=== divide16_seq_flat ===
File: config.mk
export PLATFORM = sky130hd
export DESIGN_NAME = divide16_seq_flat
export DESIGN_NICKNAME = d
export VERILOG_FILES = /design/src/rtl/divide16_seq_if.sv /design/src/rtl/divide16_seq.sv /design/src/flat_wrapper.sv
export SDC_FILE = /design/constraint.sdc
export NUM_CORES = 1
export LEC_CHECK = 0
export CAP_MARGIN = 15
export CORE_ASPECT_RATIO = 1.25
export CORE_MARGIN = 3
export CORE_UTILIZATION = 45
export DETAILED_ROUTE_END_ITERATION = 8
export HOLD_SLACK_MARGIN = 0.02
export PLACE_DENSITY = 0.76
export SLEW_MARGIN = 20
export SYNTH_ARGS = -nofsm -noshare
export SYNTH_HDL_FRONTEND = slang
export SYNTH_SLANG_ARGS = --single-unit
File: constraint.sdc
create_clock -name clk -period 2.38 [get_ports clk]
set_input_delay 0.476 -clock clk [delete_from_list [all_inputs] [get_ports clk]]
set_output_delay 0.476 -clock clk [all_outputs]
set_load 0.02 [all_outputs]
File: src/rtl/divide16_seq_if.sv
// Request/result bundle for the radix-16 divider sequencer: start with operands in,
// busy/done/quotient/remainder/error out.
interface divide16_seq_if #(
  parameter int unsigned QW = 8
);
  logic          start;
  logic [7:0]    a_in;
  logic [7:0]    b_in;
  logic          busy;
  logic          done;
  logic [QW-1:0] quotient;
  logic [7:0]    rem;
  logic          err;

  modport master (
    output start, a_in, b_in,
    input  busy, done, quotient, rem, err
  );

  modport slave (
    input  start, a_in, b_in,
    output busy, done, quotient, rem, err
  );
endinterface

File: src/rtl/divide16_seq.sv
// Sequencer for the radix-16 SRT divider datapath (two radix-4 digits per clock).
// Optional operand check is enabled by defining DIVIDE16_OPCHK_EN.
module divide16_seq #(
  parameter int unsigned ITERS = 2,
  parameter int unsigned RW    = 11
) (
  input  logic          clk,
  input  logic          reset_b,
  divide16_seq_if.slave req,
  output logic [7:0]    op1,
  output logic [7:0]    op2,
  output logic          state0,
  input  logic [3:0]    qj,
  input  logic [3:0]    qjn,
  input  logic [RW-1:0] sum2,
  input  logic [RW-1:0] carry2
);
  localparam int unsigned QW = 4 * ITERS;
  localparam int unsigned AW = QW + 2;
  localparam int unsigned CW = (ITERS > 1) ? $clog2(ITERS) : 1;
  // Residual carries the remainder scaled by 2^SH relative to the 8-bit divisor.
  localparam int unsigned SH = RW - 9;
  localparam logic [CW-1:0] CNT_LAST = CW'(ITERS - 1);

  typedef enum logic [2:0] {S_IDLE, S_LOAD, S_ITER, S_FIX, S_DONE} state_t;

  state_t               state_q, state_d;
  logic [7:0]           op1_q, op1_d, op2_q, op2_d;
  logic [CW-1:0]        cnt_q, cnt_d;
  logic signed [AW-1:0] acc_q, acc_d;
  logic [RW-1:0]        r_q, r_d;
  logic [QW-1:0]        quot_q, quot_d;
  logic [7:0]           rem_q, rem_d;

  logic signed [2:0]    d1, d2;
  logic signed [AW-1:0] d1e, d2e, acc_iter, acc_fix;
  logic [RW-1:0]        r_fix;

  function automatic logic signed [2:0] dig(input logic [3:0] c);
    case (c)
      4'b0001: return 3'sd2;
      4'b0010: return 3'sd1;
      4'b0100: return -3'sd1;
      4'b1000: return -3'sd2;
      default: return 3'sd0;
    endcase
  endfunction

  always_comb begin
    d1       = dig(qj);
    d2       = dig(qjn);
    d1e      = {{(AW-3){d1[2]}}, d1};
    d2e      = {{(AW-3){d2[2]}}, d2};
    acc_iter = (acc_q <<< 4) + (d1e <<< 2) + d2e;
    acc_fix  = acc_q;
    r_fix    = r_q;
    if (r_q[RW-1]) begin
      acc_fix = acc_q - AW'(1);
      r_fix   = r_q + (RW'(op2_q) << SH);
    end
  end

`ifdef DIVIDE16_OPCHK_EN
  logic err_q, err_d;
  logic bad_ops;
  assign bad_ops = ~req.b_in[7] | (req.a_in >= req.b_in);
  assign req.err = err_q;
`else
  assign req.err = 1'b0;
`endif

  always_comb begin
    state_d = state_q;
    op1_d   = op1_q;
    op2_d   = op2_q;
    cnt_d   = cnt_q;
    acc_d   = acc_q;
    r_d     = r_q;
    quot_d  = quot_q;
    rem_d   = rem_q;
`ifdef DIVIDE16_OPCHK_EN
    err_d   = err_q;
`endif
    case (state_q)
      S_IDLE, S_DONE: begin
        if (req.start) begin
          op1_d = req.a_in;
          op2_d = req.b_in;
`ifdef DIVIDE16_OPCHK_EN
          if (bad_ops) begin
            state_d = S_DONE;
            err_d   = 1'b1;
            quot_d  = '1;
            rem_d   = '0;
          end else begin
            state_d = S_LOAD;
            err_d   = 1'b0;
          end
`else
          state_d = S_LOAD;
`endif
        end else begin
          state_d = S_IDLE;
        end
      end
      S_LOAD: begin
        acc_d   = '0;
        cnt_d   = '0;
        state_d = S_ITER;
      end
      S_ITER: begin
        acc_d = acc_iter;
        cnt_d = cnt_q + CW'(1);
        if (cnt_q == CNT_LAST) begin
          r_d     = sum2 + carry2;
          state_d = S_FIX;
        end
      end
      S_FIX: begin
        acc_d   = acc_fix;
        r_d     = r_fix;
        quot_d  = acc_fix[QW-1:0];
        rem_d   = r_fix[SH +: 8];
        state_d = S_DONE;
      end
      default: state_d = S_IDLE;
    endcase
  end

  always_ff @(posedge clk or negedge reset_b) begin
    if (!reset_b) begin
      state_q <= S_IDLE;
      op1_q   <= '0;
      op2_q   <= '0;
      cnt_q   <= '0;
      acc_q   <= '0;
      r_q     <= '0;
      quot_q  <= '0;
      rem_q   <= '0;
`ifdef DIVIDE16_OPCHK_EN
      err_q   <= 1'b0;
`endif
    end else begin
      state_q <= state_d;
      op1_q   <= op1_d;
      op2_q   <= op2_d;
      cnt_q   <= cnt_d;
      acc_q   <= acc_d;
      r_q     <= r_d;
      quot_q  <= quot_d;
      rem_q   <= rem_d;
`ifdef DIVIDE16_OPCHK_EN
      err_q   <= err_d;
`endif
    end
  end

  assign op1          = op1_q;
  assign op2          = op2_q;
  assign state0       = (state_q == S_LOAD);
  assign req.busy     = (state_q == S_LOAD) || (state_q == S_ITER) || (state_q == S_FIX);
  assign req.done     = (state_q == S_DONE);
  assign req.quotient = quot_q;
  assign req.rem      = rem_q;
endmodule

File: src/flat_wrapper.sv
// flat-port wrapper written by rule: the top's interface ports become plain ports
module divide16_seq_flat 
#(
  parameter int unsigned ITERS = 2,
  parameter int unsigned RW    = 11
)
  (clk, reset_b, op1, op2, state0, qj, qjn, sum2, carry2, req_start, req_a_in, req_b_in, req_busy, req_done, req_quotient, req_rem, req_err);
  divide16_seq_if #(.QW((8))) req_i ();
  input  logic clk;
  input  logic reset_b;
  output logic [7:0] op1;
  output logic [7:0] op2;
  output logic state0;
  input  logic [3:0] qj;
  input  logic [3:0] qjn;
  input  logic [RW-1:0] sum2;
  input  logic [RW-1:0] carry2;
  input wire logic [$bits(req_i.start)-1:0] req_start;
  input wire logic [$bits(req_i.a_in)-1:0] req_a_in;
  input wire logic [$bits(req_i.b_in)-1:0] req_b_in;
  output wire logic [$bits(req_i.busy)-1:0] req_busy;
  output wire logic [$bits(req_i.done)-1:0] req_done;
  output wire logic [$bits(req_i.quotient)-1:0] req_quotient;
  output wire logic [$bits(req_i.rem)-1:0] req_rem;
  output wire logic [$bits(req_i.err)-1:0] req_err;
  assign req_i.start = req_start;
  assign req_i.a_in = req_a_in;
  assign req_i.b_in = req_b_in;
  assign req_busy = req_i.busy;
  assign req_done = req_i.done;
  assign req_quotient = req_i.quotient;
  assign req_rem = req_i.rem;
  assign req_err = req_i.err;
  divide16_seq #(.ITERS(ITERS), .RW(RW)) u_core (.clk(clk), .reset_b(reset_b), .req(req_i), .op1(op1), .op2(op2), .state0(state0), .qj(qj), .qjn(qjn), .sum2(sum2), .carry2(carry2));
endmodule
=== lsu_core ===
--- config.mk ---
export PLATFORM = sky130hd
export DESIGN_NAME = lsu_core
export DESIGN_NICKNAME = d
export VERILOG_FILES = /design/src/rtl/lsu_core.sv
export SDC_FILE = /design/constraint.sdc
export NUM_CORES = 1
export LEC_CHECK = 0
export CAP_MARGIN = 25
export CELL_PAD_IN_SITES_DETAIL_PLACEMENT = 1
export CELL_PAD_IN_SITES_GLOBAL_PLACEMENT = 2
export CORE_ASPECT_RATIO = 1.2
export CORE_MARGIN = 2
export CORE_UTILIZATION = 24
export DETAILED_ROUTE_END_ITERATION = 8
export GPL_TIMING_DRIVEN = 0
export PLACE_DENSITY_LB_ADDON = 0.1
export SYNTH_ARGS = -nofsm -noshare
export SYNTH_HDL_FRONTEND = slang
export SYNTH_SLANG_ARGS = --single-unit
--- constraint.sdc ---
create_clock -name i_clk -period 2.85 [get_ports i_clk]
set_clock_uncertainty 0.1 [all_clocks]
set_input_delay 0.4275 -clock i_clk [delete_from_list [all_inputs] [get_ports i_clk]]
set_output_delay 0.4275 -clock i_clk [all_outputs]
set_load 0.1 [all_outputs]
--- src/rtl/lsu_core.sv ---
// lsu_core: multi-cycle load/store engine between execute and data memory.
// Accepts one request at a time, drives an aligned bus request with byte
// mask and lane-shifted store data, then returns extended load data or an
// error code (misaligned, illegal width, timeout) with a one-cycle done pulse.
//
// Handshakes: a request transfers on any clock edge where valid and ready
// are both high (i_idu_req_valid/o_lsu_req_ready, o_mem_valid/i_mem_ready).
// The valid side keeps its payload stable until that edge. i_mem_rvalid is
// a single-cycle response with no back-pressure, accepted only in WAIT.
module lsu_core #(
    parameter int ADDR_W  = 32,
    parameter int DATA_W  = 32,
    parameter int TIMEOUT = 255
) (
    input  logic                i_clk,
    input  logic                i_rst,
    input  logic                i_idu_req_valid,
    output logic                o_lsu_req_ready,
    input  logic                i_idu_wren,
    input  logic [2:0]          i_idu_funct3,
    input  logic [ADDR_W-1:0]   i_exu_addr,
    input  logic [DATA_W-1:0]   i_idu_wdata,
    output logic                o_lsu_done,
    output logic [DATA_W-1:0]   o_lsu_rdata,
    output logic                o_lsu_err,
    output logic [1:0]          o_lsu_err_code,
    output logic                o_mem_valid,
    input  logic                i_mem_ready,
    output logic                o_mem_wen,
    output logic [ADDR_W-1:0]   o_mem_addr,
    output logic [DATA_W-1:0]   o_mem_wdata,
    output logic [DATA_W/8-1:0] o_mem_wmask,
    input  logic                i_mem_rvalid,
    input  logic [DATA_W-1:0]   i_mem_rdata,
    output logic [1:0]          o_dbg_state
);

    localparam int NB    = DATA_W / 8;
    localparam int LB    = $clog2(NB);
    localparam int CNT_W = $clog2(TIMEOUT + 2);

    // Debug encoding on o_dbg_state: 0 IDLE, 1 REQ, 2 WAIT, 3 DONE.
    typedef enum logic [1:0] {
        S_IDLE = 2'd0,
        S_REQ  = 2'd1,
        S_WAIT = 2'd2,
        S_DONE = 2'd3
    } state_t;

    state_t              state_q;
    logic                wren_q;
    logic [2:0]          f3_q;
    logic [LB-1:0]       lane_q;
    logic [CNT_W-1:0]    cnt_q;
    logic                mem_valid_q;
    logic                mem_wen_q;
    logic [ADDR_W-1:0]   mem_addr_q;
    logic [DATA_W-1:0]   mem_wdata_q;
    logic [NB-1:0]       mem_wmask_q;
    logic [DATA_W-1:0]   rdata_q;
    logic                done_q;
    logic                err_q;
    logic [1:0]          err_code_q;

    logic [LB-1:0]       lane_d;
    logic                illegal_d;
    logic                misal_d;
    logic [ADDR_W-1:0]   addr_d;
    logic [DATA_W-1:0]   wdata_d;
    logic [NB-1:0]       wmask_d;
    logic [DATA_W-1:0]   shifted;
    logic [DATA_W-1:0]   load_d;
    logic                tmo_hit;

    // Request decode: legality, alignment and the bus-side image of the access.
    always_comb begin
        lane_d    = i_exu_addr[LB-1:0];
        illegal_d = (i_idu_funct3 == 3'b111) ||
                    ((i_idu_funct3 == 3'b011) && (DATA_W == 32)) ||
                    ((i_idu_funct3 == 3'b110) && (DATA_W == 32)) ||
                    (i_idu_wren && i_idu_funct3[2]);
        case (i_idu_funct3[1:0])
            2'b01:   misal_d = i_exu_addr[0];
            2'b10:   misal_d = (i_exu_addr[1:0] != 2'b00);
            2'b11:   misal_d = (i_exu_addr[2:0] != 3'b000);
            default: misal_d = 1'b0;
        endcase
        addr_d  = {i_exu_addr[ADDR_W-1:LB], {LB{1'b0}}};
        wdata_d = i_idu_wdata << {lane_d, 3'b000};
        case (i_idu_funct3[1:0])
            2'b00:   wmask_d = NB'(1) << lane_d;
            2'b01:   wmask_d = NB'(3) << lane_d;
            2'b10:   wmask_d = NB'(4'hF) << lane_d;
            default: wmask_d = {NB{1'b1}};
        endcase
        if (!i_idu_wren) begin
            wmask_d = '0;
        end
    end

    // Load extraction: move the addressed bytes to bit 0, then extend by width.
    always_comb begin
        shifted = i_mem_rdata >> {lane_q, 3'b000};
        case (f3_q)
            3'b000:  load_d = DATA_W'($signed(shifted[7:0]));
            3'b001:  load_d = DATA_W'($signed(shifted[15:0]));
            3'b010:  load_d = DATA_W'($signed(shifted[31:0]));
            3'b100:  load_d = DATA_W'(shifted[7:0]);
            3'b101:  load_d = DATA_W'(shifted[15:0]);
            3'b110:  load_d = DATA_W'(shifted[31:0]);
            default: load_d = shifted;
        endcase
        tmo_hit = (TIMEOUT != 0) && (cnt_q == CNT_W'(TIMEOUT - 1));
    end

    // Transaction FSM with registered bus and completion outputs.
    always_ff @(posedge i_clk) begin
        if (i_rst) begin
            state_q     <= S_IDLE;
            wren_q      <= 1'b0;
            f3_q        <= '0;
            lane_q      <= '0;
            cnt_q       <= '0;
            mem_valid_q <= 1'b0;
            mem_wen_q   <= 1'b0;
            mem_addr_q  <= '0;
            mem_wdata_q <= '0;
            mem_wmask_q <= '0;
            rdata_q     <= '0;
            done_q      <= 1'b0;
            err_q       <= 1'b0;
            err_code_q  <= 2'b00;
        end else begin
            case (state_q)
                S_IDLE: begin
                    if (i_idu_req_valid) begin
                        wren_q <= i_idu_wren;
                        f3_q   <= i_idu_funct3;
                        lane_q <= lane_d;
                        cnt_q  <= '0;
                        if (illegal_d) begin
                            state_q    <= S_DONE;
                            done_q     <= 1'b1;
                            err_q      <= 1'b1;
                            err_code_q <= 2'b11;
                        end else if (misal_d) begin
                            state_q    <= S_DONE;
                            done_q     <= 1'b1;
                            err_q      <= 1'b1;
                            err_code_q <= 2'b01;
                        end else begin
                            state_q     <= S_REQ;
                            mem_valid_q <= 1'b1;
                            mem_wen_q   <= i_idu_wren;
                            mem_addr_q  <= addr_d;
                            mem_wdata_q <= wdata_d;
                            mem_wmask_q <= wmask_d;
                        end
                    end
                end
                S_REQ: begin
                    cnt_q <= cnt_q + 1'b1;
                    if (tmo_hit) begin
                        state_q     <= S_DONE;
                        mem_valid_q <= 1'b0;
                        done_q      <= 1'b1;
                        err_q       <= 1'b1;
                        err_code_q  <= 2'b10;
                    end else if (i_mem_ready) begin
                        state_q     <= S_WAIT;
                        mem_valid_q <= 1'b0;
                    end
                end
                S_WAIT: begin
                    cnt_q <= cnt_q + 1'b1;
                    if (i_mem_rvalid) begin
                        state_q <= S_DONE;
                        done_q  <= 1'b1;
                        if (!wren_q) begin
                            rdata_q <= load_d;
                        end
                    end else if (tmo_hit) begin
                        state_q    <= S_DONE;
                        done_q     <= 1'b1;
                        err_q      <= 1'b1;
                        err_code_q <= 2'b10;
                    end
                end
                S_DONE: begin
                    state_q    <= S_IDLE;
                    done_q     <= 1'b0;
                    err_q      <= 1'b0;
                    err_code_q <= 2'b00;
                end
                default: state_q <= S_IDLE;
            endcase
        end
    end

    assign o_lsu_req_ready = (state_q == S_IDLE) && !i_rst;
    assign o_lsu_done      = done_q;
    assign o_lsu_rdata     = rdata_q;
    assign o_lsu_err       = err_q;
    assign o_lsu_err_code  = err_code_q;
    assign o_mem_valid     = mem_valid_q;
    assign o_mem_wen       = mem_wen_q;
    assign o_mem_addr      = mem_addr_q;
    assign o_mem_wdata     = mem_wdata_q;
    assign o_mem_wmask     = mem_wmask_q;
    assign o_dbg_state     = state_q;

endmodule

=== video_fetch_arbiter ===
$ cat config.mk
export PLATFORM = sky130hd
export DESIGN_NAME = video_fetch_arbiter
export DESIGN_NICKNAME = d
export VERILOG_FILES = /design/src/rtl/video_fetch_arbiter.sv
export SDC_FILE = /design/constraint.sdc
export NUM_CORES = 1
export LEC_CHECK = 0
export ABC_AREA = 1
export CAP_MARGIN = 10
export CORE_MARGIN = 8
export CORE_UTILIZATION = 56
export DETAILED_ROUTE_END_ITERATION = 6
export PLACE_DENSITY = 0.95
export SLEW_MARGIN = 20
export SYNTH_ARGS = -nofsm -noshare
export SYNTH_HDL_FRONTEND = slang
export SYNTH_SLANG_ARGS = --single-unit
export TNS_END_PERCENT = 10
$ cat constraint.sdc
create_clock -name clock -period 6.5 [get_ports clock]
set_clock_uncertainty 0.05 [all_clocks]
set_input_delay 1.95 -clock clock [delete_from_list [all_inputs] [get_ports clock]]
set_output_delay 1.95 -clock clock [all_outputs]
set_load 0.02 [all_outputs]
$ cat src/rtl/video_fetch_arbiter.sv
// Shares one single-port framebuffer RAM between line-prefetch into a pixel-word FIFO
// and a host read/write port; video wins only while the FIFO needs refill, bounded by HOST_MAX.
module video_fetch_arbiter #(
    parameter int unsigned AW         = 16,
    parameter int unsigned DW         = 16,
    parameter int unsigned LINE_WORDS = 160,
    parameter int unsigned FB_BASE    = 0,
    parameter int unsigned FD         = 4,
    parameter int unsigned HOST_MAX   = 8
) (
    input  logic          clock,
    input  logic          reset,
    input  logic          frame_start,
    input  logic          line_start,
    input  logic          pix_pop,
    output logic [DW-1:0] pix_word,
    output logic          pix_valid,
    output logic          underrun,
    input  logic          h_valid,
    output logic          h_ready,
    input  logic          h_we,
    input  logic [AW-1:0] h_addr,
    input  logic [DW-1:0] h_wdata,
    output logic [DW-1:0] h_rdata,
    output logic          h_rvalid,
    output logic          m_en,
    output logic          m_we,
    output logic [AW-1:0] m_addr,
    output logic [DW-1:0] m_wdata,
    input  logic [DW-1:0] m_rdata
);

    localparam int unsigned PW  = $clog2(FD);
    localparam int unsigned LW  = PW + 1;
    localparam int unsigned LW1 = LW + 1;
    localparam int unsigned CW  = $clog2(LINE_WORDS + 1);
    localparam int unsigned WW  = $clog2(HOST_MAX + 1);

    logic [AW-1:0] fetch_addr;
    logic [CW-1:0] line_cnt;
    logic [DW-1:0] fifo_mem [FD];
    logic [PW-1:0] rd_ptr;
    logic [PW-1:0] wr_ptr;
    logic [LW-1:0] level;
    logic          video_inflight;
    logic          host_inflight;
    logic [WW-1:0] wait_cnt;

    logic          flush;
    logic          video_elig;
    logic          host_force;
    logic          grant_v;
    logic          grant_h;
    logic          push;
    logic          pop;
    logic [PW-1:0] rd_next;
    logic [DW-1:0] head_next;

    // Video may fetch only while the line is unfinished and the FIFO has room for the returning word.
    assign flush      = frame_start | line_start;
    assign video_elig = !reset && !flush && (line_cnt < CW'(LINE_WORDS)) &&
                        ((LW1'(level) + LW1'(video_inflight)) < LW1'(FD));
    assign host_force = h_valid && (wait_cnt == WW'(HOST_MAX));
    assign grant_h    = !reset && h_valid && (host_force || !video_elig);
    assign grant_v    = video_elig && !host_force;

    assign h_ready   = grant_h;
    assign m_en      = grant_v | grant_h;
    assign m_we      = grant_h & h_we;
    assign m_addr    = grant_h ? h_addr : fetch_addr;
    assign m_wdata   = grant_h ? h_wdata : '0;
    assign pix_valid = (level != '0);

    assign push    = video_inflight && !flush;
    assign pop     = pix_pop && (level != '0) && !flush;
    assign rd_next = rd_ptr + PW'(pop);

    // pix_word tracks the head and keeps its last value once the FIFO drains.
    always_comb begin
        head_next = pix_word;
        if (!flush) begin
            if ((level - LW'(pop)) != '0) begin
                head_next = fifo_mem[rd_next];
            end else if (push) begin
                head_next = m_rdata;
            end
        end
    end

    always_ff @(posedge clock) begin
        if (push) begin
            fifo_mem[wr_ptr] <= m_rdata;
        end
    end

    always_ff @(posedge clock) begin
        if (reset) begin
            fetch_addr     <= AW'(FB_BASE);
            line_cnt       <= CW'(LINE_WORDS);
            rd_ptr         <= '0;
            wr_ptr         <= '0;
            level          <= '0;
            video_inflight <= 1'b0;
            host_inflight  <= 1'b0;
            wait_cnt       <= '0;
            underrun       <= 1'b0;
            pix_word       <= '0;
            h_rdata        <= '0;
            h_rvalid       <= 1'b0;
        end else begin
            video_inflight <= grant_v;
            host_inflight  <= grant_h && !h_we;
            h_rvalid       <= host_inflight;
            if (host_inflight) begin
                h_rdata <= m_rdata;
            end

            if (!h_valid || grant_h) begin
                wait_cnt <= '0;
            end else if (wait_cnt != WW'(HOST_MAX)) begin
                wait_cnt <= wait_cnt + WW'(1);
            end

            pix_word <= head_next;
            if (flush) begin
                rd_ptr <= '0;
                wr_ptr <= '0;
                level  <= '0;
            end else begin
                if (push) begin
                    wr_ptr <= wr_ptr + PW'(1);
                end
                rd_ptr <= rd_next;
                level  <= level + LW'(push) - LW'(pop);
            end

            // Lines are contiguous in memory: only frame_start rewinds the fetch address.
            if (frame_start) begin
                fetch_addr <= AW'(FB_BASE);
                line_cnt   <= line_start ? '0 : CW'(LINE_WORDS);
            end else if (line_start) begin
                line_cnt <= '0;
            end else if (grant_v) begin
                fetch_addr <= fetch_addr + AW'(1);
                line_cnt   <= line_cnt + CW'(1);
            end

            if (frame_start) begin
                underrun <= 1'b0;
            end else if (!line_start && pix_pop && (level == '0)) begin
                underrun <= 1'b1;
            end
        end
    end

endmodule
=== iro_sample_ctrl ===
<file path="src/rtl/iro_sample_ctrl.sv">
// Sequencer and capture buffer for an instrumented ring oscillator. It loads the seed serially,
// runs enable/hold shots and stores the synchronised frozen phase vector of each shot in a FIFO.
module iro_sample_ctrl #(
  parameter int unsigned N_STAGES = 25,
  parameter int unsigned PHASE_W  = 16,
  parameter int unsigned RUN_W    = 16,
  parameter int unsigned SEL_W    = 4,
  parameter int unsigned DEPTH    = 8
) (
  input  logic                clk,
  input  logic                rst,
  input  logic                bdat,
  input  logic                bvalid,
  input  logic                start,
  input  logic [RUN_W-1:0]    run_len,
  input  logic [7:0]          shots,
  input  logic [SEL_W-1:0]    n_stages_cfg,
  input  logic [PHASE_W-1:0]  ro_phases,
  output logic [N_STAGES-1:0] ro_seed,
  output logic                ro_enable,
  output logic                ro_hold,
  output logic [SEL_W-1:0]    ro_n_stages,
  output logic                busy,
  output logic                done,
  input  logic                rd_en,
  output logic [PHASE_W-1:0]  rd_data,
  output logic                empty,
  output logic                full,
  output logic                overflow
);

  localparam int unsigned AW = $clog2(DEPTH);
  localparam int unsigned CW = AW + 1;

  typedef enum logic [2:0] {StIdle, StRun, StHold, StSettle, StCapture, StGap} state_e;

  state_e              state_q, state_d;
  logic [N_STAGES-1:0] seed_q;
  logic [SEL_W-1:0]    sel_q;
  logic [RUN_W-1:0]    run_len_q;
  logic [RUN_W-1:0]    cnt_q;
  logic [7:0]          shots_q;
  logic [PHASE_W-1:0]  sync1_q;
  logic [PHASE_W-1:0]  sync_ph;
  logic [PHASE_W-1:0]  mem_q [DEPTH];
  logic [AW-1:0]       wr_ptr_q, rd_ptr_q;
  logic [CW-1:0]       count_q;
  logic                overflow_q;
  logic                push, pop, push_ok, last_shot;

  assign last_shot = (shots_q == 8'd1);

  always_comb begin
    state_d   = state_q;
    ro_enable = 1'b0;
    ro_hold   = 1'b0;
    push      = 1'b0;
    done      = 1'b0;
    case (state_q)
      StIdle: begin
        if (start) state_d = StRun;
      end
      StRun: begin
        ro_enable = 1'b1;
        if (cnt_q == run_len_q) state_d = StHold;
      end
      StHold: begin
        ro_enable = 1'b1;
        ro_hold   = 1'b1;
        if (cnt_q == RUN_W'(2)) state_d = StSettle;
      end
      StSettle: begin
        ro_enable = 1'b1;
        ro_hold   = 1'b1;
        if (cnt_q == RUN_W'(3)) state_d = StCapture;
      end
      StCapture: begin
        push = 1'b1;
        if (last_shot) begin
          done    = 1'b1;
          state_d = StIdle;
        end else begin
          // Keep the RO frozen through capture so the only enable-low cycle is the gap.
          ro_enable = 1'b1;
          ro_hold   = 1'b1;
          state_d   = StGap;
        end
      end
      StGap: begin
        state_d = StRun;
      end
      default: state_d = StIdle;
    endcase
  end

  always_ff @(posedge clk) begin
    if (rst) begin
      state_q   <= StIdle;
      seed_q    <= '0;
      sel_q     <= '0;
      run_len_q <= '0;
      cnt_q     <= '0;
      shots_q   <= '0;
      sync1_q   <= '0;
      sync_ph   <= '0;
    end else begin
      state_q <= state_d;
      sync1_q <= ro_phases;
      sync_ph <= sync1_q;
      // Cycle counter restarts at 1 on every state change.
      if (state_d != state_q) begin
        cnt_q <= RUN_W'(1);
      end else if (state_q != StIdle) begin
        cnt_q <= cnt_q + RUN_W'(1);
      end
      if (state_q == StIdle) begin
        if (bvalid) seed_q <= {seed_q[N_STAGES-2:0], bdat};
        if (start) begin
          sel_q     <= n_stages_cfg;
          run_len_q <= (run_len == '0) ? RUN_W'(1) : run_len;
          shots_q   <= (shots == 8'd0) ? 8'd1 : shots;
        end
      end
      if (state_q == StCapture) shots_q <= shots_q - 8'd1;
    end
  end

  assign ro_seed     = seed_q;
  assign ro_n_stages = sel_q;
  assign busy        = (state_q != StIdle);

  assign empty    = (count_q == '0);
  assign full     = (count_q == CW'(DEPTH));
  assign pop      = rd_en && !empty;
  assign push_ok  = push && (!full || pop);
  assign rd_data  = mem_q[rd_ptr_q];
  assign overflow = overflow_q;

  always_ff @(posedge clk) begin
    if (rst) begin
      for (int i = 0; i < DEPTH; i++) mem_q[i] <= '0;
      wr_ptr_q   <= '0;
      rd_ptr_q   <= '0;
      count_q    <= '0;
      overflow_q <= 1'b0;
    end else begin
      if (push_ok) begin
        mem_q[wr_ptr_q] <= sync_ph;
        wr_ptr_q        <= wr_ptr_q + AW'(1);
      end
      if (pop) rd_ptr_q <= rd_ptr_q + AW'(1);
      case ({push_ok, pop})
        2'b10:   count_q <= count_q + CW'(1);
        2'b01:   count_q <= count_q - CW'(1);
        default: count_q <= count_q;
      endcase
      if (push && !push_ok) overflow_q <= 1'b1;
    end
  end

endmodule
</file>
<file path="config.mk">
export PLATFORM = sky130hd
export DESIGN_NAME = iro_sample_ctrl
export DESIGN_NICKNAME = d
export VERILOG_FILES = /design/src/rtl/iro_sample_ctrl.sv
export SDC_FILE = /design/constraint.sdc
export NUM_CORES = 1
export LEC_CHECK = 0
export ABC_AREA = 1
export CORE_UTILIZATION = 44
export CTS_BUF_LIST = sky130_fd_sc_hd__clkbuf_8
export CTS_CLUSTER_SIZE = 14
export DETAILED_ROUTE_END_ITERATION = 6
export SYNTH_ARGS = -nofsm -noshare
export SYNTH_HDL_FRONTEND = slang
export SYNTH_SLANG_ARGS = --single-unit
export TNS_END_PERCENT = 50
</file>
<file path="constraint.sdc">
create_clock -name clk -period 6.7 [get_ports clk]
set_input_delay 1.005 -clock clk [delete_from_list [all_inputs] [get_ports clk]]
set_output_delay 1.005 -clock clk [all_outputs]
set_load 0.005 [all_outputs]
</file>
### Cell density map, iro_sample_ctrl

Drawn at 2 px/µm. 16 x 16 tiles, from white (low) to dark blue (high), 0 to 100% covered.
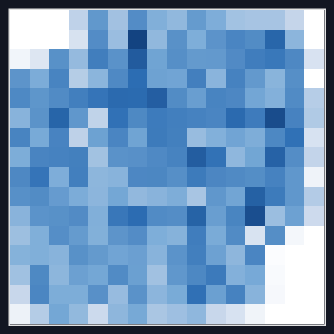
fullest tile: 92%
nearly empty tiles: 7.8%
mean over tiles: 49%
tiles over 75% full: 6.2%
emptiest ninth of the die: bottom right

==> flow_metrics.py, iro_sample_ctrl <==
# Physical implementation metrics
metrics = {
    "worst_hold_path": {
        "hold_path_end": "sync_ph[14]",
        "holdCritStartpoint": "sync1_q[14]",
    },
    "logic_synthesis": {
        "syn_avg_cell_area_um2": 8.660,
    },
    "setup_path": {
        "worstSetupPathType": "register to output pin",
        "cpPeakStageDelay_ps": 660,
    },
    "power": {
        "power_frac_comb_pct": 21.7,
        "p_seq_w": 0.00169,
        "swShare_pct": 29.67,
    },
    "grt": {
        "grt_usage_pct": 21.67,
    },
    "placement": {
        "place_ws_ps": 2713,
        "place.gp.congestion": 0.8210,
        "postPlaceCellArea_um2": 11820,
    },
    "final_layout": {
        "largest_reg_flops": 128,
        "clockNetworkAreaShare_pct": 6.226,
    },
    "status": {
        "outcome": "complete, no violations",
    },
    "final_timing": {
        "tightest_slew_ps": 1055,
    },
    "run": {
        "drv_cap": 0,
    },
}
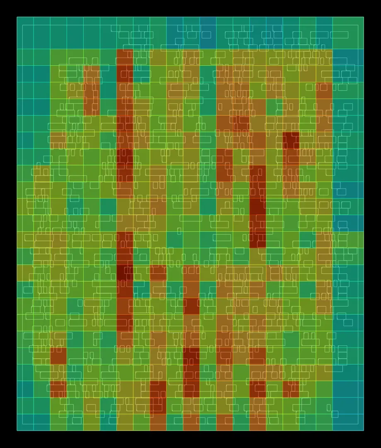
*Routing congestion map, lsu_core*
global routing usage on met3: 4.819%
layer carrying the most global-route usage: met2
wire per inst: 17.63 µm

==> flow_metrics.py, lsu_core <==
# Physical implementation metrics
metrics = {
    "status": {
        "outcome": "complete, no violations",
    },
    "final_layout": {
        "nClkBuffers": 17,
        "fill_cells": 2778,
        "drive_gt1_share_pct": 9.715,
        "clockNetworkAreaShare_pct": 7.470,
        "lay_top_cells": "210 x clkdlybuf4s50_1, 150 x nand2_1, 121 x dfxtp_1",
        "inv_count": 12,
        "layout.cells.non_filler": 1262,
        "diodes": 0,
        "area_growth_pct": 56.65,
    },
    "worst_hold_path": {
        "hold_path_end": "o_mem_wdata[7]",
        "min_path_cells": 2,
    },
    "logic_synthesis": {
        "synthXorXnorAreaFrac_pct": 0.6206,
        "yosysCellCount": 703,
        "synth_cell_types": 44,
        "mux_share_pct": 10.33,
        "area_leaders": "dfxtp_1 43%, nand2_1 10%, a21oi_1 8.2%, mux2_2 5.2%, mux2i_1 5.1%",
        "ys_top_logic_family": "simple AND/OR/NAND/NOR gates",
        "synth_top_area_share_pct": 42.91,
    },
    "setup_path": {
        "cp.required_ps": 3040,
        "cp_num_buf_inv": 4,
        "cpPeakStageDelay_ps": 540,
        "critical_path_depth": 7,
    },
    "floorplan": {
        "fp.dieW_um": 144.0,
        "rows": 61,
    },
    "cts": {
        "htree_num_levels": 4,
        "clk_pin_slew_ps": 60,
        "ctsResizeCount": 5,
        "tritoncts": "done",
        "clock_latency_ps": 430,
    },
    "placement": {
        "io_buffers": 211,
        "hpwl_mm": 17.68,
        "postPlaceCellArea_um2": 8158,
        "place.gp.congestion": 0.7754,
    },
    "final_timing": {
        "final_hold_viol_count": 0,
        "max_freq_ghz": 0.3724,
    },
    "route": {
        "met1_length_mm": 9.677,
    },
}
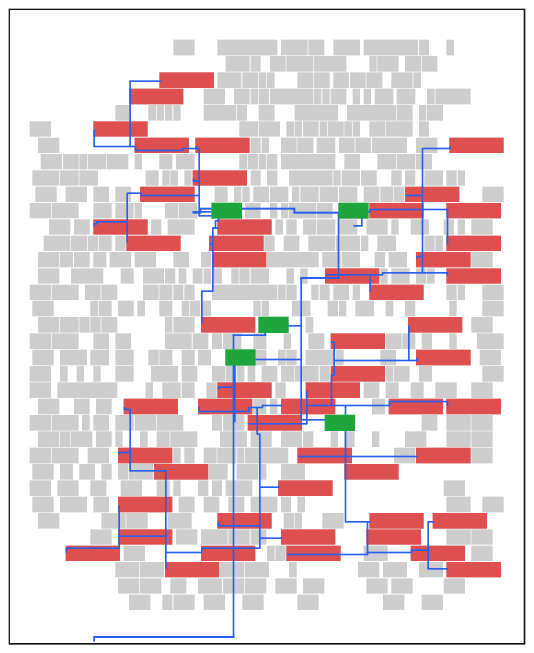
*Clock network drawn from the DEF, divide16_seq_flat*
Drawn at 6 px/µm.
[red] flip-flops | count: 53
[blue] clock wires | length: 662 µm
[green] clock-net drivers | count: 5
flops lie: all over the die

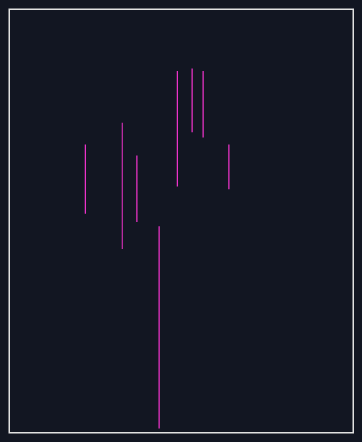
*The metal 4 layer, divide16_seq_flat*
Drawn at 4 px/µm.
longest straight run: 50.3 µm
share of all routed wire: 2.2%
wire length on this layer: 186 µm
nets with wire on the layer: 8

==> flow_metrics.py, divide16_seq_flat <==
# Physical implementation metrics
metrics = {
    "status": {
        "outcome": "finished, violations left",
        "violations": "negative setup slack",
    },
    "floorplan": {
        "rows": 35,
        "die.size.y_um": 105.5,
        "n_tap_cell": 92,
        "dieArea_um2": 9035,
        "fp.dieW_um": 85.62,
    },
    "cts": {
        "tritoncts": "done",
        "clock_latency_ps": 310,
    },
    "logic_synthesis": {
        "synth_area_um2": 3566,
        "synth_cell_types": 59,
        "synth_top_area_share_pct": 37.19,
        "synth_cells": 375,
    },
    "final_timing": {
        "setup_viol": 2,
        "postLayoutSetupSlackWorst_ps": -210.1,
    },
    "setup_path": {
        "crit_end": "u_core.acc_q[7]",
        "cpMaxStageDelayCell": "fa_1",
        "worstRegToRegCells": 10,
        "cp.required_ps": 2570,
        "crit_arrival_ps": 2780,
        "r2r-start": "u_core.acc_q[0]",
    },
    "grt": {
        "grt_max_degree": 54,
        "grt_pass1_wl_mm": 14.27,
        "grt_pass1_vias": 3155,
        "top_usage_layer": "met2",
    },
    "final_layout": {
        "drive_gt1_share_pct": 21.30,
        "lay_top_count": "clkdlybuf4s50_1",
        "layout.cells.non_filler": 585,
        "buffers": 126,
        "lay_top_cells": "72 x clkdlybuf4s50_1, 53 x dfrtp_1, 43 x buf_4",
        "inv_count": 21,
    },
    "worst_hold_path": {
        "hp-class": "input pin to async pin",
    },
    "route": {
        "routed.top_layer": "met4",
        "dr.pass1.iters": 4,
        "vias": 3166,
    },
    "placement": {
        "place_ws_ps": -961.6,
    },
    "power": {
        "clkPwrFrac_pct": 10.0,
    },
    "run": {
        "drv_cap": 0,
    },
}
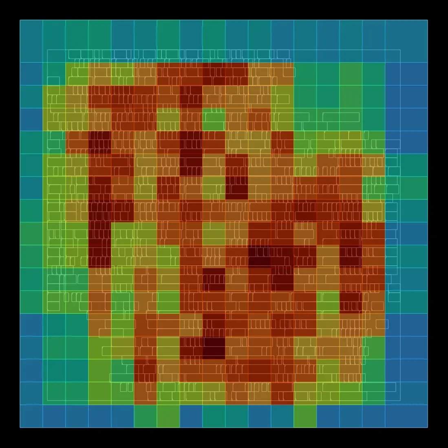
*Routing congestion map, video_fetch_arbiter*
GR Util met1: 26.67%
Total GRT Usage: 25.30%

==> flow_metrics.py, video_fetch_arbiter <==
# Physical implementation metrics
metrics = {
    "power": {
        "swShare_pct": 23.02,
        "static-leakage-power_nw": 3.569,
        "comb-power_w": 0.000159,
        "clk-power_w": 0.000954,
    },
    "final_layout": {
        "nets": 1028,
        "nClkBuffers": 20,
        "logic_area_um2": 2649,
        "top_register": "fifo_mem",
    },
    "grt": {
        "gr-total-overflow": 0,
        "grt_pass1_vias": 6206,
        "grtUsageMet3_pct": 7.078,
        "antenna_found_initial": 0,
    },
    "logic_synthesis": {
        "ys_sh_adder_pct": 2.448,
        "mux_share_pct": 0,
        "ys_seq_share_pct": 51.90,
        "synth_cells": 837,
    },
    "route": {
        "routed.top_layer": "met4",
        "dr.pass1.iters": 5,
        "met3_length_mm": 1.606,
    },
    "final_timing": {
        "setup_viol": 0,
        "slew_violations": 0,
        "slew_headroom_pct": 33.43,
        "min_period_ps": 6335,
    },
    "setup_path": {
        "reg2reg_to": "pix_word[3]",
        "cpMaxStageDelayCell": "clkdlybuf4s50_1",
        "crit_chain": "clkdlybuf4s50_1 > inv_4 > buf_4 > nand3_4 > inv_2 > nand2_1 > nand2_1 > clkdlybuf4s50_1",
        "cp-start-kind": "input pin",
        "cp_num_buf_inv": 5,
        "critPathCaptureType": "output pin",
        "cp.required_ps": 4500,
        "crit_arrival_ps": 4330,
        "worstSetupPathType": "input pin to output pin",
        "r2r_setup_slack_ps": 2520,
    },
    "cts": {
        "numCtsBuffers": 17,
        "holdBufCountCts": 0,
        "htree_num_levels": 4,
        "clock_latency_ps": 430,
        "clk_pin_slew_ps": 60,
        "ctsResizeCount": 0,
    },
    "placement": {
        "place.gp.congestion": 0.8607,
        "io_buffers": 124,
        "placedCellCount": 1085,
    },
    "status": {
        "outcome": "complete, no violations",
    },
}

=== mem_arbiter ===
===== config.mk =====
export PLATFORM = sky130hd
export DESIGN_NAME = mem_arbiter
export DESIGN_NICKNAME = d
export VERILOG_FILES = /design/src/rtl/mem_arbiter.sv
export SDC_FILE = /design/constraint.sdc
export NUM_CORES = 1
export LEC_CHECK = 0
export CAP_MARGIN = 25
export CORE_AREA = 2 2 536 538
export CTS_BUF_LIST = sky130_fd_sc_hd__clkbuf_4
export DETAILED_ROUTE_END_ITERATION = 6
export DIE_AREA = 0 0 538 540
export GPL_ROUTABILITY_DRIVEN = 0
export PLACE_DENSITY = 0.3
export SYNTH_ARGS = -nofsm -noshare
export SYNTH_HDL_FRONTEND = slang
export SYNTH_SLANG_ARGS = --single-unit

===== constraint.sdc =====
create_clock -name clk_i -period 35.5 [get_ports clk_i]
set_input_delay 3.55 -clock clk_i [delete_from_list [all_inputs] [get_ports clk_i]]
set_output_delay 3.55 -clock clk_i [all_outputs]
set_load 0.005 [all_outputs]

===== src/rtl/mem_arbiter.sv =====
// Two-requester arbiter for the shared 256-bit memory port: one outstanding
// transaction at a time, ack and read line routed back to the owning requester.
module mem_arbiter #(
  parameter int unsigned DATA_PRIO = 0
) (
  input  logic         clk_i,
  input  logic         rst_i,
  input  logic         i_enable_i,
  input  logic         i_write_i,
  input  logic [31:0]  i_addr_i,
  input  logic [255:0] i_data_i,
  output logic         i_ack_o,
  input  logic         d_enable_i,
  input  logic         d_write_i,
  input  logic [31:0]  d_addr_i,
  input  logic [255:0] d_data_i,
  output logic         d_ack_o,
  output logic [255:0] rdata_o,
  output logic         mem_enable_o,
  output logic         mem_write_o,
  output logic [31:0]  mem_addr_o,
  output logic [255:0] mem_data_o,
  input  logic [255:0] mem_data_i,
  input  logic         mem_ack_i,
  output logic         busy_o
);

  typedef enum logic [1:0] {IDLE, BUSY, DONE} state_t;

  state_t         state_q, state_d;
  logic           owner_q, owner_d;            // 1 = D owns the transaction
  logic           last_grant_q, last_grant_d;  // 1 = D was granted last
  logic           mem_enable_q, mem_enable_d;
  logic           mem_write_q, mem_write_d;
  logic [31:0]    mem_addr_q, mem_addr_d;
  logic [255:0]   mem_data_q, mem_data_d;
  logic [255:0]   rdata_q, rdata_d;
  logic           i_ack_q, i_ack_d;
  logic           d_ack_q, d_ack_d;
  logic           busy_q, busy_d;
  logic           pick_d;

  // Line addressing drops the byte offset.
  logic unused_addr_bits;
  assign unused_addr_bits = ^{i_addr_i[4:0], d_addr_i[4:0]};

  always_comb begin
    state_d      = state_q;
    owner_d      = owner_q;
    last_grant_d = last_grant_q;
    mem_enable_d = mem_enable_q;
    mem_write_d  = mem_write_q;
    mem_addr_d   = mem_addr_q;
    mem_data_d   = mem_data_q;
    rdata_d      = rdata_q;
    busy_d       = busy_q;
    i_ack_d      = 1'b0;
    d_ack_d      = 1'b0;
    pick_d       = d_enable_i && (!i_enable_i || (DATA_PRIO != 0) || !last_grant_q);

    case (state_q)
      IDLE: begin
        if (i_enable_i || d_enable_i) begin
          owner_d      = pick_d;
          last_grant_d = pick_d;
          mem_write_d  = pick_d ? d_write_i : i_write_i;
          mem_addr_d   = pick_d ? {d_addr_i[31:5], 5'b0} : {i_addr_i[31:5], 5'b0};
          mem_data_d   = pick_d ? d_data_i : i_data_i;
          mem_enable_d = 1'b1;
          busy_d       = 1'b1;
          state_d      = BUSY;
        end
      end
      BUSY: begin
        if (mem_ack_i) begin
          rdata_d      = mem_data_i;
          mem_enable_d = 1'b0;
          mem_write_d  = 1'b0;
          i_ack_d      = !owner_q;
          d_ack_d      = owner_q;
          state_d      = DONE;
        end
      end
      DONE: begin
        busy_d  = 1'b0;
        state_d = IDLE;
      end
      default: state_d = IDLE;
    endcase
  end

  always_ff @(posedge clk_i or posedge rst_i) begin
    if (rst_i) begin
      state_q      <= IDLE;
      owner_q      <= 1'b0;
      last_grant_q <= 1'b1;
      mem_enable_q <= 1'b0;
      mem_write_q  <= 1'b0;
      mem_addr_q   <= '0;
      mem_data_q   <= '0;
      rdata_q      <= '0;
      i_ack_q      <= 1'b0;
      d_ack_q      <= 1'b0;
      busy_q       <= 1'b0;
    end else begin
      state_q      <= state_d;
      owner_q      <= owner_d;
      last_grant_q <= last_grant_d;
      mem_enable_q <= mem_enable_d;
      mem_write_q  <= mem_write_d;
      mem_addr_q   <= mem_addr_d;
      mem_data_q   <= mem_data_d;
      rdata_q      <= rdata_d;
      i_ack_q      <= i_ack_d;
      d_ack_q      <= d_ack_d;
      busy_q       <= busy_d;
    end
  end

  assign i_ack_o      = i_ack_q;
  assign d_ack_o      = d_ack_q;
  assign rdata_o      = rdata_q;
  assign mem_enable_o = mem_enable_q;
  assign mem_write_o  = mem_write_q;
  assign mem_addr_o   = mem_addr_q;
  assign mem_data_o   = mem_data_q;
  assign busy_o       = busy_q;

endmodule


=== gmii_tx_framer_flat ===
File: config.mk
export PLATFORM = sky130hd
export DESIGN_NAME = gmii_tx_framer_flat
export DESIGN_NICKNAME = d
export VERILOG_FILES = /design/src/rtl/gmii_tx_framer_if.sv /design/src/rtl/gmii_tx_framer.sv /design/src/flat_wrapper.sv
export SDC_FILE = /design/constraint.sdc
export NUM_CORES = 1
export LEC_CHECK = 0
export ABC_AREA = 1
export CAP_MARGIN = 20
export CORE_AREA = 2 2 106 108
export DETAILED_ROUTE_END_ITERATION = 7
export DIE_AREA = 0 0 108 110
export PLACE_DENSITY = 0.76
export SETUP_SLACK_MARGIN = 0.02
export SYNTH_ARGS = -nofsm -noshare
export SYNTH_HDL_FRONTEND = slang
export SYNTH_SLANG_ARGS = --single-unit
File: constraint.sdc
create_clock -name gmii_tx_clk -period 1.8 [get_ports gmii_tx_clk]
set_input_delay 0.27 -clock gmii_tx_clk [delete_from_list [all_inputs] [get_ports gmii_tx_clk]]
set_output_delay 0.27 -clock gmii_tx_clk [all_outputs]
set_load 0.02 [all_outputs]
File: src/rtl/gmii_tx_framer_if.sv
// Byte-stream handshake into the GMII TX framer.
// The master drives the bytes and the slave returns s_ready.
interface gmii_tx_framer_if;
  logic       s_valid;
  logic [7:0] s_data;
  logic       s_last;
  logic       s_ready;

  modport master (
    output s_valid, s_data, s_last,
    input  s_ready
  );

  modport slave (
    input  s_valid, s_data, s_last,
    output s_ready
  );
endinterface

File: src/rtl/gmii_tx_framer.sv
// GMII TX framer: preamble/SFD insertion, zero padding, CRC32 FCS, IFG.
// All GMII outputs are registered; s_ready decodes straight from state.
module gmii_tx_framer #(
  parameter int MIN_FRAME  = 60,
  parameter int IFG_CYCLES = 12
) (
  input  logic             gmii_tx_clk,
  input  logic             reset,
  gmii_tx_framer_if.slave  up,
  output logic             gmii_tx_en,
  output logic [7:0]       gmii_txd,
  output logic             gmii_tx_er,
  output logic             tx_busy,
  output logic             tx_done,
  output logic             tx_underrun
);

  typedef enum logic [2:0] {
    IDLE, PRE, SFD, DATA, PAD, FCS, IFG, DROP
  } state_t;

  localparam logic [10:0] MINF     = 11'(MIN_FRAME);
  localparam logic [15:0] IFG_LAST = 16'(IFG_CYCLES - 1);

  state_t      r_state, w_state;
  logic [31:0] r_crc, w_crc;
  logic [10:0] r_cnt, w_cnt;
  logic [2:0]  r_bcnt, w_bcnt;
  logic [15:0] r_icnt, w_icnt;
  logic        r_good, w_good;
  logic        r_en, w_en;
  logic [7:0]  r_txd, w_txd;
  logic        r_er, w_er;
  logic        r_done, w_done;
  logic        r_urun, w_urun;
  logic        w_ready;
  logic [10:0] w_cnt_inc;
  logic [31:0] w_fcs;
  logic [7:0]  w_fcs_byte;

  function automatic logic [31:0] crc_byte(
    input logic [31:0] c,
    input logic [7:0]  d
  );
    logic [31:0] x;
    x = c ^ {24'h0, d};
    for (int i = 0; i < 8; i++)
      x = x[0] ? ((x >> 1) ^ 32'hEDB88320) : (x >> 1);
    return x;
  endfunction

  assign w_cnt_inc = (r_cnt == 11'h7FF) ? r_cnt : r_cnt + 11'd1;
  assign w_fcs     = ~r_crc;

  always_comb begin
    w_fcs_byte = w_fcs[7:0];
    unique case (r_bcnt[1:0])
      2'd0: w_fcs_byte = w_fcs[7:0];
      2'd1: w_fcs_byte = w_fcs[15:8];
      2'd2: w_fcs_byte = w_fcs[23:16];
      2'd3: w_fcs_byte = w_fcs[31:24];
    endcase
  end

  always_comb begin
    w_state = r_state;
    w_crc   = r_crc;
    w_cnt   = r_cnt;
    w_bcnt  = r_bcnt;
    w_icnt  = r_icnt;
    w_good  = r_good;
    w_en    = 1'b0;
    w_txd   = 8'h00;
    w_er    = 1'b0;
    w_done  = 1'b0;
    w_urun  = 1'b0;
    w_ready = 1'b0;
    unique case (r_state)
      IDLE: begin
        if (up.s_valid) begin
          w_state = PRE;
          w_en    = 1'b1;
          w_txd   = 8'h55;
          w_bcnt  = 3'd0;
          w_cnt   = 11'd0;
          w_crc   = 32'hFFFFFFFF;
        end
      end
      PRE: begin
        w_en   = 1'b1;
        w_txd  = 8'h55;
        w_bcnt = r_bcnt + 3'd1;
        if (r_bcnt == 3'd5) w_state = SFD;
      end
      SFD: begin
        w_en    = 1'b1;
        w_txd   = 8'hD5;
        w_state = DATA;
      end
      DATA: begin
        w_ready = 1'b1;
        if (up.s_valid) begin
          w_en  = 1'b1;
          w_txd = up.s_data;
          w_crc = crc_byte(r_crc, up.s_data);
          w_cnt = w_cnt_inc;
          if (up.s_last) begin
            w_bcnt  = 3'd0;
            w_state = (w_cnt_inc < MINF) ? PAD : FCS;
          end
        end else begin
          // Underrun: poison the frame with one error byte
          w_en    = 1'b1;
          w_er    = 1'b1;
          w_urun  = 1'b1;
          w_state = DROP;
        end
      end
      PAD: begin
        w_en  = 1'b1;
        w_crc = crc_byte(r_crc, 8'h00);
        w_cnt = w_cnt_inc;
        if (w_cnt_inc >= MINF) begin
          w_bcnt  = 3'd0;
          w_state = FCS;
        end
      end
      FCS: begin
        w_en   = 1'b1;
        w_txd  = w_fcs_byte;
        w_bcnt = r_bcnt + 3'd1;
        if (r_bcnt == 3'd3) begin
          w_state = IFG;
          w_icnt  = 16'd0;
          w_good  = 1'b1;
        end
      end
      IFG: begin
        w_icnt = r_icnt + 16'd1;
        w_done = r_good && (r_icnt == 16'd0);
        if (r_icnt >= IFG_LAST) begin
          w_state = IDLE;
          w_good  = 1'b0;
        end
      end
      DROP: begin
        w_ready = 1'b1;
        if (up.s_valid && up.s_last) begin
          w_state = IFG;
          w_icnt  = 16'd0;
          w_good  = 1'b0;
        end
      end
    endcase
  end

  always_ff @(posedge gmii_tx_clk) begin
    if (reset) begin
      r_state <= IDLE;
      r_crc   <= 32'hFFFFFFFF;
      r_cnt   <= 11'd0;
      r_bcnt  <= 3'd0;
      r_icnt  <= 16'd0;
      r_good  <= 1'b0;
      r_en    <= 1'b0;
      r_txd   <= 8'h00;
      r_er    <= 1'b0;
      r_done  <= 1'b0;
      r_urun  <= 1'b0;
    end else begin
      r_state <= w_state;
      r_crc   <= w_crc;
      r_cnt   <= w_cnt;
      r_bcnt  <= w_bcnt;
      r_icnt  <= w_icnt;
      r_good  <= w_good;
      r_en    <= w_en;
      r_txd   <= w_txd;
      r_er    <= w_er;
      r_done  <= w_done;
      r_urun  <= w_urun;
    end
  end

  assign up.s_ready  = w_ready;
  assign gmii_tx_en  = r_en;
  assign gmii_txd    = r_txd;
  assign gmii_tx_er  = r_er;
  assign tx_busy     = (r_state != IDLE);
  assign tx_done     = r_done;
  assign tx_underrun = r_urun;

endmodule
File: src/flat_wrapper.sv
// flat-port wrapper written by rule: the top's interface ports become plain ports
module gmii_tx_framer_flat 
#(
  parameter int MIN_FRAME  = 60,
  parameter int IFG_CYCLES = 12
)
  (gmii_tx_clk, reset, gmii_tx_en, gmii_txd, gmii_tx_er, tx_busy, tx_done, tx_underrun, up_s_valid, up_s_data, up_s_last, up_s_ready);
  gmii_tx_framer_if up_i ();
  input  logic gmii_tx_clk;
  input  logic reset;
  output logic gmii_tx_en;
  output logic [7:0] gmii_txd;
  output logic gmii_tx_er;
  output logic tx_busy;
  output logic tx_done;
  output logic tx_underrun;
  input wire logic [$bits(up_i.s_valid)-1:0] up_s_valid;
  input wire logic [$bits(up_i.s_data)-1:0] up_s_data;
  input wire logic [$bits(up_i.s_last)-1:0] up_s_last;
  output wire logic [$bits(up_i.s_ready)-1:0] up_s_ready;
  assign up_i.s_valid = up_s_valid;
  assign up_i.s_data = up_s_data;
  assign up_i.s_last = up_s_last;
  assign up_s_ready = up_i.s_ready;
  gmii_tx_framer #(.MIN_FRAME(MIN_FRAME), .IFG_CYCLES(IFG_CYCLES)) u_core (.gmii_tx_clk(gmii_tx_clk), .reset(reset), .up(up_i), .gmii_tx_en(gmii_tx_en), .gmii_txd(gmii_txd), .gmii_tx_er(gmii_tx_er), .tx_busy(tx_busy), .tx_done(tx_done), .tx_underrun(tx_underrun));
endmodule
### The metal 4 layer, gmii_tx_framer_flat

Drawn at 3 px/µm.
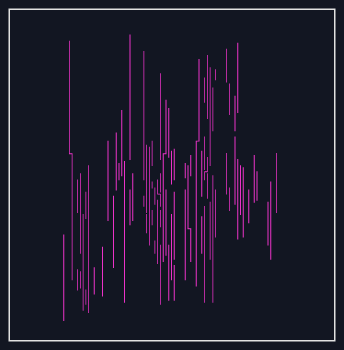
wire length on this layer: 1,560 µm
longest straight run: 49.0 µm

==> flow_metrics.py, gmii_tx_framer_flat <==
# Physical implementation metrics
metrics = {
    "status": {
        "outcome": "finished, violations left",
        "violations": "negative setup slack",
    },
    "route": {
        "vias_per_cell": 6.113,
        "wl_per_cell_um": 19.36,
        "routed.top_layer": "met4",
        "ant_nets": 0,
    },
    "grt": {
        "gr-total-overflow": 0,
        "grt_pass1_wl_mm": 30.37,
    },
    "final_layout": {
        "buffers": 201,
        "nets": 1076,
        "seq_cells": 77,
        "final_util_pct": 80.46,
        "sh_comb_area_pct": 52.43,
        "seq_share_pct": 18.32,
        "seqCellArea_um2": 1577,
        "fill_cells": 611,
    },
    "cts": {
        "holdBufCountCts": 0,
        "tritoncts": "done",
        "clockBufferDepth": 2,
        "cts_root_buffer": "clkbuf_8",
    },
    "placement": {
        "hpwl_mm": 13.56,
        "postPlaceCellArea_um2": 7286,
    },
    "final_timing": {
        "postLayoutSetupSlackWorst_ps": -182.8,
        "setup_viol": 27,
        "final_hold_viol_count": 0,
        "clock_skew_ps": 13.62,
        "slew_headroom_pct": 71.26,
    },
    "power": {
        "intPower_w": 0.008502,
        "swShare_pct": 50.24,
    },
    "setup_path": {
        "critPathTopFamily": "simple AND/OR/NAND/NOR gates",
        "crit_path_start": "u_core.r_cnt[0]",
        "cpMaxStageDelayCell": "dfxtp_2",
        "cp-start-kind": "register",
    },
    "logic_synthesis": {
        "ys_seq_share_pct": 26.17,
        "synth_cells": 878,
        "area_leaders": "dfxtp_1 26%, nand2_1 14%, xor2_1 9.5%, a21oi_1 6.1%, inv_1 5.9%",
    },
    "floorplan": {
        "boundaryPins": 26,
    },
}
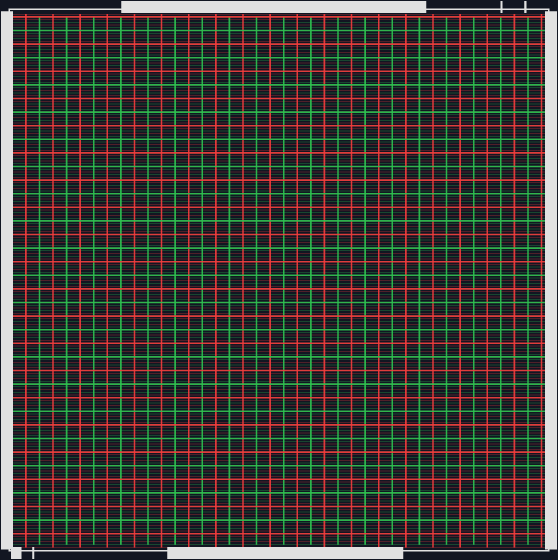
*Floorplan with the power grid, mem_arbiter*
Drawn at 1 px/µm. Pins as bars on the die edge.
[red] VSS
[green] VDD
met5 straps: 39
met4 straps: 39
rows: 196
signal pins: 1,388

==> flow_metrics.py, mem_arbiter <==
# Physical implementation metrics
metrics = {
    "status": {
        "outcome": "complete, no violations",
    },
    "final_timing": {
        "clock_skew_ps": 114.0,
        "final_hold_viol_count": 0,
        "rsz0062_at_grt": "false",
        "setup_viol": 0,
    },
    "cts": {
        "clock_latency_ps": 1210,
    },
    "route": {
        "drt_iter0_drc": 489,
        "vias": 19720,
    },
    "final_layout": {
        "lay_top_cells": "1,372 x clkdlybuf4s50_1, 585 x mux2_2, 547 x dfrtp_1",
        "dominant_cells": "non-clock buffers",
        "drive_gt1_share_pct": 37.60,
        "diodes": 39,
        "nets": 3837,
    },
    "grt": {
        "grt_use_met1_pct": 12.06,
        "grt_usage_pct": 12.29,
        "grtUsageMet3_pct": 9.996,
    },
    "setup_path": {
        "crit_arrival_ps": 8140,
        "critPathTopFamily": "buffers and inverters",
        "worstSetupPathType": "input pin to register",
        "reg2reg_to": "mem_addr_o[19]",
        "cp_num_buf_inv": 4,
        "critical_path.most_common_cell": "buf_4",
    },
    "logic_synthesis": {
        "ys_sh_adder_pct": 0,
        "ys_ff": 548,
        "synth_async_sr_flop_share_pct": 100.0,
        "synth_top_area_share_pct": 55.48,
    },
    "worst_hold_path": {
        "holdCritStartpoint": "owner_q",
    },
    "power": {
        "clk-power_w": 0.000781,
        "sequentialPowerShare_pct": 30.3,
        "powerDensity_nw_per_um2": 82.14,
        "power_frac_comb_pct": 48.8,
    },
}

=== data_fetch_engine ===
### Routing congestion map, data_fetch_engine

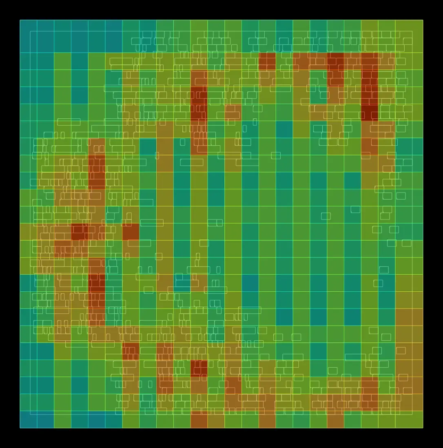

`src/rtl/data_fetch_pkg.sv`:
```
// data_fetch_pkg: FSM state encoding and latched command record for data_fetch_engine.
// Command field widths match the engine's default parameters.
package data_fetch_pkg;
    localparam int CMD_ADDR_W = 32;
    localparam int CMD_LEN_W  = 4;
    localparam int CMD_PE_W   = 4;
    typedef enum logic [1:0] {IDLE, LD_ISSUE, LD_DRAIN, ST_WRITE} state_t;
    typedef struct packed {
        logic                  store;
        logic [CMD_ADDR_W-1:0] base;
        logic [CMD_LEN_W-1:0]  len;
        logic [CMD_PE_W-1:0]   mask;
    } cmd_t;
endpackage

```
`src/rtl/pe_mask_next.sv`:
```
// pe_mask_next: lowest-set-bit encoder picking the next PE lane to service.
module pe_mask_next #(
    parameter int N = 4,
    parameter int W = (N > 1) ? $clog2(N) : 1
) (
    input  logic [N-1:0] mask,
    output logic [W-1:0] idx,
    output logic         found
);
    always_comb begin
        idx = '0;
        for (int i = N - 1; i >= 0; i--) idx = mask[i] ? W'(i) : idx;
    end
    assign found = |mask;
endmodule

```
`src/rtl/data_fetch_engine.sv`:
```
// data_fetch_engine: BRAM port B <-> PE-array burst mover (broadcast loads, multi-lane stores).
module data_fetch_engine
    import data_fetch_pkg::*;
#(
    parameter int DATA_W   = 32,
    parameter int ADDR_W   = CMD_ADDR_W,
    parameter int NUM_PE   = CMD_PE_W,
    parameter int LEN_W    = CMD_LEN_W,
    parameter int BRAM_LAT = 1
) (
    input  logic                     CLK,
    input  logic                     RST,
    input  logic                     CMD_VALID,
    output logic                     CMD_READY,
    input  logic                     CMD_STORE,
    input  logic [ADDR_W-1:0]        CMD_BASE,
    input  logic [LEN_W-1:0]         CMD_LEN,
    input  logic [NUM_PE-1:0]        CMD_PE_MASK,
    output logic                     BUSY,
    output logic                     DONE,
    output logic [ADDR_W-1:0]        addrb,
    output logic [DATA_W-1:0]        dinb,
    input  logic [DATA_W-1:0]        doutb,
    output logic                     enb,
    output logic [DATA_W/8-1:0]      web,
    output logic [NUM_PE*DATA_W-1:0] PE_DIN,
    output logic [NUM_PE-1:0]        PE_DIN_VALID,
    input  logic [NUM_PE*DATA_W-1:0] PE_DOUT,
    output logic [NUM_PE-1:0]        PE_DOUT_POP
);
    localparam int LANE_W = (NUM_PE > 1) ? $clog2(NUM_PE) : 1;
    localparam int WC_W   = LEN_W + $clog2(NUM_PE) + 1;

    state_t              state, state_nx;
    cmd_t                cmd;
    logic [WC_W-1:0]     wc;
    logic [LEN_W-1:0]    bcnt;
    logic [NUM_PE-1:0]   rem, rem_nx, enc_in;
    logic [BRAM_LAT-1:0] vld, vld_behind;
    logic [LANE_W-1:0]   lane;
    logic                found, accept, beat_last, acc, st, done;

    // In IDLE the encoder inspects the offered mask so an empty command is caught at accept.
    assign enc_in     = (state == IDLE) ? CMD_PE_MASK : rem;
    assign accept     = CMD_VALID && (state == IDLE);
    assign beat_last  = bcnt == LEN_W'(cmd.len);
    assign rem_nx     = rem & (rem - 1'b1);
    assign vld_behind = vld << 1;
    assign acc        = (state == LD_ISSUE) || (state == ST_WRITE);
    assign st         = acc && cmd.store;

    pe_mask_next #(.N(NUM_PE), .W(LANE_W)) u_next (
        .mask (enc_in),
        .idx  (lane),
        .found(found)
    );

    always_ff @(posedge CLK or posedge RST)
        if (RST) state <= IDLE;
        else     state <= state_nx;

    always_comb begin
        state_nx = state;
        case (state)
            IDLE:     state_nx = (accept && found) ? (CMD_STORE ? ST_WRITE : LD_ISSUE) : IDLE;
            LD_ISSUE: state_nx = beat_last ? LD_DRAIN : LD_ISSUE;
            LD_DRAIN: state_nx = (vld_behind == '0) ? IDLE : LD_DRAIN;
            ST_WRITE: state_nx = (beat_last && rem_nx == '0) ? IDLE : ST_WRITE;
            default:  state_nx = IDLE;
        endcase
    end

    // vld[0] is the newest read tag; vld[BRAM_LAT-1] marks the beat on doutb this cycle.
    always_ff @(posedge CLK or posedge RST)
        if (RST) begin
            cmd  <= '0;
            wc   <= '0;
            bcnt <= '0;
            rem  <= '0;
            vld  <= '0;
            done <= 1'b0;
        end else begin
            done <= (state != IDLE && state_nx == IDLE) || (accept && !found);
            vld  <= (vld << 1) | BRAM_LAT'(state == LD_ISSUE);
            if (accept) begin
                cmd  <= '{store: CMD_STORE, base: CMD_ADDR_W'(CMD_BASE),
                          len: CMD_LEN_W'(CMD_LEN), mask: CMD_PE_W'(CMD_PE_MASK)};
                wc   <= '0;
                bcnt <= '0;
                rem  <= CMD_PE_MASK;
            end else if (acc) begin
                wc   <= wc + 1'b1;
                bcnt <= beat_last ? '0 : bcnt + 1'b1;
                if (beat_last) rem <= rem_nx;
            end
        end

    always_comb begin
        CMD_READY    = state == IDLE;
        BUSY         = state != IDLE;
        DONE         = done;
        enb          = acc;
        web          = st ? '1 : '0;
        addrb        = acc ? ADDR_W'(cmd.base) + ADDR_W'(wc) : '0;
        dinb         = st ? PE_DOUT[lane*DATA_W +: DATA_W] : '0;
        PE_DOUT_POP  = st ? NUM_PE'(1) << lane : '0;
        PE_DIN_VALID = vld[BRAM_LAT-1] ? NUM_PE'(cmd.mask) : '0;
        PE_DIN       = {NUM_PE{doutb}};
    end
endmodule

```
`config.mk`:
```
export PLATFORM = sky130hd
export DESIGN_NAME = data_fetch_engine
export DESIGN_NICKNAME = d
export VERILOG_FILES = /design/src/rtl/data_fetch_pkg.sv /design/src/rtl/pe_mask_next.sv /design/src/rtl/data_fetch_engine.sv
export SDC_FILE = /design/constraint.sdc
export NUM_CORES = 1
export LEC_CHECK = 0
export CAP_MARGIN = 20
export CORE_AREA = 4 4 159 161
export DETAILED_ROUTE_END_ITERATION = 16
export DIE_AREA = 0 0 163 165
export SLEW_MARGIN = 30
export SYNTH_ARGS = -nofsm -noshare
export SYNTH_HDL_FRONTEND = slang
export SYNTH_HIERARCHICAL = 1
export SYNTH_SLANG_ARGS = --single-unit
```
`constraint.sdc`:
```
create_clock -name CLK -period 10.4 [get_ports CLK]
set_clock_uncertainty 0.15 [all_clocks]
set_input_delay 1.56 -clock CLK [delete_from_list [all_inputs] [get_ports CLK]]
set_output_delay 1.56 -clock CLK [all_outputs]
set_load 0.02 [all_outputs]
```
=== fetch_unit_flat ===
$ cat src/rtl/fetch_pkg.sv
// rtl/fetch_pkg.sv - shared widths, address/instruction types and PC increment helper
package fetch_pkg;

  localparam int ADDR_W  = 12;
  localparam int INSTR_W = 19;

  typedef logic [ADDR_W-1:0]  addr_t;
  typedef logic [INSTR_W-1:0] instr_t;

  // Wraps 4095 -> 0 by construction of the 12-bit type
  function automatic addr_t addr_inc(input addr_t a);
    return a + 1'b1;
  endfunction

endpackage

$ cat src/rtl/fetch_if.sv
// rtl/fetch_if.sv - fetch control, instruction-memory and decode-side signal bundle
interface fetch_if;
  import fetch_pkg::*;

  logic   stall;
  logic   jmp;
  logic   call;
  logic   ret;
  addr_t  target;
  addr_t  address;
  instr_t instruction;
  instr_t ir;
  logic   ir_valid;
  logic   stack_ovf;
  logic   stack_unf;

  modport master (
    output stall, jmp, call, ret, target, instruction,
    input  address, ir, ir_valid, stack_ovf, stack_unf
  );

  modport slave (
    input  stall, jmp, call, ret, target, instruction,
    output address, ir, ir_valid, stack_ovf, stack_unf
  );

endinterface

$ cat src/rtl/fetch_rstack.sv
// rtl/fetch_rstack.sv - return-address stack, occupancy 0..DEPTH with exact full/empty
module fetch_rstack
  import fetch_pkg::*;
#(
  parameter int DEPTH = 8
) (
  input  logic  clk,
  input  logic  rst,
  input  logic  push,
  input  logic  pop,
  input  addr_t push_data,
  output addr_t top,
  output logic  full,
  output logic  empty
);

  localparam int PW = $clog2(DEPTH);

  // One extra pointer bit so a full stack is distinct from an empty one
  logic [PW:0]   ptr;
  logic [PW-1:0] top_idx;
  addr_t         mem [DEPTH];

  assign full    = (ptr == (PW+1)'(DEPTH));
  assign empty   = (ptr == '0);
  assign top_idx = ptr[PW-1:0] - 1'b1;
  assign top     = mem[top_idx];

  always_ff @(posedge clk or posedge rst) begin
    if (rst) begin
      ptr <= '0;
    end else if (push && !full) begin
      ptr <= ptr + 1'b1;
    end else if (pop && !empty) begin
      ptr <= ptr - 1'b1;
    end
  end

  always_ff @(posedge clk) begin
    if (push && !full) begin
      mem[ptr[PW-1:0]] <= push_data;
    end
  end

endmodule

$ cat src/rtl/fetch_unit.sv
// rtl/fetch_unit.sv - PC sequencing, redirect, IR capture; return stack under FETCH_RSTACK_EN
module fetch_unit
  import fetch_pkg::*;
#(
  parameter int STACK_DEPTH = 8
) (
  input logic   clk,
  input logic   rst,
  fetch_if.slave bus
);

  addr_t  pc;
  addr_t  pc_inc;
  addr_t  pc_next;
  instr_t ir_q;
  logic   ir_valid_q;
  logic   ovf_q;
  logic   unf_q;
  logic   flush;
  logic   set_ovf;
  logic   set_unf;
  logic   take_ret;
  logic   take_call;
  logic   take_jmp;

  assign pc_inc    = addr_inc(pc);
  assign take_ret  = !bus.stall && bus.ret;
  assign take_call = !bus.stall && bus.call && !bus.ret;
  assign take_jmp  = !bus.stall && bus.jmp && !bus.call && !bus.ret;

`ifdef FETCH_RSTACK_EN
  logic  st_full;
  logic  st_empty;
  addr_t st_top;

  fetch_rstack #(.DEPTH(STACK_DEPTH)) u_rstack (
    .clk       (clk),
    .rst       (rst),
    .push      (take_call),
    .pop       (take_ret),
    .push_data (pc_inc),
    .top       (st_top),
    .full      (st_full),
    .empty     (st_empty)
  );

  always_comb begin
    pc_next = pc_inc;
    flush   = 1'b0;
    set_ovf = 1'b0;
    set_unf = 1'b0;
    if (take_ret) begin
      flush = 1'b1;
      if (st_empty) set_unf = 1'b1;
      else          pc_next = st_top;
    end else if (take_call) begin
      pc_next = bus.target;
      flush   = 1'b1;
      set_ovf = st_full;
    end else if (take_jmp) begin
      pc_next = bus.target;
      flush   = 1'b1;
    end
  end
`else
  // Without a stack, ret degrades to a plain sequential fetch
  always_comb begin
    pc_next = pc_inc;
    flush   = 1'b0;
    set_ovf = 1'b0;
    set_unf = 1'b0;
    if (take_call || take_jmp) begin
      pc_next = bus.target;
      flush   = 1'b1;
    end
  end
`endif

  always_ff @(posedge clk or posedge rst) begin
    if (rst) begin
      pc         <= '0;
      ir_q       <= '0;
      ir_valid_q <= 1'b0;
      ovf_q      <= 1'b0;
      unf_q      <= 1'b0;
    end else if (!bus.stall) begin
      pc         <= pc_next;
      ir_q       <= bus.instruction;
      ir_valid_q <= !flush;
      ovf_q      <= ovf_q | set_ovf;
      unf_q      <= unf_q | set_unf;
    end
  end

  assign bus.address   = pc;
  assign bus.ir        = ir_q;
  assign bus.ir_valid  = ir_valid_q;
  assign bus.stack_ovf = ovf_q;
  assign bus.stack_unf = unf_q;

endmodule

$ cat src/flat_wrapper.sv
// flat-port wrapper written by rule: the top's interface ports become plain ports
module fetch_unit_flat import fetch_pkg::*;
#(
  parameter int STACK_DEPTH = 8
)
  (clk, rst, bus_stall, bus_jmp, bus_call, bus_ret, bus_target, bus_instruction, bus_address, bus_ir, bus_ir_valid, bus_stack_ovf, bus_stack_unf);
  fetch_if bus_i ();
  input logic clk;
  input logic rst;
  input wire logic [$bits(bus_i.stall)-1:0] bus_stall;
  input wire logic [$bits(bus_i.jmp)-1:0] bus_jmp;
  input wire logic [$bits(bus_i.call)-1:0] bus_call;
  input wire logic [$bits(bus_i.ret)-1:0] bus_ret;
  input wire logic [$bits(bus_i.target)-1:0] bus_target;
  input wire logic [$bits(bus_i.instruction)-1:0] bus_instruction;
  output wire logic [$bits(bus_i.address)-1:0] bus_address;
  output wire logic [$bits(bus_i.ir)-1:0] bus_ir;
  output wire logic [$bits(bus_i.ir_valid)-1:0] bus_ir_valid;
  output wire logic [$bits(bus_i.stack_ovf)-1:0] bus_stack_ovf;
  output wire logic [$bits(bus_i.stack_unf)-1:0] bus_stack_unf;
  assign bus_i.stall = bus_stall;
  assign bus_i.jmp = bus_jmp;
  assign bus_i.call = bus_call;
  assign bus_i.ret = bus_ret;
  assign bus_i.target = bus_target;
  assign bus_i.instruction = bus_instruction;
  assign bus_address = bus_i.address;
  assign bus_ir = bus_i.ir;
  assign bus_ir_valid = bus_i.ir_valid;
  assign bus_stack_ovf = bus_i.stack_ovf;
  assign bus_stack_unf = bus_i.stack_unf;
  fetch_unit #(.STACK_DEPTH(STACK_DEPTH)) u_core (.clk(clk), .rst(rst), .bus(bus_i));
endmodule
$ cat config.mk
export PLATFORM = sky130hd
export DESIGN_NAME = fetch_unit_flat
export DESIGN_NICKNAME = d
export VERILOG_FILES = /design/src/rtl/fetch_pkg.sv /design/src/rtl/fetch_if.sv /design/src/rtl/fetch_rstack.sv /design/src/rtl/fetch_unit.sv /design/src/flat_wrapper.sv
export SDC_FILE = /design/constraint.sdc
export NUM_CORES = 1
export LEC_CHECK = 0
export ABC_AREA = 1
export CAP_MARGIN = 20
export CORE_MARGIN = 2
export CORE_UTILIZATION = 38
export CTS_CLUSTER_SIZE = 12
export DETAILED_ROUTE_END_ITERATION = 8
export PLACE_DENSITY = 0.77
export SYNTH_ARGS = -nofsm -noshare
export SYNTH_HDL_FRONTEND = slang
export SYNTH_HIERARCHICAL = 1
export SYNTH_SLANG_ARGS = --single-unit
$ cat constraint.sdc
create_clock -name clk -period 1.2 [get_ports clk]
set_input_delay 0.36 -clock clk [delete_from_list [all_inputs] [get_ports clk]]
set_output_delay 0.36 -clock clk [all_outputs]
set_load 0.005 [all_outputs]
=== regfile_arbiter ===
==> config.mk <==
export PLATFORM = sky130hd
export DESIGN_NAME = regfile_arbiter
export DESIGN_NICKNAME = d
export VERILOG_FILES = /design/src/rtl/regfile_arbiter.sv
export SDC_FILE = /design/constraint.sdc
export NUM_CORES = 1
export LEC_CHECK = 0
export ABC_AREA = 0
export CELL_PAD_IN_SITES_DETAIL_PLACEMENT = 1
export CELL_PAD_IN_SITES_GLOBAL_PLACEMENT = 1
export CORE_MARGIN = 5
export CORE_UTILIZATION = 28
export DETAILED_ROUTE_END_ITERATION = 12
export GPL_TIMING_DRIVEN = 0
export PLACE_DENSITY_LB_ADDON = 0.1
export SLEW_MARGIN = 30
export SYNTH_ARGS = -nofsm -noshare
export SYNTH_HDL_FRONTEND = slang
export SYNTH_SLANG_ARGS = --single-unit
==> constraint.sdc <==
create_clock -name clk -period 2.1 [get_ports clk]
set_input_delay 0.315 -clock clk [delete_from_list [all_inputs] [get_ports clk]]
set_output_delay 0.315 -clock clk [all_outputs]
set_load 0.01 [all_outputs]
==> src/rtl/regfile_arbiter.sv <==
// Round-robin arbiter/sequencer granting N_REQ requesters one access at a time to a shared 8x8 register file.
// Optional write protection is enabled by defining REGFILE_ARB_WPROT_EN (adds wprot_mask input, drives err).
module regfile_arbiter #(
    parameter int DATA_WIDTH = 8,
    parameter int ADDR_WIDTH = 3,
    parameter int N_REQ      = 2
) (
    input  logic                          clk,
    input  logic                          rst,
    input  logic [N_REQ-1:0]              req,
    input  logic [N_REQ-1:0]              req_we,
    input  logic [N_REQ*ADDR_WIDTH-1:0]   req_addr,
    input  logic [N_REQ*DATA_WIDTH-1:0]   req_wdata,
`ifdef REGFILE_ARB_WPROT_EN
    input  logic [2**ADDR_WIDTH-1:0]      wprot_mask,
`endif
    output logic [N_REQ-1:0]              gnt,
    output logic [N_REQ-1:0]              done,
    output logic [DATA_WIDTH-1:0]         rdata,
    output logic                          err,
    output logic                          rf_enable,
    output logic                          rf_write_en,
    output logic [ADDR_WIDTH-1:0]         rf_write_addr,
    output logic [DATA_WIDTH-1:0]         rf_write_data,
    output logic [ADDR_WIDTH-1:0]         rf_read_addr,
    input  logic [DATA_WIDTH-1:0]         rf_read_data
);

    localparam int              OW       = (N_REQ > 1) ? $clog2(N_REQ) : 1;
    localparam logic [OW:0]     NREQ_W   = (OW+1)'(N_REQ);
    localparam logic [OW-1:0]   LAST_RST = OW'(N_REQ - 1);

    localparam logic [1:0] S_IDLE  = 2'd0;
    localparam logic [1:0] S_ISSUE = 2'd1;
    localparam logic [1:0] S_DONE  = 2'd2;

    logic [1:0]            state_q, state_d;
    logic [OW-1:0]         owner_q, owner_d;
    logic [OW-1:0]         last_owner_q, last_owner_d;
    logic                  we_q, we_d;
    logic [ADDR_WIDTH-1:0] addr_q, addr_d;
    logic [DATA_WIDTH-1:0] wdata_q, wdata_d;
    logic [DATA_WIDTH-1:0] rdata_q, rdata_d;
    logic                  err_q, err_d;
    logic                  wr_block_s;

    logic                  found_s;
    logic [OW-1:0]         winner_s;
    logic [OW:0]           sum_s;
    logic [OW:0]           cand_s;
    logic                  sel_we_s;
    logic [ADDR_WIDTH-1:0] sel_addr_s;
    logic [DATA_WIDTH-1:0] sel_wdata_s;

`ifdef REGFILE_ARB_WPROT_EN
    logic prot_q, prot_d;
    assign wr_block_s = prot_q;
`else
    assign wr_block_s = 1'b0;
`endif

    // Round-robin search starting just after the last owner, wrapping modulo N_REQ.
    always_comb begin
        found_s  = 1'b0;
        winner_s = {OW{1'b0}};
        sum_s    = {(OW+1){1'b0}};
        cand_s   = {(OW+1){1'b0}};
        for (int k = 1; k <= N_REQ; k++) begin
            sum_s  = {1'b0, last_owner_q} + (OW+1)'(k);
            cand_s = (sum_s >= NREQ_W) ? (sum_s - NREQ_W) : sum_s;
            if (!found_s && req[cand_s[OW-1:0]]) begin
                found_s  = 1'b1;
                winner_s = cand_s[OW-1:0];
            end else begin
                found_s  = found_s;
            end
        end
    end

    // Select the winning requester's operation fields.
    always_comb begin
        sel_we_s    = 1'b0;
        sel_addr_s  = {ADDR_WIDTH{1'b0}};
        sel_wdata_s = {DATA_WIDTH{1'b0}};
        for (int i = 0; i < N_REQ; i++) begin
            if (winner_s == OW'(i)) begin
                sel_we_s    = req_we[i];
                sel_addr_s  = req_addr[i*ADDR_WIDTH +: ADDR_WIDTH];
                sel_wdata_s = req_wdata[i*DATA_WIDTH +: DATA_WIDTH];
            end else begin
                sel_we_s    = sel_we_s;
            end
        end
    end

    // IDLE -> ISSUE -> DONE sequencing and operation latching.
    always_comb begin
        state_d      = state_q;
        owner_d      = owner_q;
        last_owner_d = last_owner_q;
        we_d         = we_q;
        addr_d       = addr_q;
        wdata_d      = wdata_q;
        rdata_d      = rdata_q;
        err_d        = err_q;
`ifdef REGFILE_ARB_WPROT_EN
        prot_d       = prot_q;
`endif
        case (state_q)
            S_IDLE: begin
                if (found_s) begin
                    state_d      = S_ISSUE;
                    owner_d      = winner_s;
                    last_owner_d = winner_s;
                    we_d         = sel_we_s;
                    addr_d       = sel_addr_s;
                    wdata_d      = sel_wdata_s;
`ifdef REGFILE_ARB_WPROT_EN
                    prot_d       = wprot_mask[sel_addr_s];
`endif
                end else begin
                    state_d = S_IDLE;
                end
            end
            S_ISSUE: begin
                state_d = S_DONE;
                err_d   = we_q & wr_block_s;
                if (!we_q) begin
                    rdata_d = rf_read_data;
                end else begin
                    rdata_d = rdata_q;
                end
            end
            S_DONE: begin
                state_d = S_IDLE;
                err_d   = 1'b0;
            end
            default: begin
                state_d = S_IDLE;
                err_d   = 1'b0;
            end
        endcase
    end

    // State registers with synchronous reset.
    always_ff @(posedge clk) begin
        if (rst) begin
            state_q      <= S_IDLE;
            owner_q      <= {OW{1'b0}};
            last_owner_q <= LAST_RST;
            we_q         <= 1'b0;
            addr_q       <= {ADDR_WIDTH{1'b0}};
            wdata_q      <= {DATA_WIDTH{1'b0}};
            rdata_q      <= {DATA_WIDTH{1'b0}};
            err_q        <= 1'b0;
`ifdef REGFILE_ARB_WPROT_EN
            prot_q       <= 1'b0;
`endif
        end else begin
            state_q      <= state_d;
            owner_q      <= owner_d;
            last_owner_q <= last_owner_d;
            we_q         <= we_d;
            addr_q       <= addr_d;
            wdata_q      <= wdata_d;
            rdata_q      <= rdata_d;
            err_q        <= err_d;
`ifdef REGFILE_ARB_WPROT_EN
            prot_q       <= prot_d;
`endif
        end
    end

    // One-hot grant/done decoded from the registered owner and state.
    always_comb begin
        gnt  = {N_REQ{1'b0}};
        done = {N_REQ{1'b0}};
        for (int i = 0; i < N_REQ; i++) begin
            gnt[i]  = (state_q == S_ISSUE) && (owner_q == OW'(i));
            done[i] = (state_q == S_DONE)  && (owner_q == OW'(i));
        end
    end

    // rst gates the write strobe so nothing lands while the register file is clearing.
    assign rf_enable     = (state_q == S_ISSUE);
    assign rf_write_en   = (state_q == S_ISSUE) & we_q & ~wr_block_s & ~rst;
    assign rf_write_addr = addr_q;
    assign rf_write_data = wdata_q;
    assign rf_read_addr  = addr_q;
    assign rdata         = rdata_q;
    assign err           = err_q;

endmodule

=== fano_conv_encoder ===
File: config.mk
export PLATFORM = sky130hd
export DESIGN_NAME = fano_conv_encoder
export DESIGN_NICKNAME = d
export VERILOG_FILES = /design/src/rtl/fano_pkg.sv /design/src/rtl/qpsk_mapper.sv /design/src/rtl/fano_conv_encoder.sv
export SDC_FILE = /design/constraint.sdc
export NUM_CORES = 1
export LEC_CHECK = 0
export CAP_MARGIN = 20
export CORE_MARGIN = 2
export CORE_UTILIZATION = 55
export CTS_CLUSTER_DIAMETER = 80
export DETAILED_ROUTE_END_ITERATION = 7
export PLACE_DENSITY = 0.88
export SETUP_SLACK_MARGIN = 0.2
export SYNTH_ARGS = -nofsm -noshare
export SYNTH_HDL_FRONTEND = slang
export SYNTH_HIERARCHICAL = 1
export SYNTH_SLANG_ARGS = --single-unit
File: constraint.sdc
create_clock -name clk -period 3 [get_ports clk]
set_input_delay 0.45 -clock clk [delete_from_list [all_inputs] [get_ports clk]]
set_output_delay 0.45 -clock clk [all_outputs]
set_load 0.05 [all_outputs]
File: src/rtl/fano_pkg.sv
// Shared definitions for the Fano convolutional encoder/decoder pair:
// code-rate encoding, puncturing tables, default generators and QPSK tables.
package fano_pkg;

  // Selectable punctured code rates; the encoding matches the i_code_rate port.
  typedef enum logic [1:0] {
    RATE_1_2 = 2'd0,
    RATE_2_3 = 2'd1,
    RATE_3_4 = 2'd2,
    RATE_7_8 = 2'd3
  } code_rate_e;

  // Number of encoder input bits in one puncturing period.
  localparam logic [2:0] PERIOD_1_2 = 3'd1;
  localparam logic [2:0] PERIOD_2_3 = 3'd2;
  localparam logic [2:0] PERIOD_3_4 = 3'd3;
  localparam logic [2:0] PERIOD_7_8 = 3'd7;

  // Default generator polynomials of the rate-1/2 mother code (K = 24).
  localparam logic [23:0] DEFAULT_G0 = 24'h8E4D2F;
  localparam logic [23:0] DEFAULT_G1 = 24'hF1B3A5;

  // Keep mask per rate and phase, each entry {keep_c1, keep_c0}.
  // Rows list phases 7 down to 0; unused phases are 00 and never reached.
  //   1/2: p0 c0c1
  //   2/3: p0 c0c1, p1 c1
  //   3/4: p0 c0c1, p1 c1, p2 c0
  //   7/8: p0 c0c1, p1..p3 c1, p4 c0, p5 c1, p6 c0
  localparam logic [3:0][7:0][1:0] PUNCT_MASK = {
    16'b00_01_10_01_10_10_10_11,
    16'b00_00_00_00_00_01_10_11,
    16'b00_00_00_00_00_00_10_11,
    16'b00_00_00_00_00_00_00_11
  };

  // Gray dibit {b0,b1} to phase increment: 00->0, 01->1, 11->2, 10->3.
  localparam logic [3:0][1:0] GRAY_INDEX = {2'd2, 2'd3, 2'd1, 2'd0};

  // Absolute phase to {I negative, Q negative}:
  // 0:(+,+) 1:(-,+) 2:(-,-) 3:(+,-).
  localparam logic [3:0][1:0] PHASE_NEG = {2'b01, 2'b11, 2'b10, 2'b00};

  function automatic logic [2:0] punct_period(input code_rate_e rate);
    logic [2:0] period;
    unique case (rate)
      RATE_1_2: period = PERIOD_1_2;
      RATE_2_3: period = PERIOD_2_3;
      RATE_3_4: period = PERIOD_3_4;
      RATE_7_8: period = PERIOD_7_8;
      default:  period = PERIOD_1_2;
    endcase
    return period;
  endfunction

  function automatic logic [1:0] punct_keep(input code_rate_e rate,
                                            input logic [2:0] phase);
    return PUNCT_MASK[rate][phase];
  endfunction

endpackage

File: src/rtl/qpsk_mapper.sv
// QPSK symbol mapper: optional differential phase accumulation followed by
// sign mapping onto +/-AMP, with registered I/Q samples and a valid pulse.
module qpsk_mapper
  import fano_pkg::*;
#(
  parameter int IQ_WIDTH = 10,
  parameter int AMP      = 362
) (
  input  logic                       clk,
  input  logic                       reset,
  input  logic                       diff_en,
  input  logic                       sym_pop,
  input  logic                       b0,
  input  logic                       b1,
  output logic                       sym_vld,
  output logic signed [IQ_WIDTH-1:0] sym_i,
  output logic signed [IQ_WIDTH-1:0] sym_q
);

  localparam logic signed [IQ_WIDTH-1:0] POS_AMP = IQ_WIDTH'(AMP);
  localparam logic signed [IQ_WIDTH-1:0] NEG_AMP = -POS_AMP;

  logic [1:0] phase;
  logic [1:0] phase_new;
  logic [1:0] neg_iq;

  // Work out the new differential phase and which rails go negative.
  always_comb begin
    phase_new = phase + GRAY_INDEX[{b0, b1}];
    neg_iq    = {b0, b1};
    if (diff_en) begin
      neg_iq = PHASE_NEG[phase_new];
    end
  end

  // Register the sample pair and the phase; samples hold between pops.
  always_ff @(posedge clk) begin
    if (reset) begin
      phase   <= 2'd0;
      sym_vld <= 1'b0;
      sym_i   <= '0;
      sym_q   <= '0;
    end else begin
      sym_vld <= sym_pop;
      if (sym_pop) begin
        sym_i <= neg_iq[1] ? NEG_AMP : POS_AMP;
        sym_q <= neg_iq[0] ? NEG_AMP : POS_AMP;
        if (diff_en) begin
          phase <= phase_new;
        end
      end
    end
  end

endmodule

File: src/rtl/fano_conv_encoder.sv
// Per-channel transmit encoder: byte buffer, K=24 rate-1/2 convolutional
// encoder, puncturing to the selected rate, an 8-bit coded-bit accumulator
// and a QPSK mapper producing samples in the decoder's input format.
module fano_conv_encoder
  import fano_pkg::*;
#(
  parameter int           K        = 24,
  parameter logic [K-1:0] G0       = K'(DEFAULT_G0),
  parameter logic [K-1:0] G1       = K'(DEFAULT_G1),
  parameter int           IQ_WIDTH = 10,
  parameter int           AMP      = 362
) (
  input  logic                       clk,
  input  logic                       reset,
  input  logic [1:0]                 i_code_rate,
  input  logic                       i_diff_en,
  input  logic                       i_vld,
  input  logic [7:0]                 i_data,
  output logic                       o_rdy,
  input  logic                       i_sym_en,
  output logic                       o_vld,
  output logic signed [IQ_WIDTH-1:0] o_data_I,
  output logic signed [IQ_WIDTH-1:0] o_data_Q,
  output logic                       o_underflow
);

  code_rate_e rate;

  // Byte buffer
  logic [7:0] byte_sr;
  logic [3:0] bit_cnt;
  logic       byte_take;

  // Encoder state; only the K-1 previous bits are stored, the bit being
  // encoded completes the K-bit window.
  logic [K-2:0] sr;
  logic [K-1:0] sr_new;
  logic [2:0]   punct_phase;
  logic [2:0]   phase_last;
  logic         enc_en;
  logic         c0;
  logic         c1;
  logic [1:0]   keep;
  logic [1:0]   enc_bits;
  logic [3:0]   enc_cnt;

  // Coded-bit accumulator, oldest bit at acc[7], unused low bits kept at 0.
  logic [7:0] acc;
  logic [3:0] acc_cnt;
  logic [7:0] acc_base;
  logic [3:0] cnt_base;
  logic [7:0] acc_next;
  logic [3:0] acc_cnt_next;
  logic       sym_pop;
  logic       sym_starve;
  logic       underflow;

  assign rate       = code_rate_e'(i_code_rate);
  assign o_rdy      = (bit_cnt == 4'd0);
  assign byte_take  = i_vld && o_rdy;
  assign enc_en     = (bit_cnt != 4'd0) && (acc_cnt <= 4'd6);
  assign sym_pop    = i_sym_en && (acc_cnt >= 4'd2);
  assign sym_starve = i_sym_en && (acc_cnt < 4'd2);
  assign o_underflow = underflow;

  // Encode the current MSB against both generators and look up the puncture mask.
  always_comb begin
    sr_new     = {sr, byte_sr[7]};
    c0         = ^(sr_new & G0);
    c1         = ^(sr_new & G1);
    keep       = punct_keep(rate, punct_phase);
    phase_last = punct_period(rate) - 3'd1;
  end

  // Turn the kept coded bits into an MSB-aligned pair plus a count, c0 first.
  always_comb begin
    enc_bits = 2'b00;
    enc_cnt  = 4'd0;
    if (enc_en) begin
      unique case (keep)
        2'b11: begin
          enc_bits = {c0, c1};
          enc_cnt  = 4'd2;
        end
        2'b10: begin
          enc_bits = {c1, 1'b0};
          enc_cnt  = 4'd1;
        end
        2'b01: begin
          enc_bits = {c0, 1'b0};
          enc_cnt  = 4'd1;
        end
        default: begin
          enc_bits = 2'b00;
          enc_cnt  = 4'd0;
        end
      endcase
    end
  end

  // Pop first, then append new bits right behind whatever remains so that a
  // same-cycle pop and push keep FIFO order.
  always_comb begin
    acc_base = acc;
    cnt_base = acc_cnt;
    if (sym_pop) begin
      acc_base = {acc[5:0], 2'b00};
      cnt_base = acc_cnt - 4'd2;
    end
    acc_next     = acc_base | ({enc_bits, 6'b000000} >> cnt_base);
    acc_cnt_next = cnt_base + enc_cnt;
  end

  // Byte buffer: load on acceptance, shift out one bit per encode step.
  always_ff @(posedge clk) begin
    if (reset) begin
      byte_sr <= 8'h00;
      bit_cnt <= 4'd0;
    end else if (byte_take) begin
      byte_sr <= i_data;
      bit_cnt <= 4'd8;
    end else if (enc_en) begin
      byte_sr <= {byte_sr[6:0], 1'b0};
      bit_cnt <= bit_cnt - 4'd1;
    end
  end

  // Encoder shift register and puncture phase advance once per encoded bit.
  always_ff @(posedge clk) begin
    if (reset) begin
      sr          <= '0;
      punct_phase <= 3'd0;
    end else if (enc_en) begin
      sr          <= sr_new[K-2:0];
      punct_phase <= (punct_phase == phase_last) ? 3'd0 : punct_phase + 3'd1;
    end
  end

  // Accumulator contents and fill level.
  always_ff @(posedge clk) begin
    if (reset) begin
      acc     <= 8'h00;
      acc_cnt <= 4'd0;
    end else begin
      acc     <= acc_next;
      acc_cnt <= acc_cnt_next;
    end
  end

  // Sticky flag for a symbol request that found fewer than two coded bits.
  always_ff @(posedge clk) begin
    if (reset) begin
      underflow <= 1'b0;
    end else if (sym_starve) begin
      underflow <= 1'b1;
    end
  end

  qpsk_mapper #(
    .IQ_WIDTH (IQ_WIDTH),
    .AMP      (AMP)
  ) u_mapper (
    .clk     (clk),
    .reset   (reset),
    .diff_en (i_diff_en),
    .sym_pop (sym_pop),
    .b0      (acc[7]),
    .b1      (acc[6]),
    .sym_vld (o_vld),
    .sym_i   (o_data_I),
    .sym_q   (o_data_Q)
  );

endmodule

### Signal wires by layer, regfile_arbiter

Drawn at 8 px/µm. Two of the layers only.
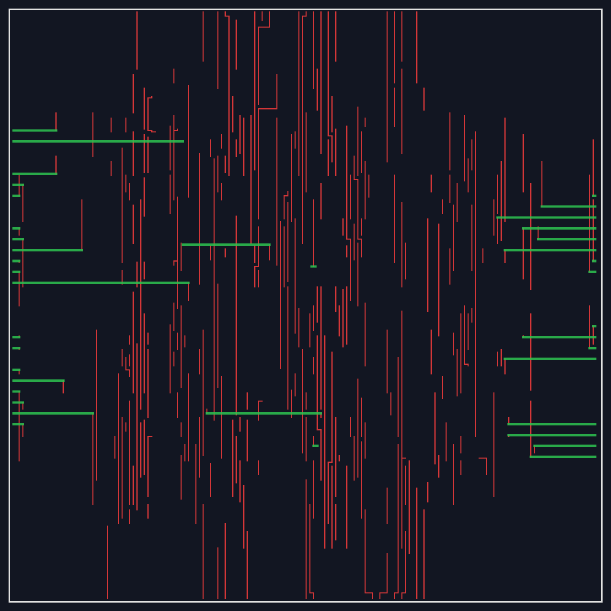
[green] M3 | wire length: 220 µm
[red] M2 | wire length: 1,970 µm

==> flow_metrics.py, regfile_arbiter <==
# Physical implementation metrics
metrics = {
    "status": {
        "outcome": "complete, no violations",
    },
    "grt": {
        "grt_pass1_wl_mm": 6.044,
        "use_met2_pct": 26.97,
    },
    "cts": {
        "clock_latency_ps": 260,
        "numCtsBuffers": 3,
        "holdBufCountCts": 0,
    },
    "logic_synthesis": {
        "synth_async_sr_flop_share_pct": 0,
        "ys_sh_adder_pct": 0,
        "most_common_cell": "nand2_1",
        "mux_share_pct": 0,
        "synth-edff-count": 0,
    },
    "worst_hold_path": {
        "min_path_cells": 2,
    },
    "setup_path": {
        "cpMaxStageDelayCell": "clkdlybuf4s50_1",
        "critPathTopFamily": "buffers and inverters",
        "worstSetupPathType": "register to output pin",
        "worstRegToRegCells": 4,
    },
    "power": {
        "intPower_w": 0.0008416,
        "power_frac_comb_pct": 32.3,
        "sequentialPowerShare_pct": 44.8,
    },
    "final_layout": {
        "nonClkBufAreaFrac_pct": 38.42,
        "nets": 236,
        "stdcell_area_um2": 1879,
        "buffers": 77,
        "drive_gt1_share_pct": 15.15,
        "logic_area_um2": 568.0,
    },
    "route": {
        "wl_per_cell_um": 15.08,
        "finalWirelength_mm": 3.740,
        "wl_met2_mm": 1.971,
        "drc": 0,
    },
    "final_timing": {
        "slew_violations": 0,
    },
}
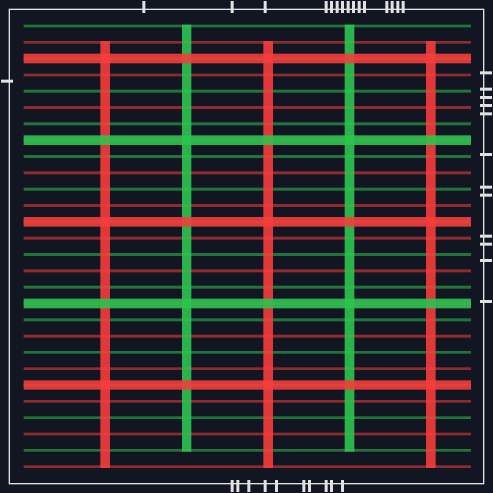
*Floorplan with the power grid, fano_conv_encoder*
Drawn at 6 px/µm. Pins as bars on the die edge.
[red] VSS
[green] VDD
met1 rails: 28
rows: 27
met4 straps: 5
met5 straps: 5
signal pins: 38

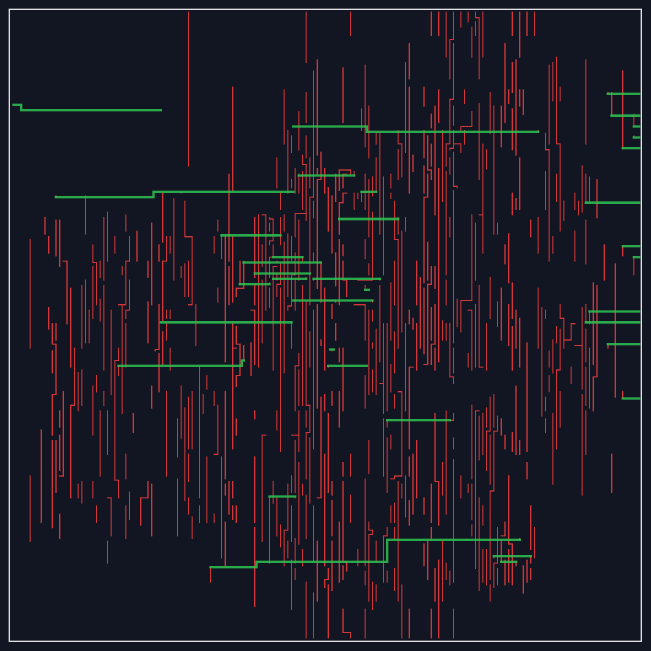
*Signal wires by layer, fano_conv_encoder*
Drawn at 8 px/µm. Two of the layers only.
[red] M2 | wire length: 2,990 µm
[green] M3 | wire length: 287 µm

==> flow_metrics.py, fano_conv_encoder <==
# Physical implementation metrics
metrics = {
    "status": {
        "outcome": "complete, no violations",
    },
    "power": {
        "clkPwrFrac_pct": 20.4,
        "ir_drop_uv": 574.4,
        "powerDensity_nw_per_um2": 974.1,
        "power_switching_w": 0.001531,
        "power_leader": "combinational cells",
    },
    "worst_hold_path": {
        "hold_path_end": "acc[0]",
    },
    "setup_path": {
        "r2r-start": "acc_cnt[2]",
        "critPathTopFamily": "buffers and inverters",
        "cp_num_buf_inv": 2,
        "cpPeakStageDelay_ps": 860,
        "crit_path_start": "bit_cnt[0]",
        "r2r_setup_slack_ps": 510,
    },
    "run": {
        "drv_cap": 0,
        "warnings": 30,
    },
    "cts": {
        "holdBufCountCts": 0,
        "htree_num_levels": 3,
        "tritoncts": "done",
        "cts_root_buffer": "clkbuf_8",
    },
    "logic_synthesis": {
        "synth_area_leader_cell": "dfxtp_1",
        "ys.flop_type": "dfxtp_1",
        "synth_top_area_share_pct": 38.36,
        "syn_avg_cell_area_um2": 8.553,
        "ys_chip_area_um2": 3079,
        "simple_gate_area_share_pct": 18.45,
        "synth-edff-count": 0,
    },
    "route": {
        "wl_per_cell_um": 13.07,
        "wl_met2_mm": 2.986,
    },
    "final_layout": {
        "seq_cells": 59,
        "seqCellArea_um2": 1181,
        "area_growth_pct": 15.93,
    },
    "final_timing": {
        "max_freq_ghz": 0.3984,
        "setup_tns_ps": 0,
        "final_hold_viol_count": 0,
    },
    "floorplan": {
        "fp.dieW_um": 78.83,
        "rows": 27,
        "core_area_um2": 5473,
    },
    "placement": {
        "hpwl_mm": 4.167,
        "placedCellCount": 443,
        "place_ws_ps": 167.9,
    },
    "grt": {
        "grt_max_degree": 36,
    },
}
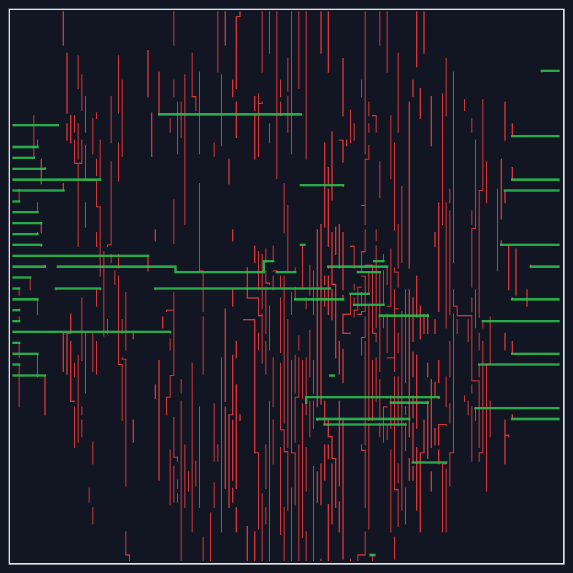
*Signal wires by layer, fetch_unit_flat*
Drawn at 8 px/µm. Two of the layers only.
[green] M3 | wire length: 338 µm
[red] M2 | wire length: 2,290 µm

==> flow_metrics.py, fetch_unit_flat <==
# Physical implementation metrics
metrics = {
    "status": {
        "outcome": "finished, violations left",
        "violations": "negative setup slack",
    },
    "final_layout": {
        "drive_gt1_share_pct": 30.99,
        "inv_count": 15,
        "nets": 350,
    },
    "final_timing": {
        "postLayoutSetupSlackWorst_ps": -63.42,
        "setup_viol": 6,
    },
    "setup_path": {
        "cpPeakStageDelay_ps": 360,
        "crit_end": "u_core/bus.address[5]",
    },
    "power": {
        "comb-power_w": 0.00135,
    },
    "logic_synthesis": {
        "synthXorXnorAreaFrac_pct": 0,
        "ys_top_logic_family": "simple AND/OR/NAND/NOR gates",
        "area_leaders": "dfrtp_1 50%, nand2_1 22%, nand3_1 3.7%, inv_1 3.3%, o21ai_0 2.5%",
        "synth_top_area_share_pct": 49.65,
    },
    "route": {
        "dr.pass1.iters": 4,
        "ant_nets": 0,
        "met1_length_mm": 1.880,
    },
}
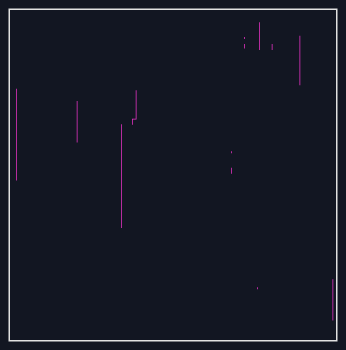
*The metal 4 layer, data_fetch_engine*
Drawn at 2 px/µm.
share of all routed wire: 0.94%
longest straight run: 51.7 µm

## Picture notes: 'Routing congestion map' of data_fetch_engine
wire per inst: 19.96 µm
GR Util met1: 19.51%
met2 global-route usage: 25.19%
Finished Core Util: 32.58%
Total GRT Usage: 15.44%

==> flow_metrics.py, data_fetch_engine <==
# Physical implementation metrics
metrics = {
    "status": {
        "outcome": "complete, no violations",
    },
    "logic_synthesis": {
        "most_common_cell": "nand2_1",
        "synth_cells": 653,
        "synth_cell_types": 51,
        "synthXorXnorAreaFrac_pct": 2.969,
        "synth_area_um2": 5605,
        "yosysCellCount": 653,
        "fp_nets": 867,
    },
    "power": {
        "sequentialPowerShare_pct": 20.8,
        "intPower_w": 0.001231,
    },
    "setup_path": {
        "critPathCaptureType": "output pin",
        "cp_num_buf_inv": 3,
        "cp-start-kind": "input pin",
        "crit_end": "dinb[25]",
        "critical_path_depth": 8,
    },
    "cts": {
        "clockBufferDepth": 2,
        "ctsResizeCount": 0,
        "tritoncts": "done",
        "clk_pin_slew_ps": 60,
    },
    "grt": {
        "grt_pass1_wl_mm": 31.41,
    },
    "final_layout": {
        "nonClkBufAreaFrac_pct": 32.76,
        "logic_area_um2": 2948,
        "logic_gates": 417,
        "clockNetworkAreaShare_pct": 4.360,
        "lay_top_count": "clkdlybuf4s50_1",
        "diodes": 2,
        "buffers": 257,
    },
    "final_timing": {
        "min_period_ps": 6195,
        "rsz0062_at_grt": "false",
        "max_freq_ghz": 0.1614,
    },
    "floorplan": {
        "dieArea_um2": 26900,
        "core_area_um2": 23960,
        "die.size.y_um": 165,
        "boundaryPins": 412,
        "n_tap_cell": 324,
        "fp.dieW_um": 163,
    },
    "route": {
        "vias": 4936,
    },
    "run": {
        "warnings": 26,
    },
    "placement": {
        "hpwl_mm": 17.41,
    },
}


==> notes/layouts.md <==
Pictures saved along the way, in no particular order.

The metal 4 layer.
image #1
Drawn at 1 px/µm.
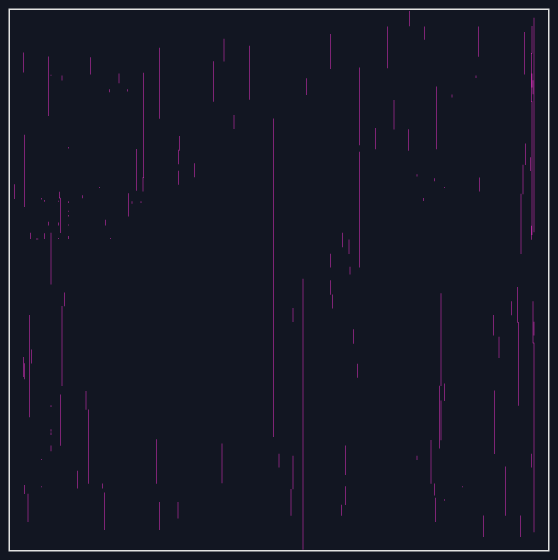
image #2
Drawn at 2 px/µm.
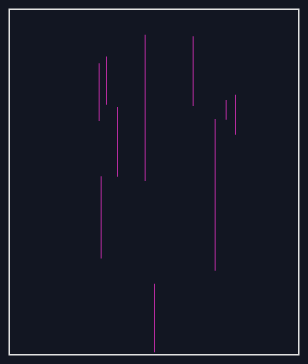
image #3
Drawn at 2 px/µm.
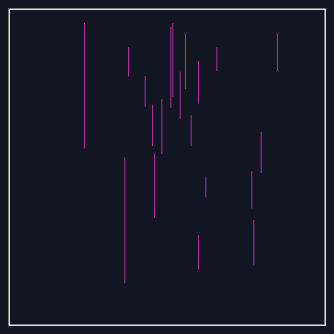
image #4
Drawn at 3 px/µm.
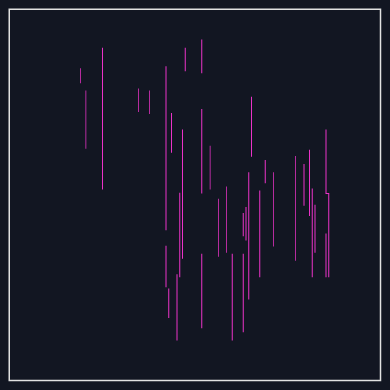
- iro_sample_ctrl = image #3
- mem_arbiter = image #1
- video_fetch_arbiter = image #4
- lsu_core = image #2


==> screenshots <==
Clock network drawn from the DEF.
Plate I
Drawn at 8 px/µm.
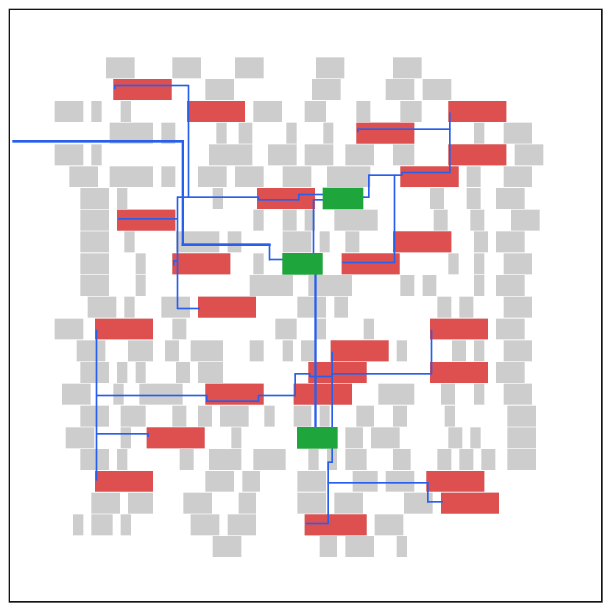
Plate II
Drawn at 8 px/µm.
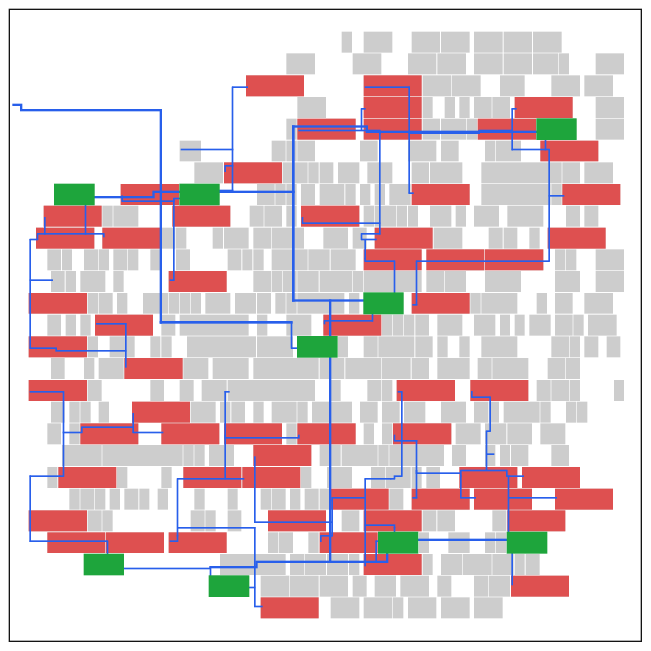
Plate III
Drawn at 8 px/µm.
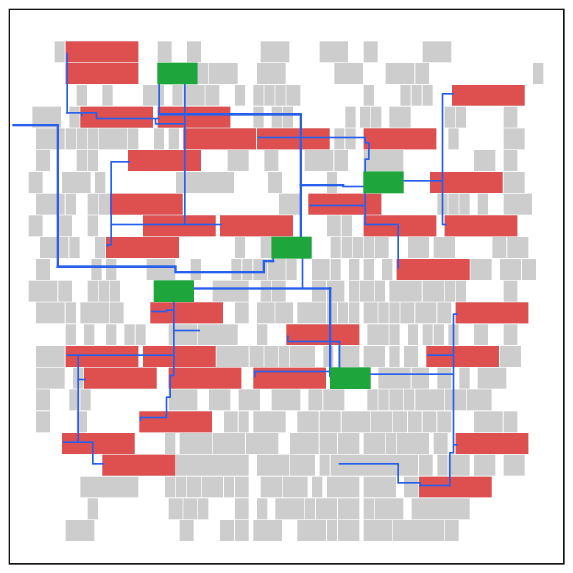
Plate IV
Drawn at 3 px/µm.
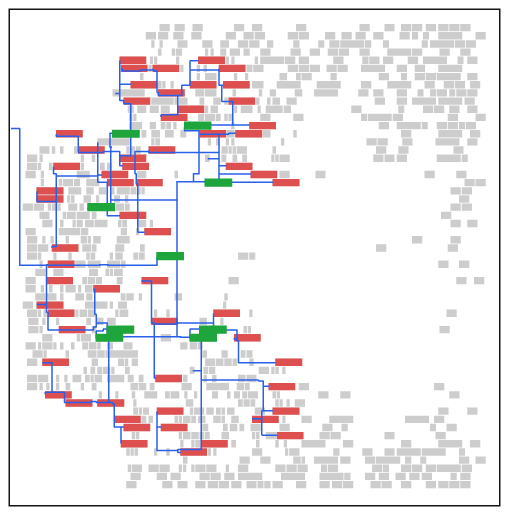
Plate V
Drawn at 4 px/µm.
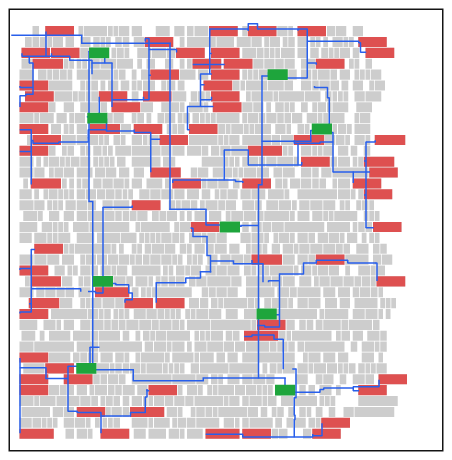
Plate VI
Drawn at 3 px/µm.
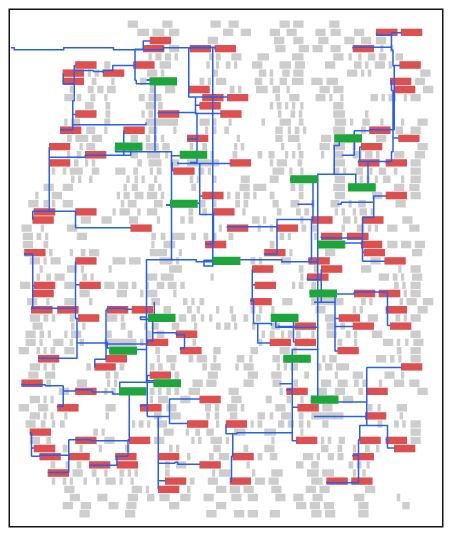
- data_fetch_engine = Plate IV
- fano_conv_encoder = Plate II
- gmii_tx_framer_flat = Plate V
- fetch_unit_flat = Plate III
- lsu_core = Plate VI
- regfile_arbiter = Plate I
Of these, fewest sequential cells: Plate I

Key to Plate IV:
[green] clock-net drivers | count: 9
[red] flip-flops | count: 60
[blue] clock wires | length: 1,050 µm
routed clock nets: 10

Power and IR drop assume default switching activity.
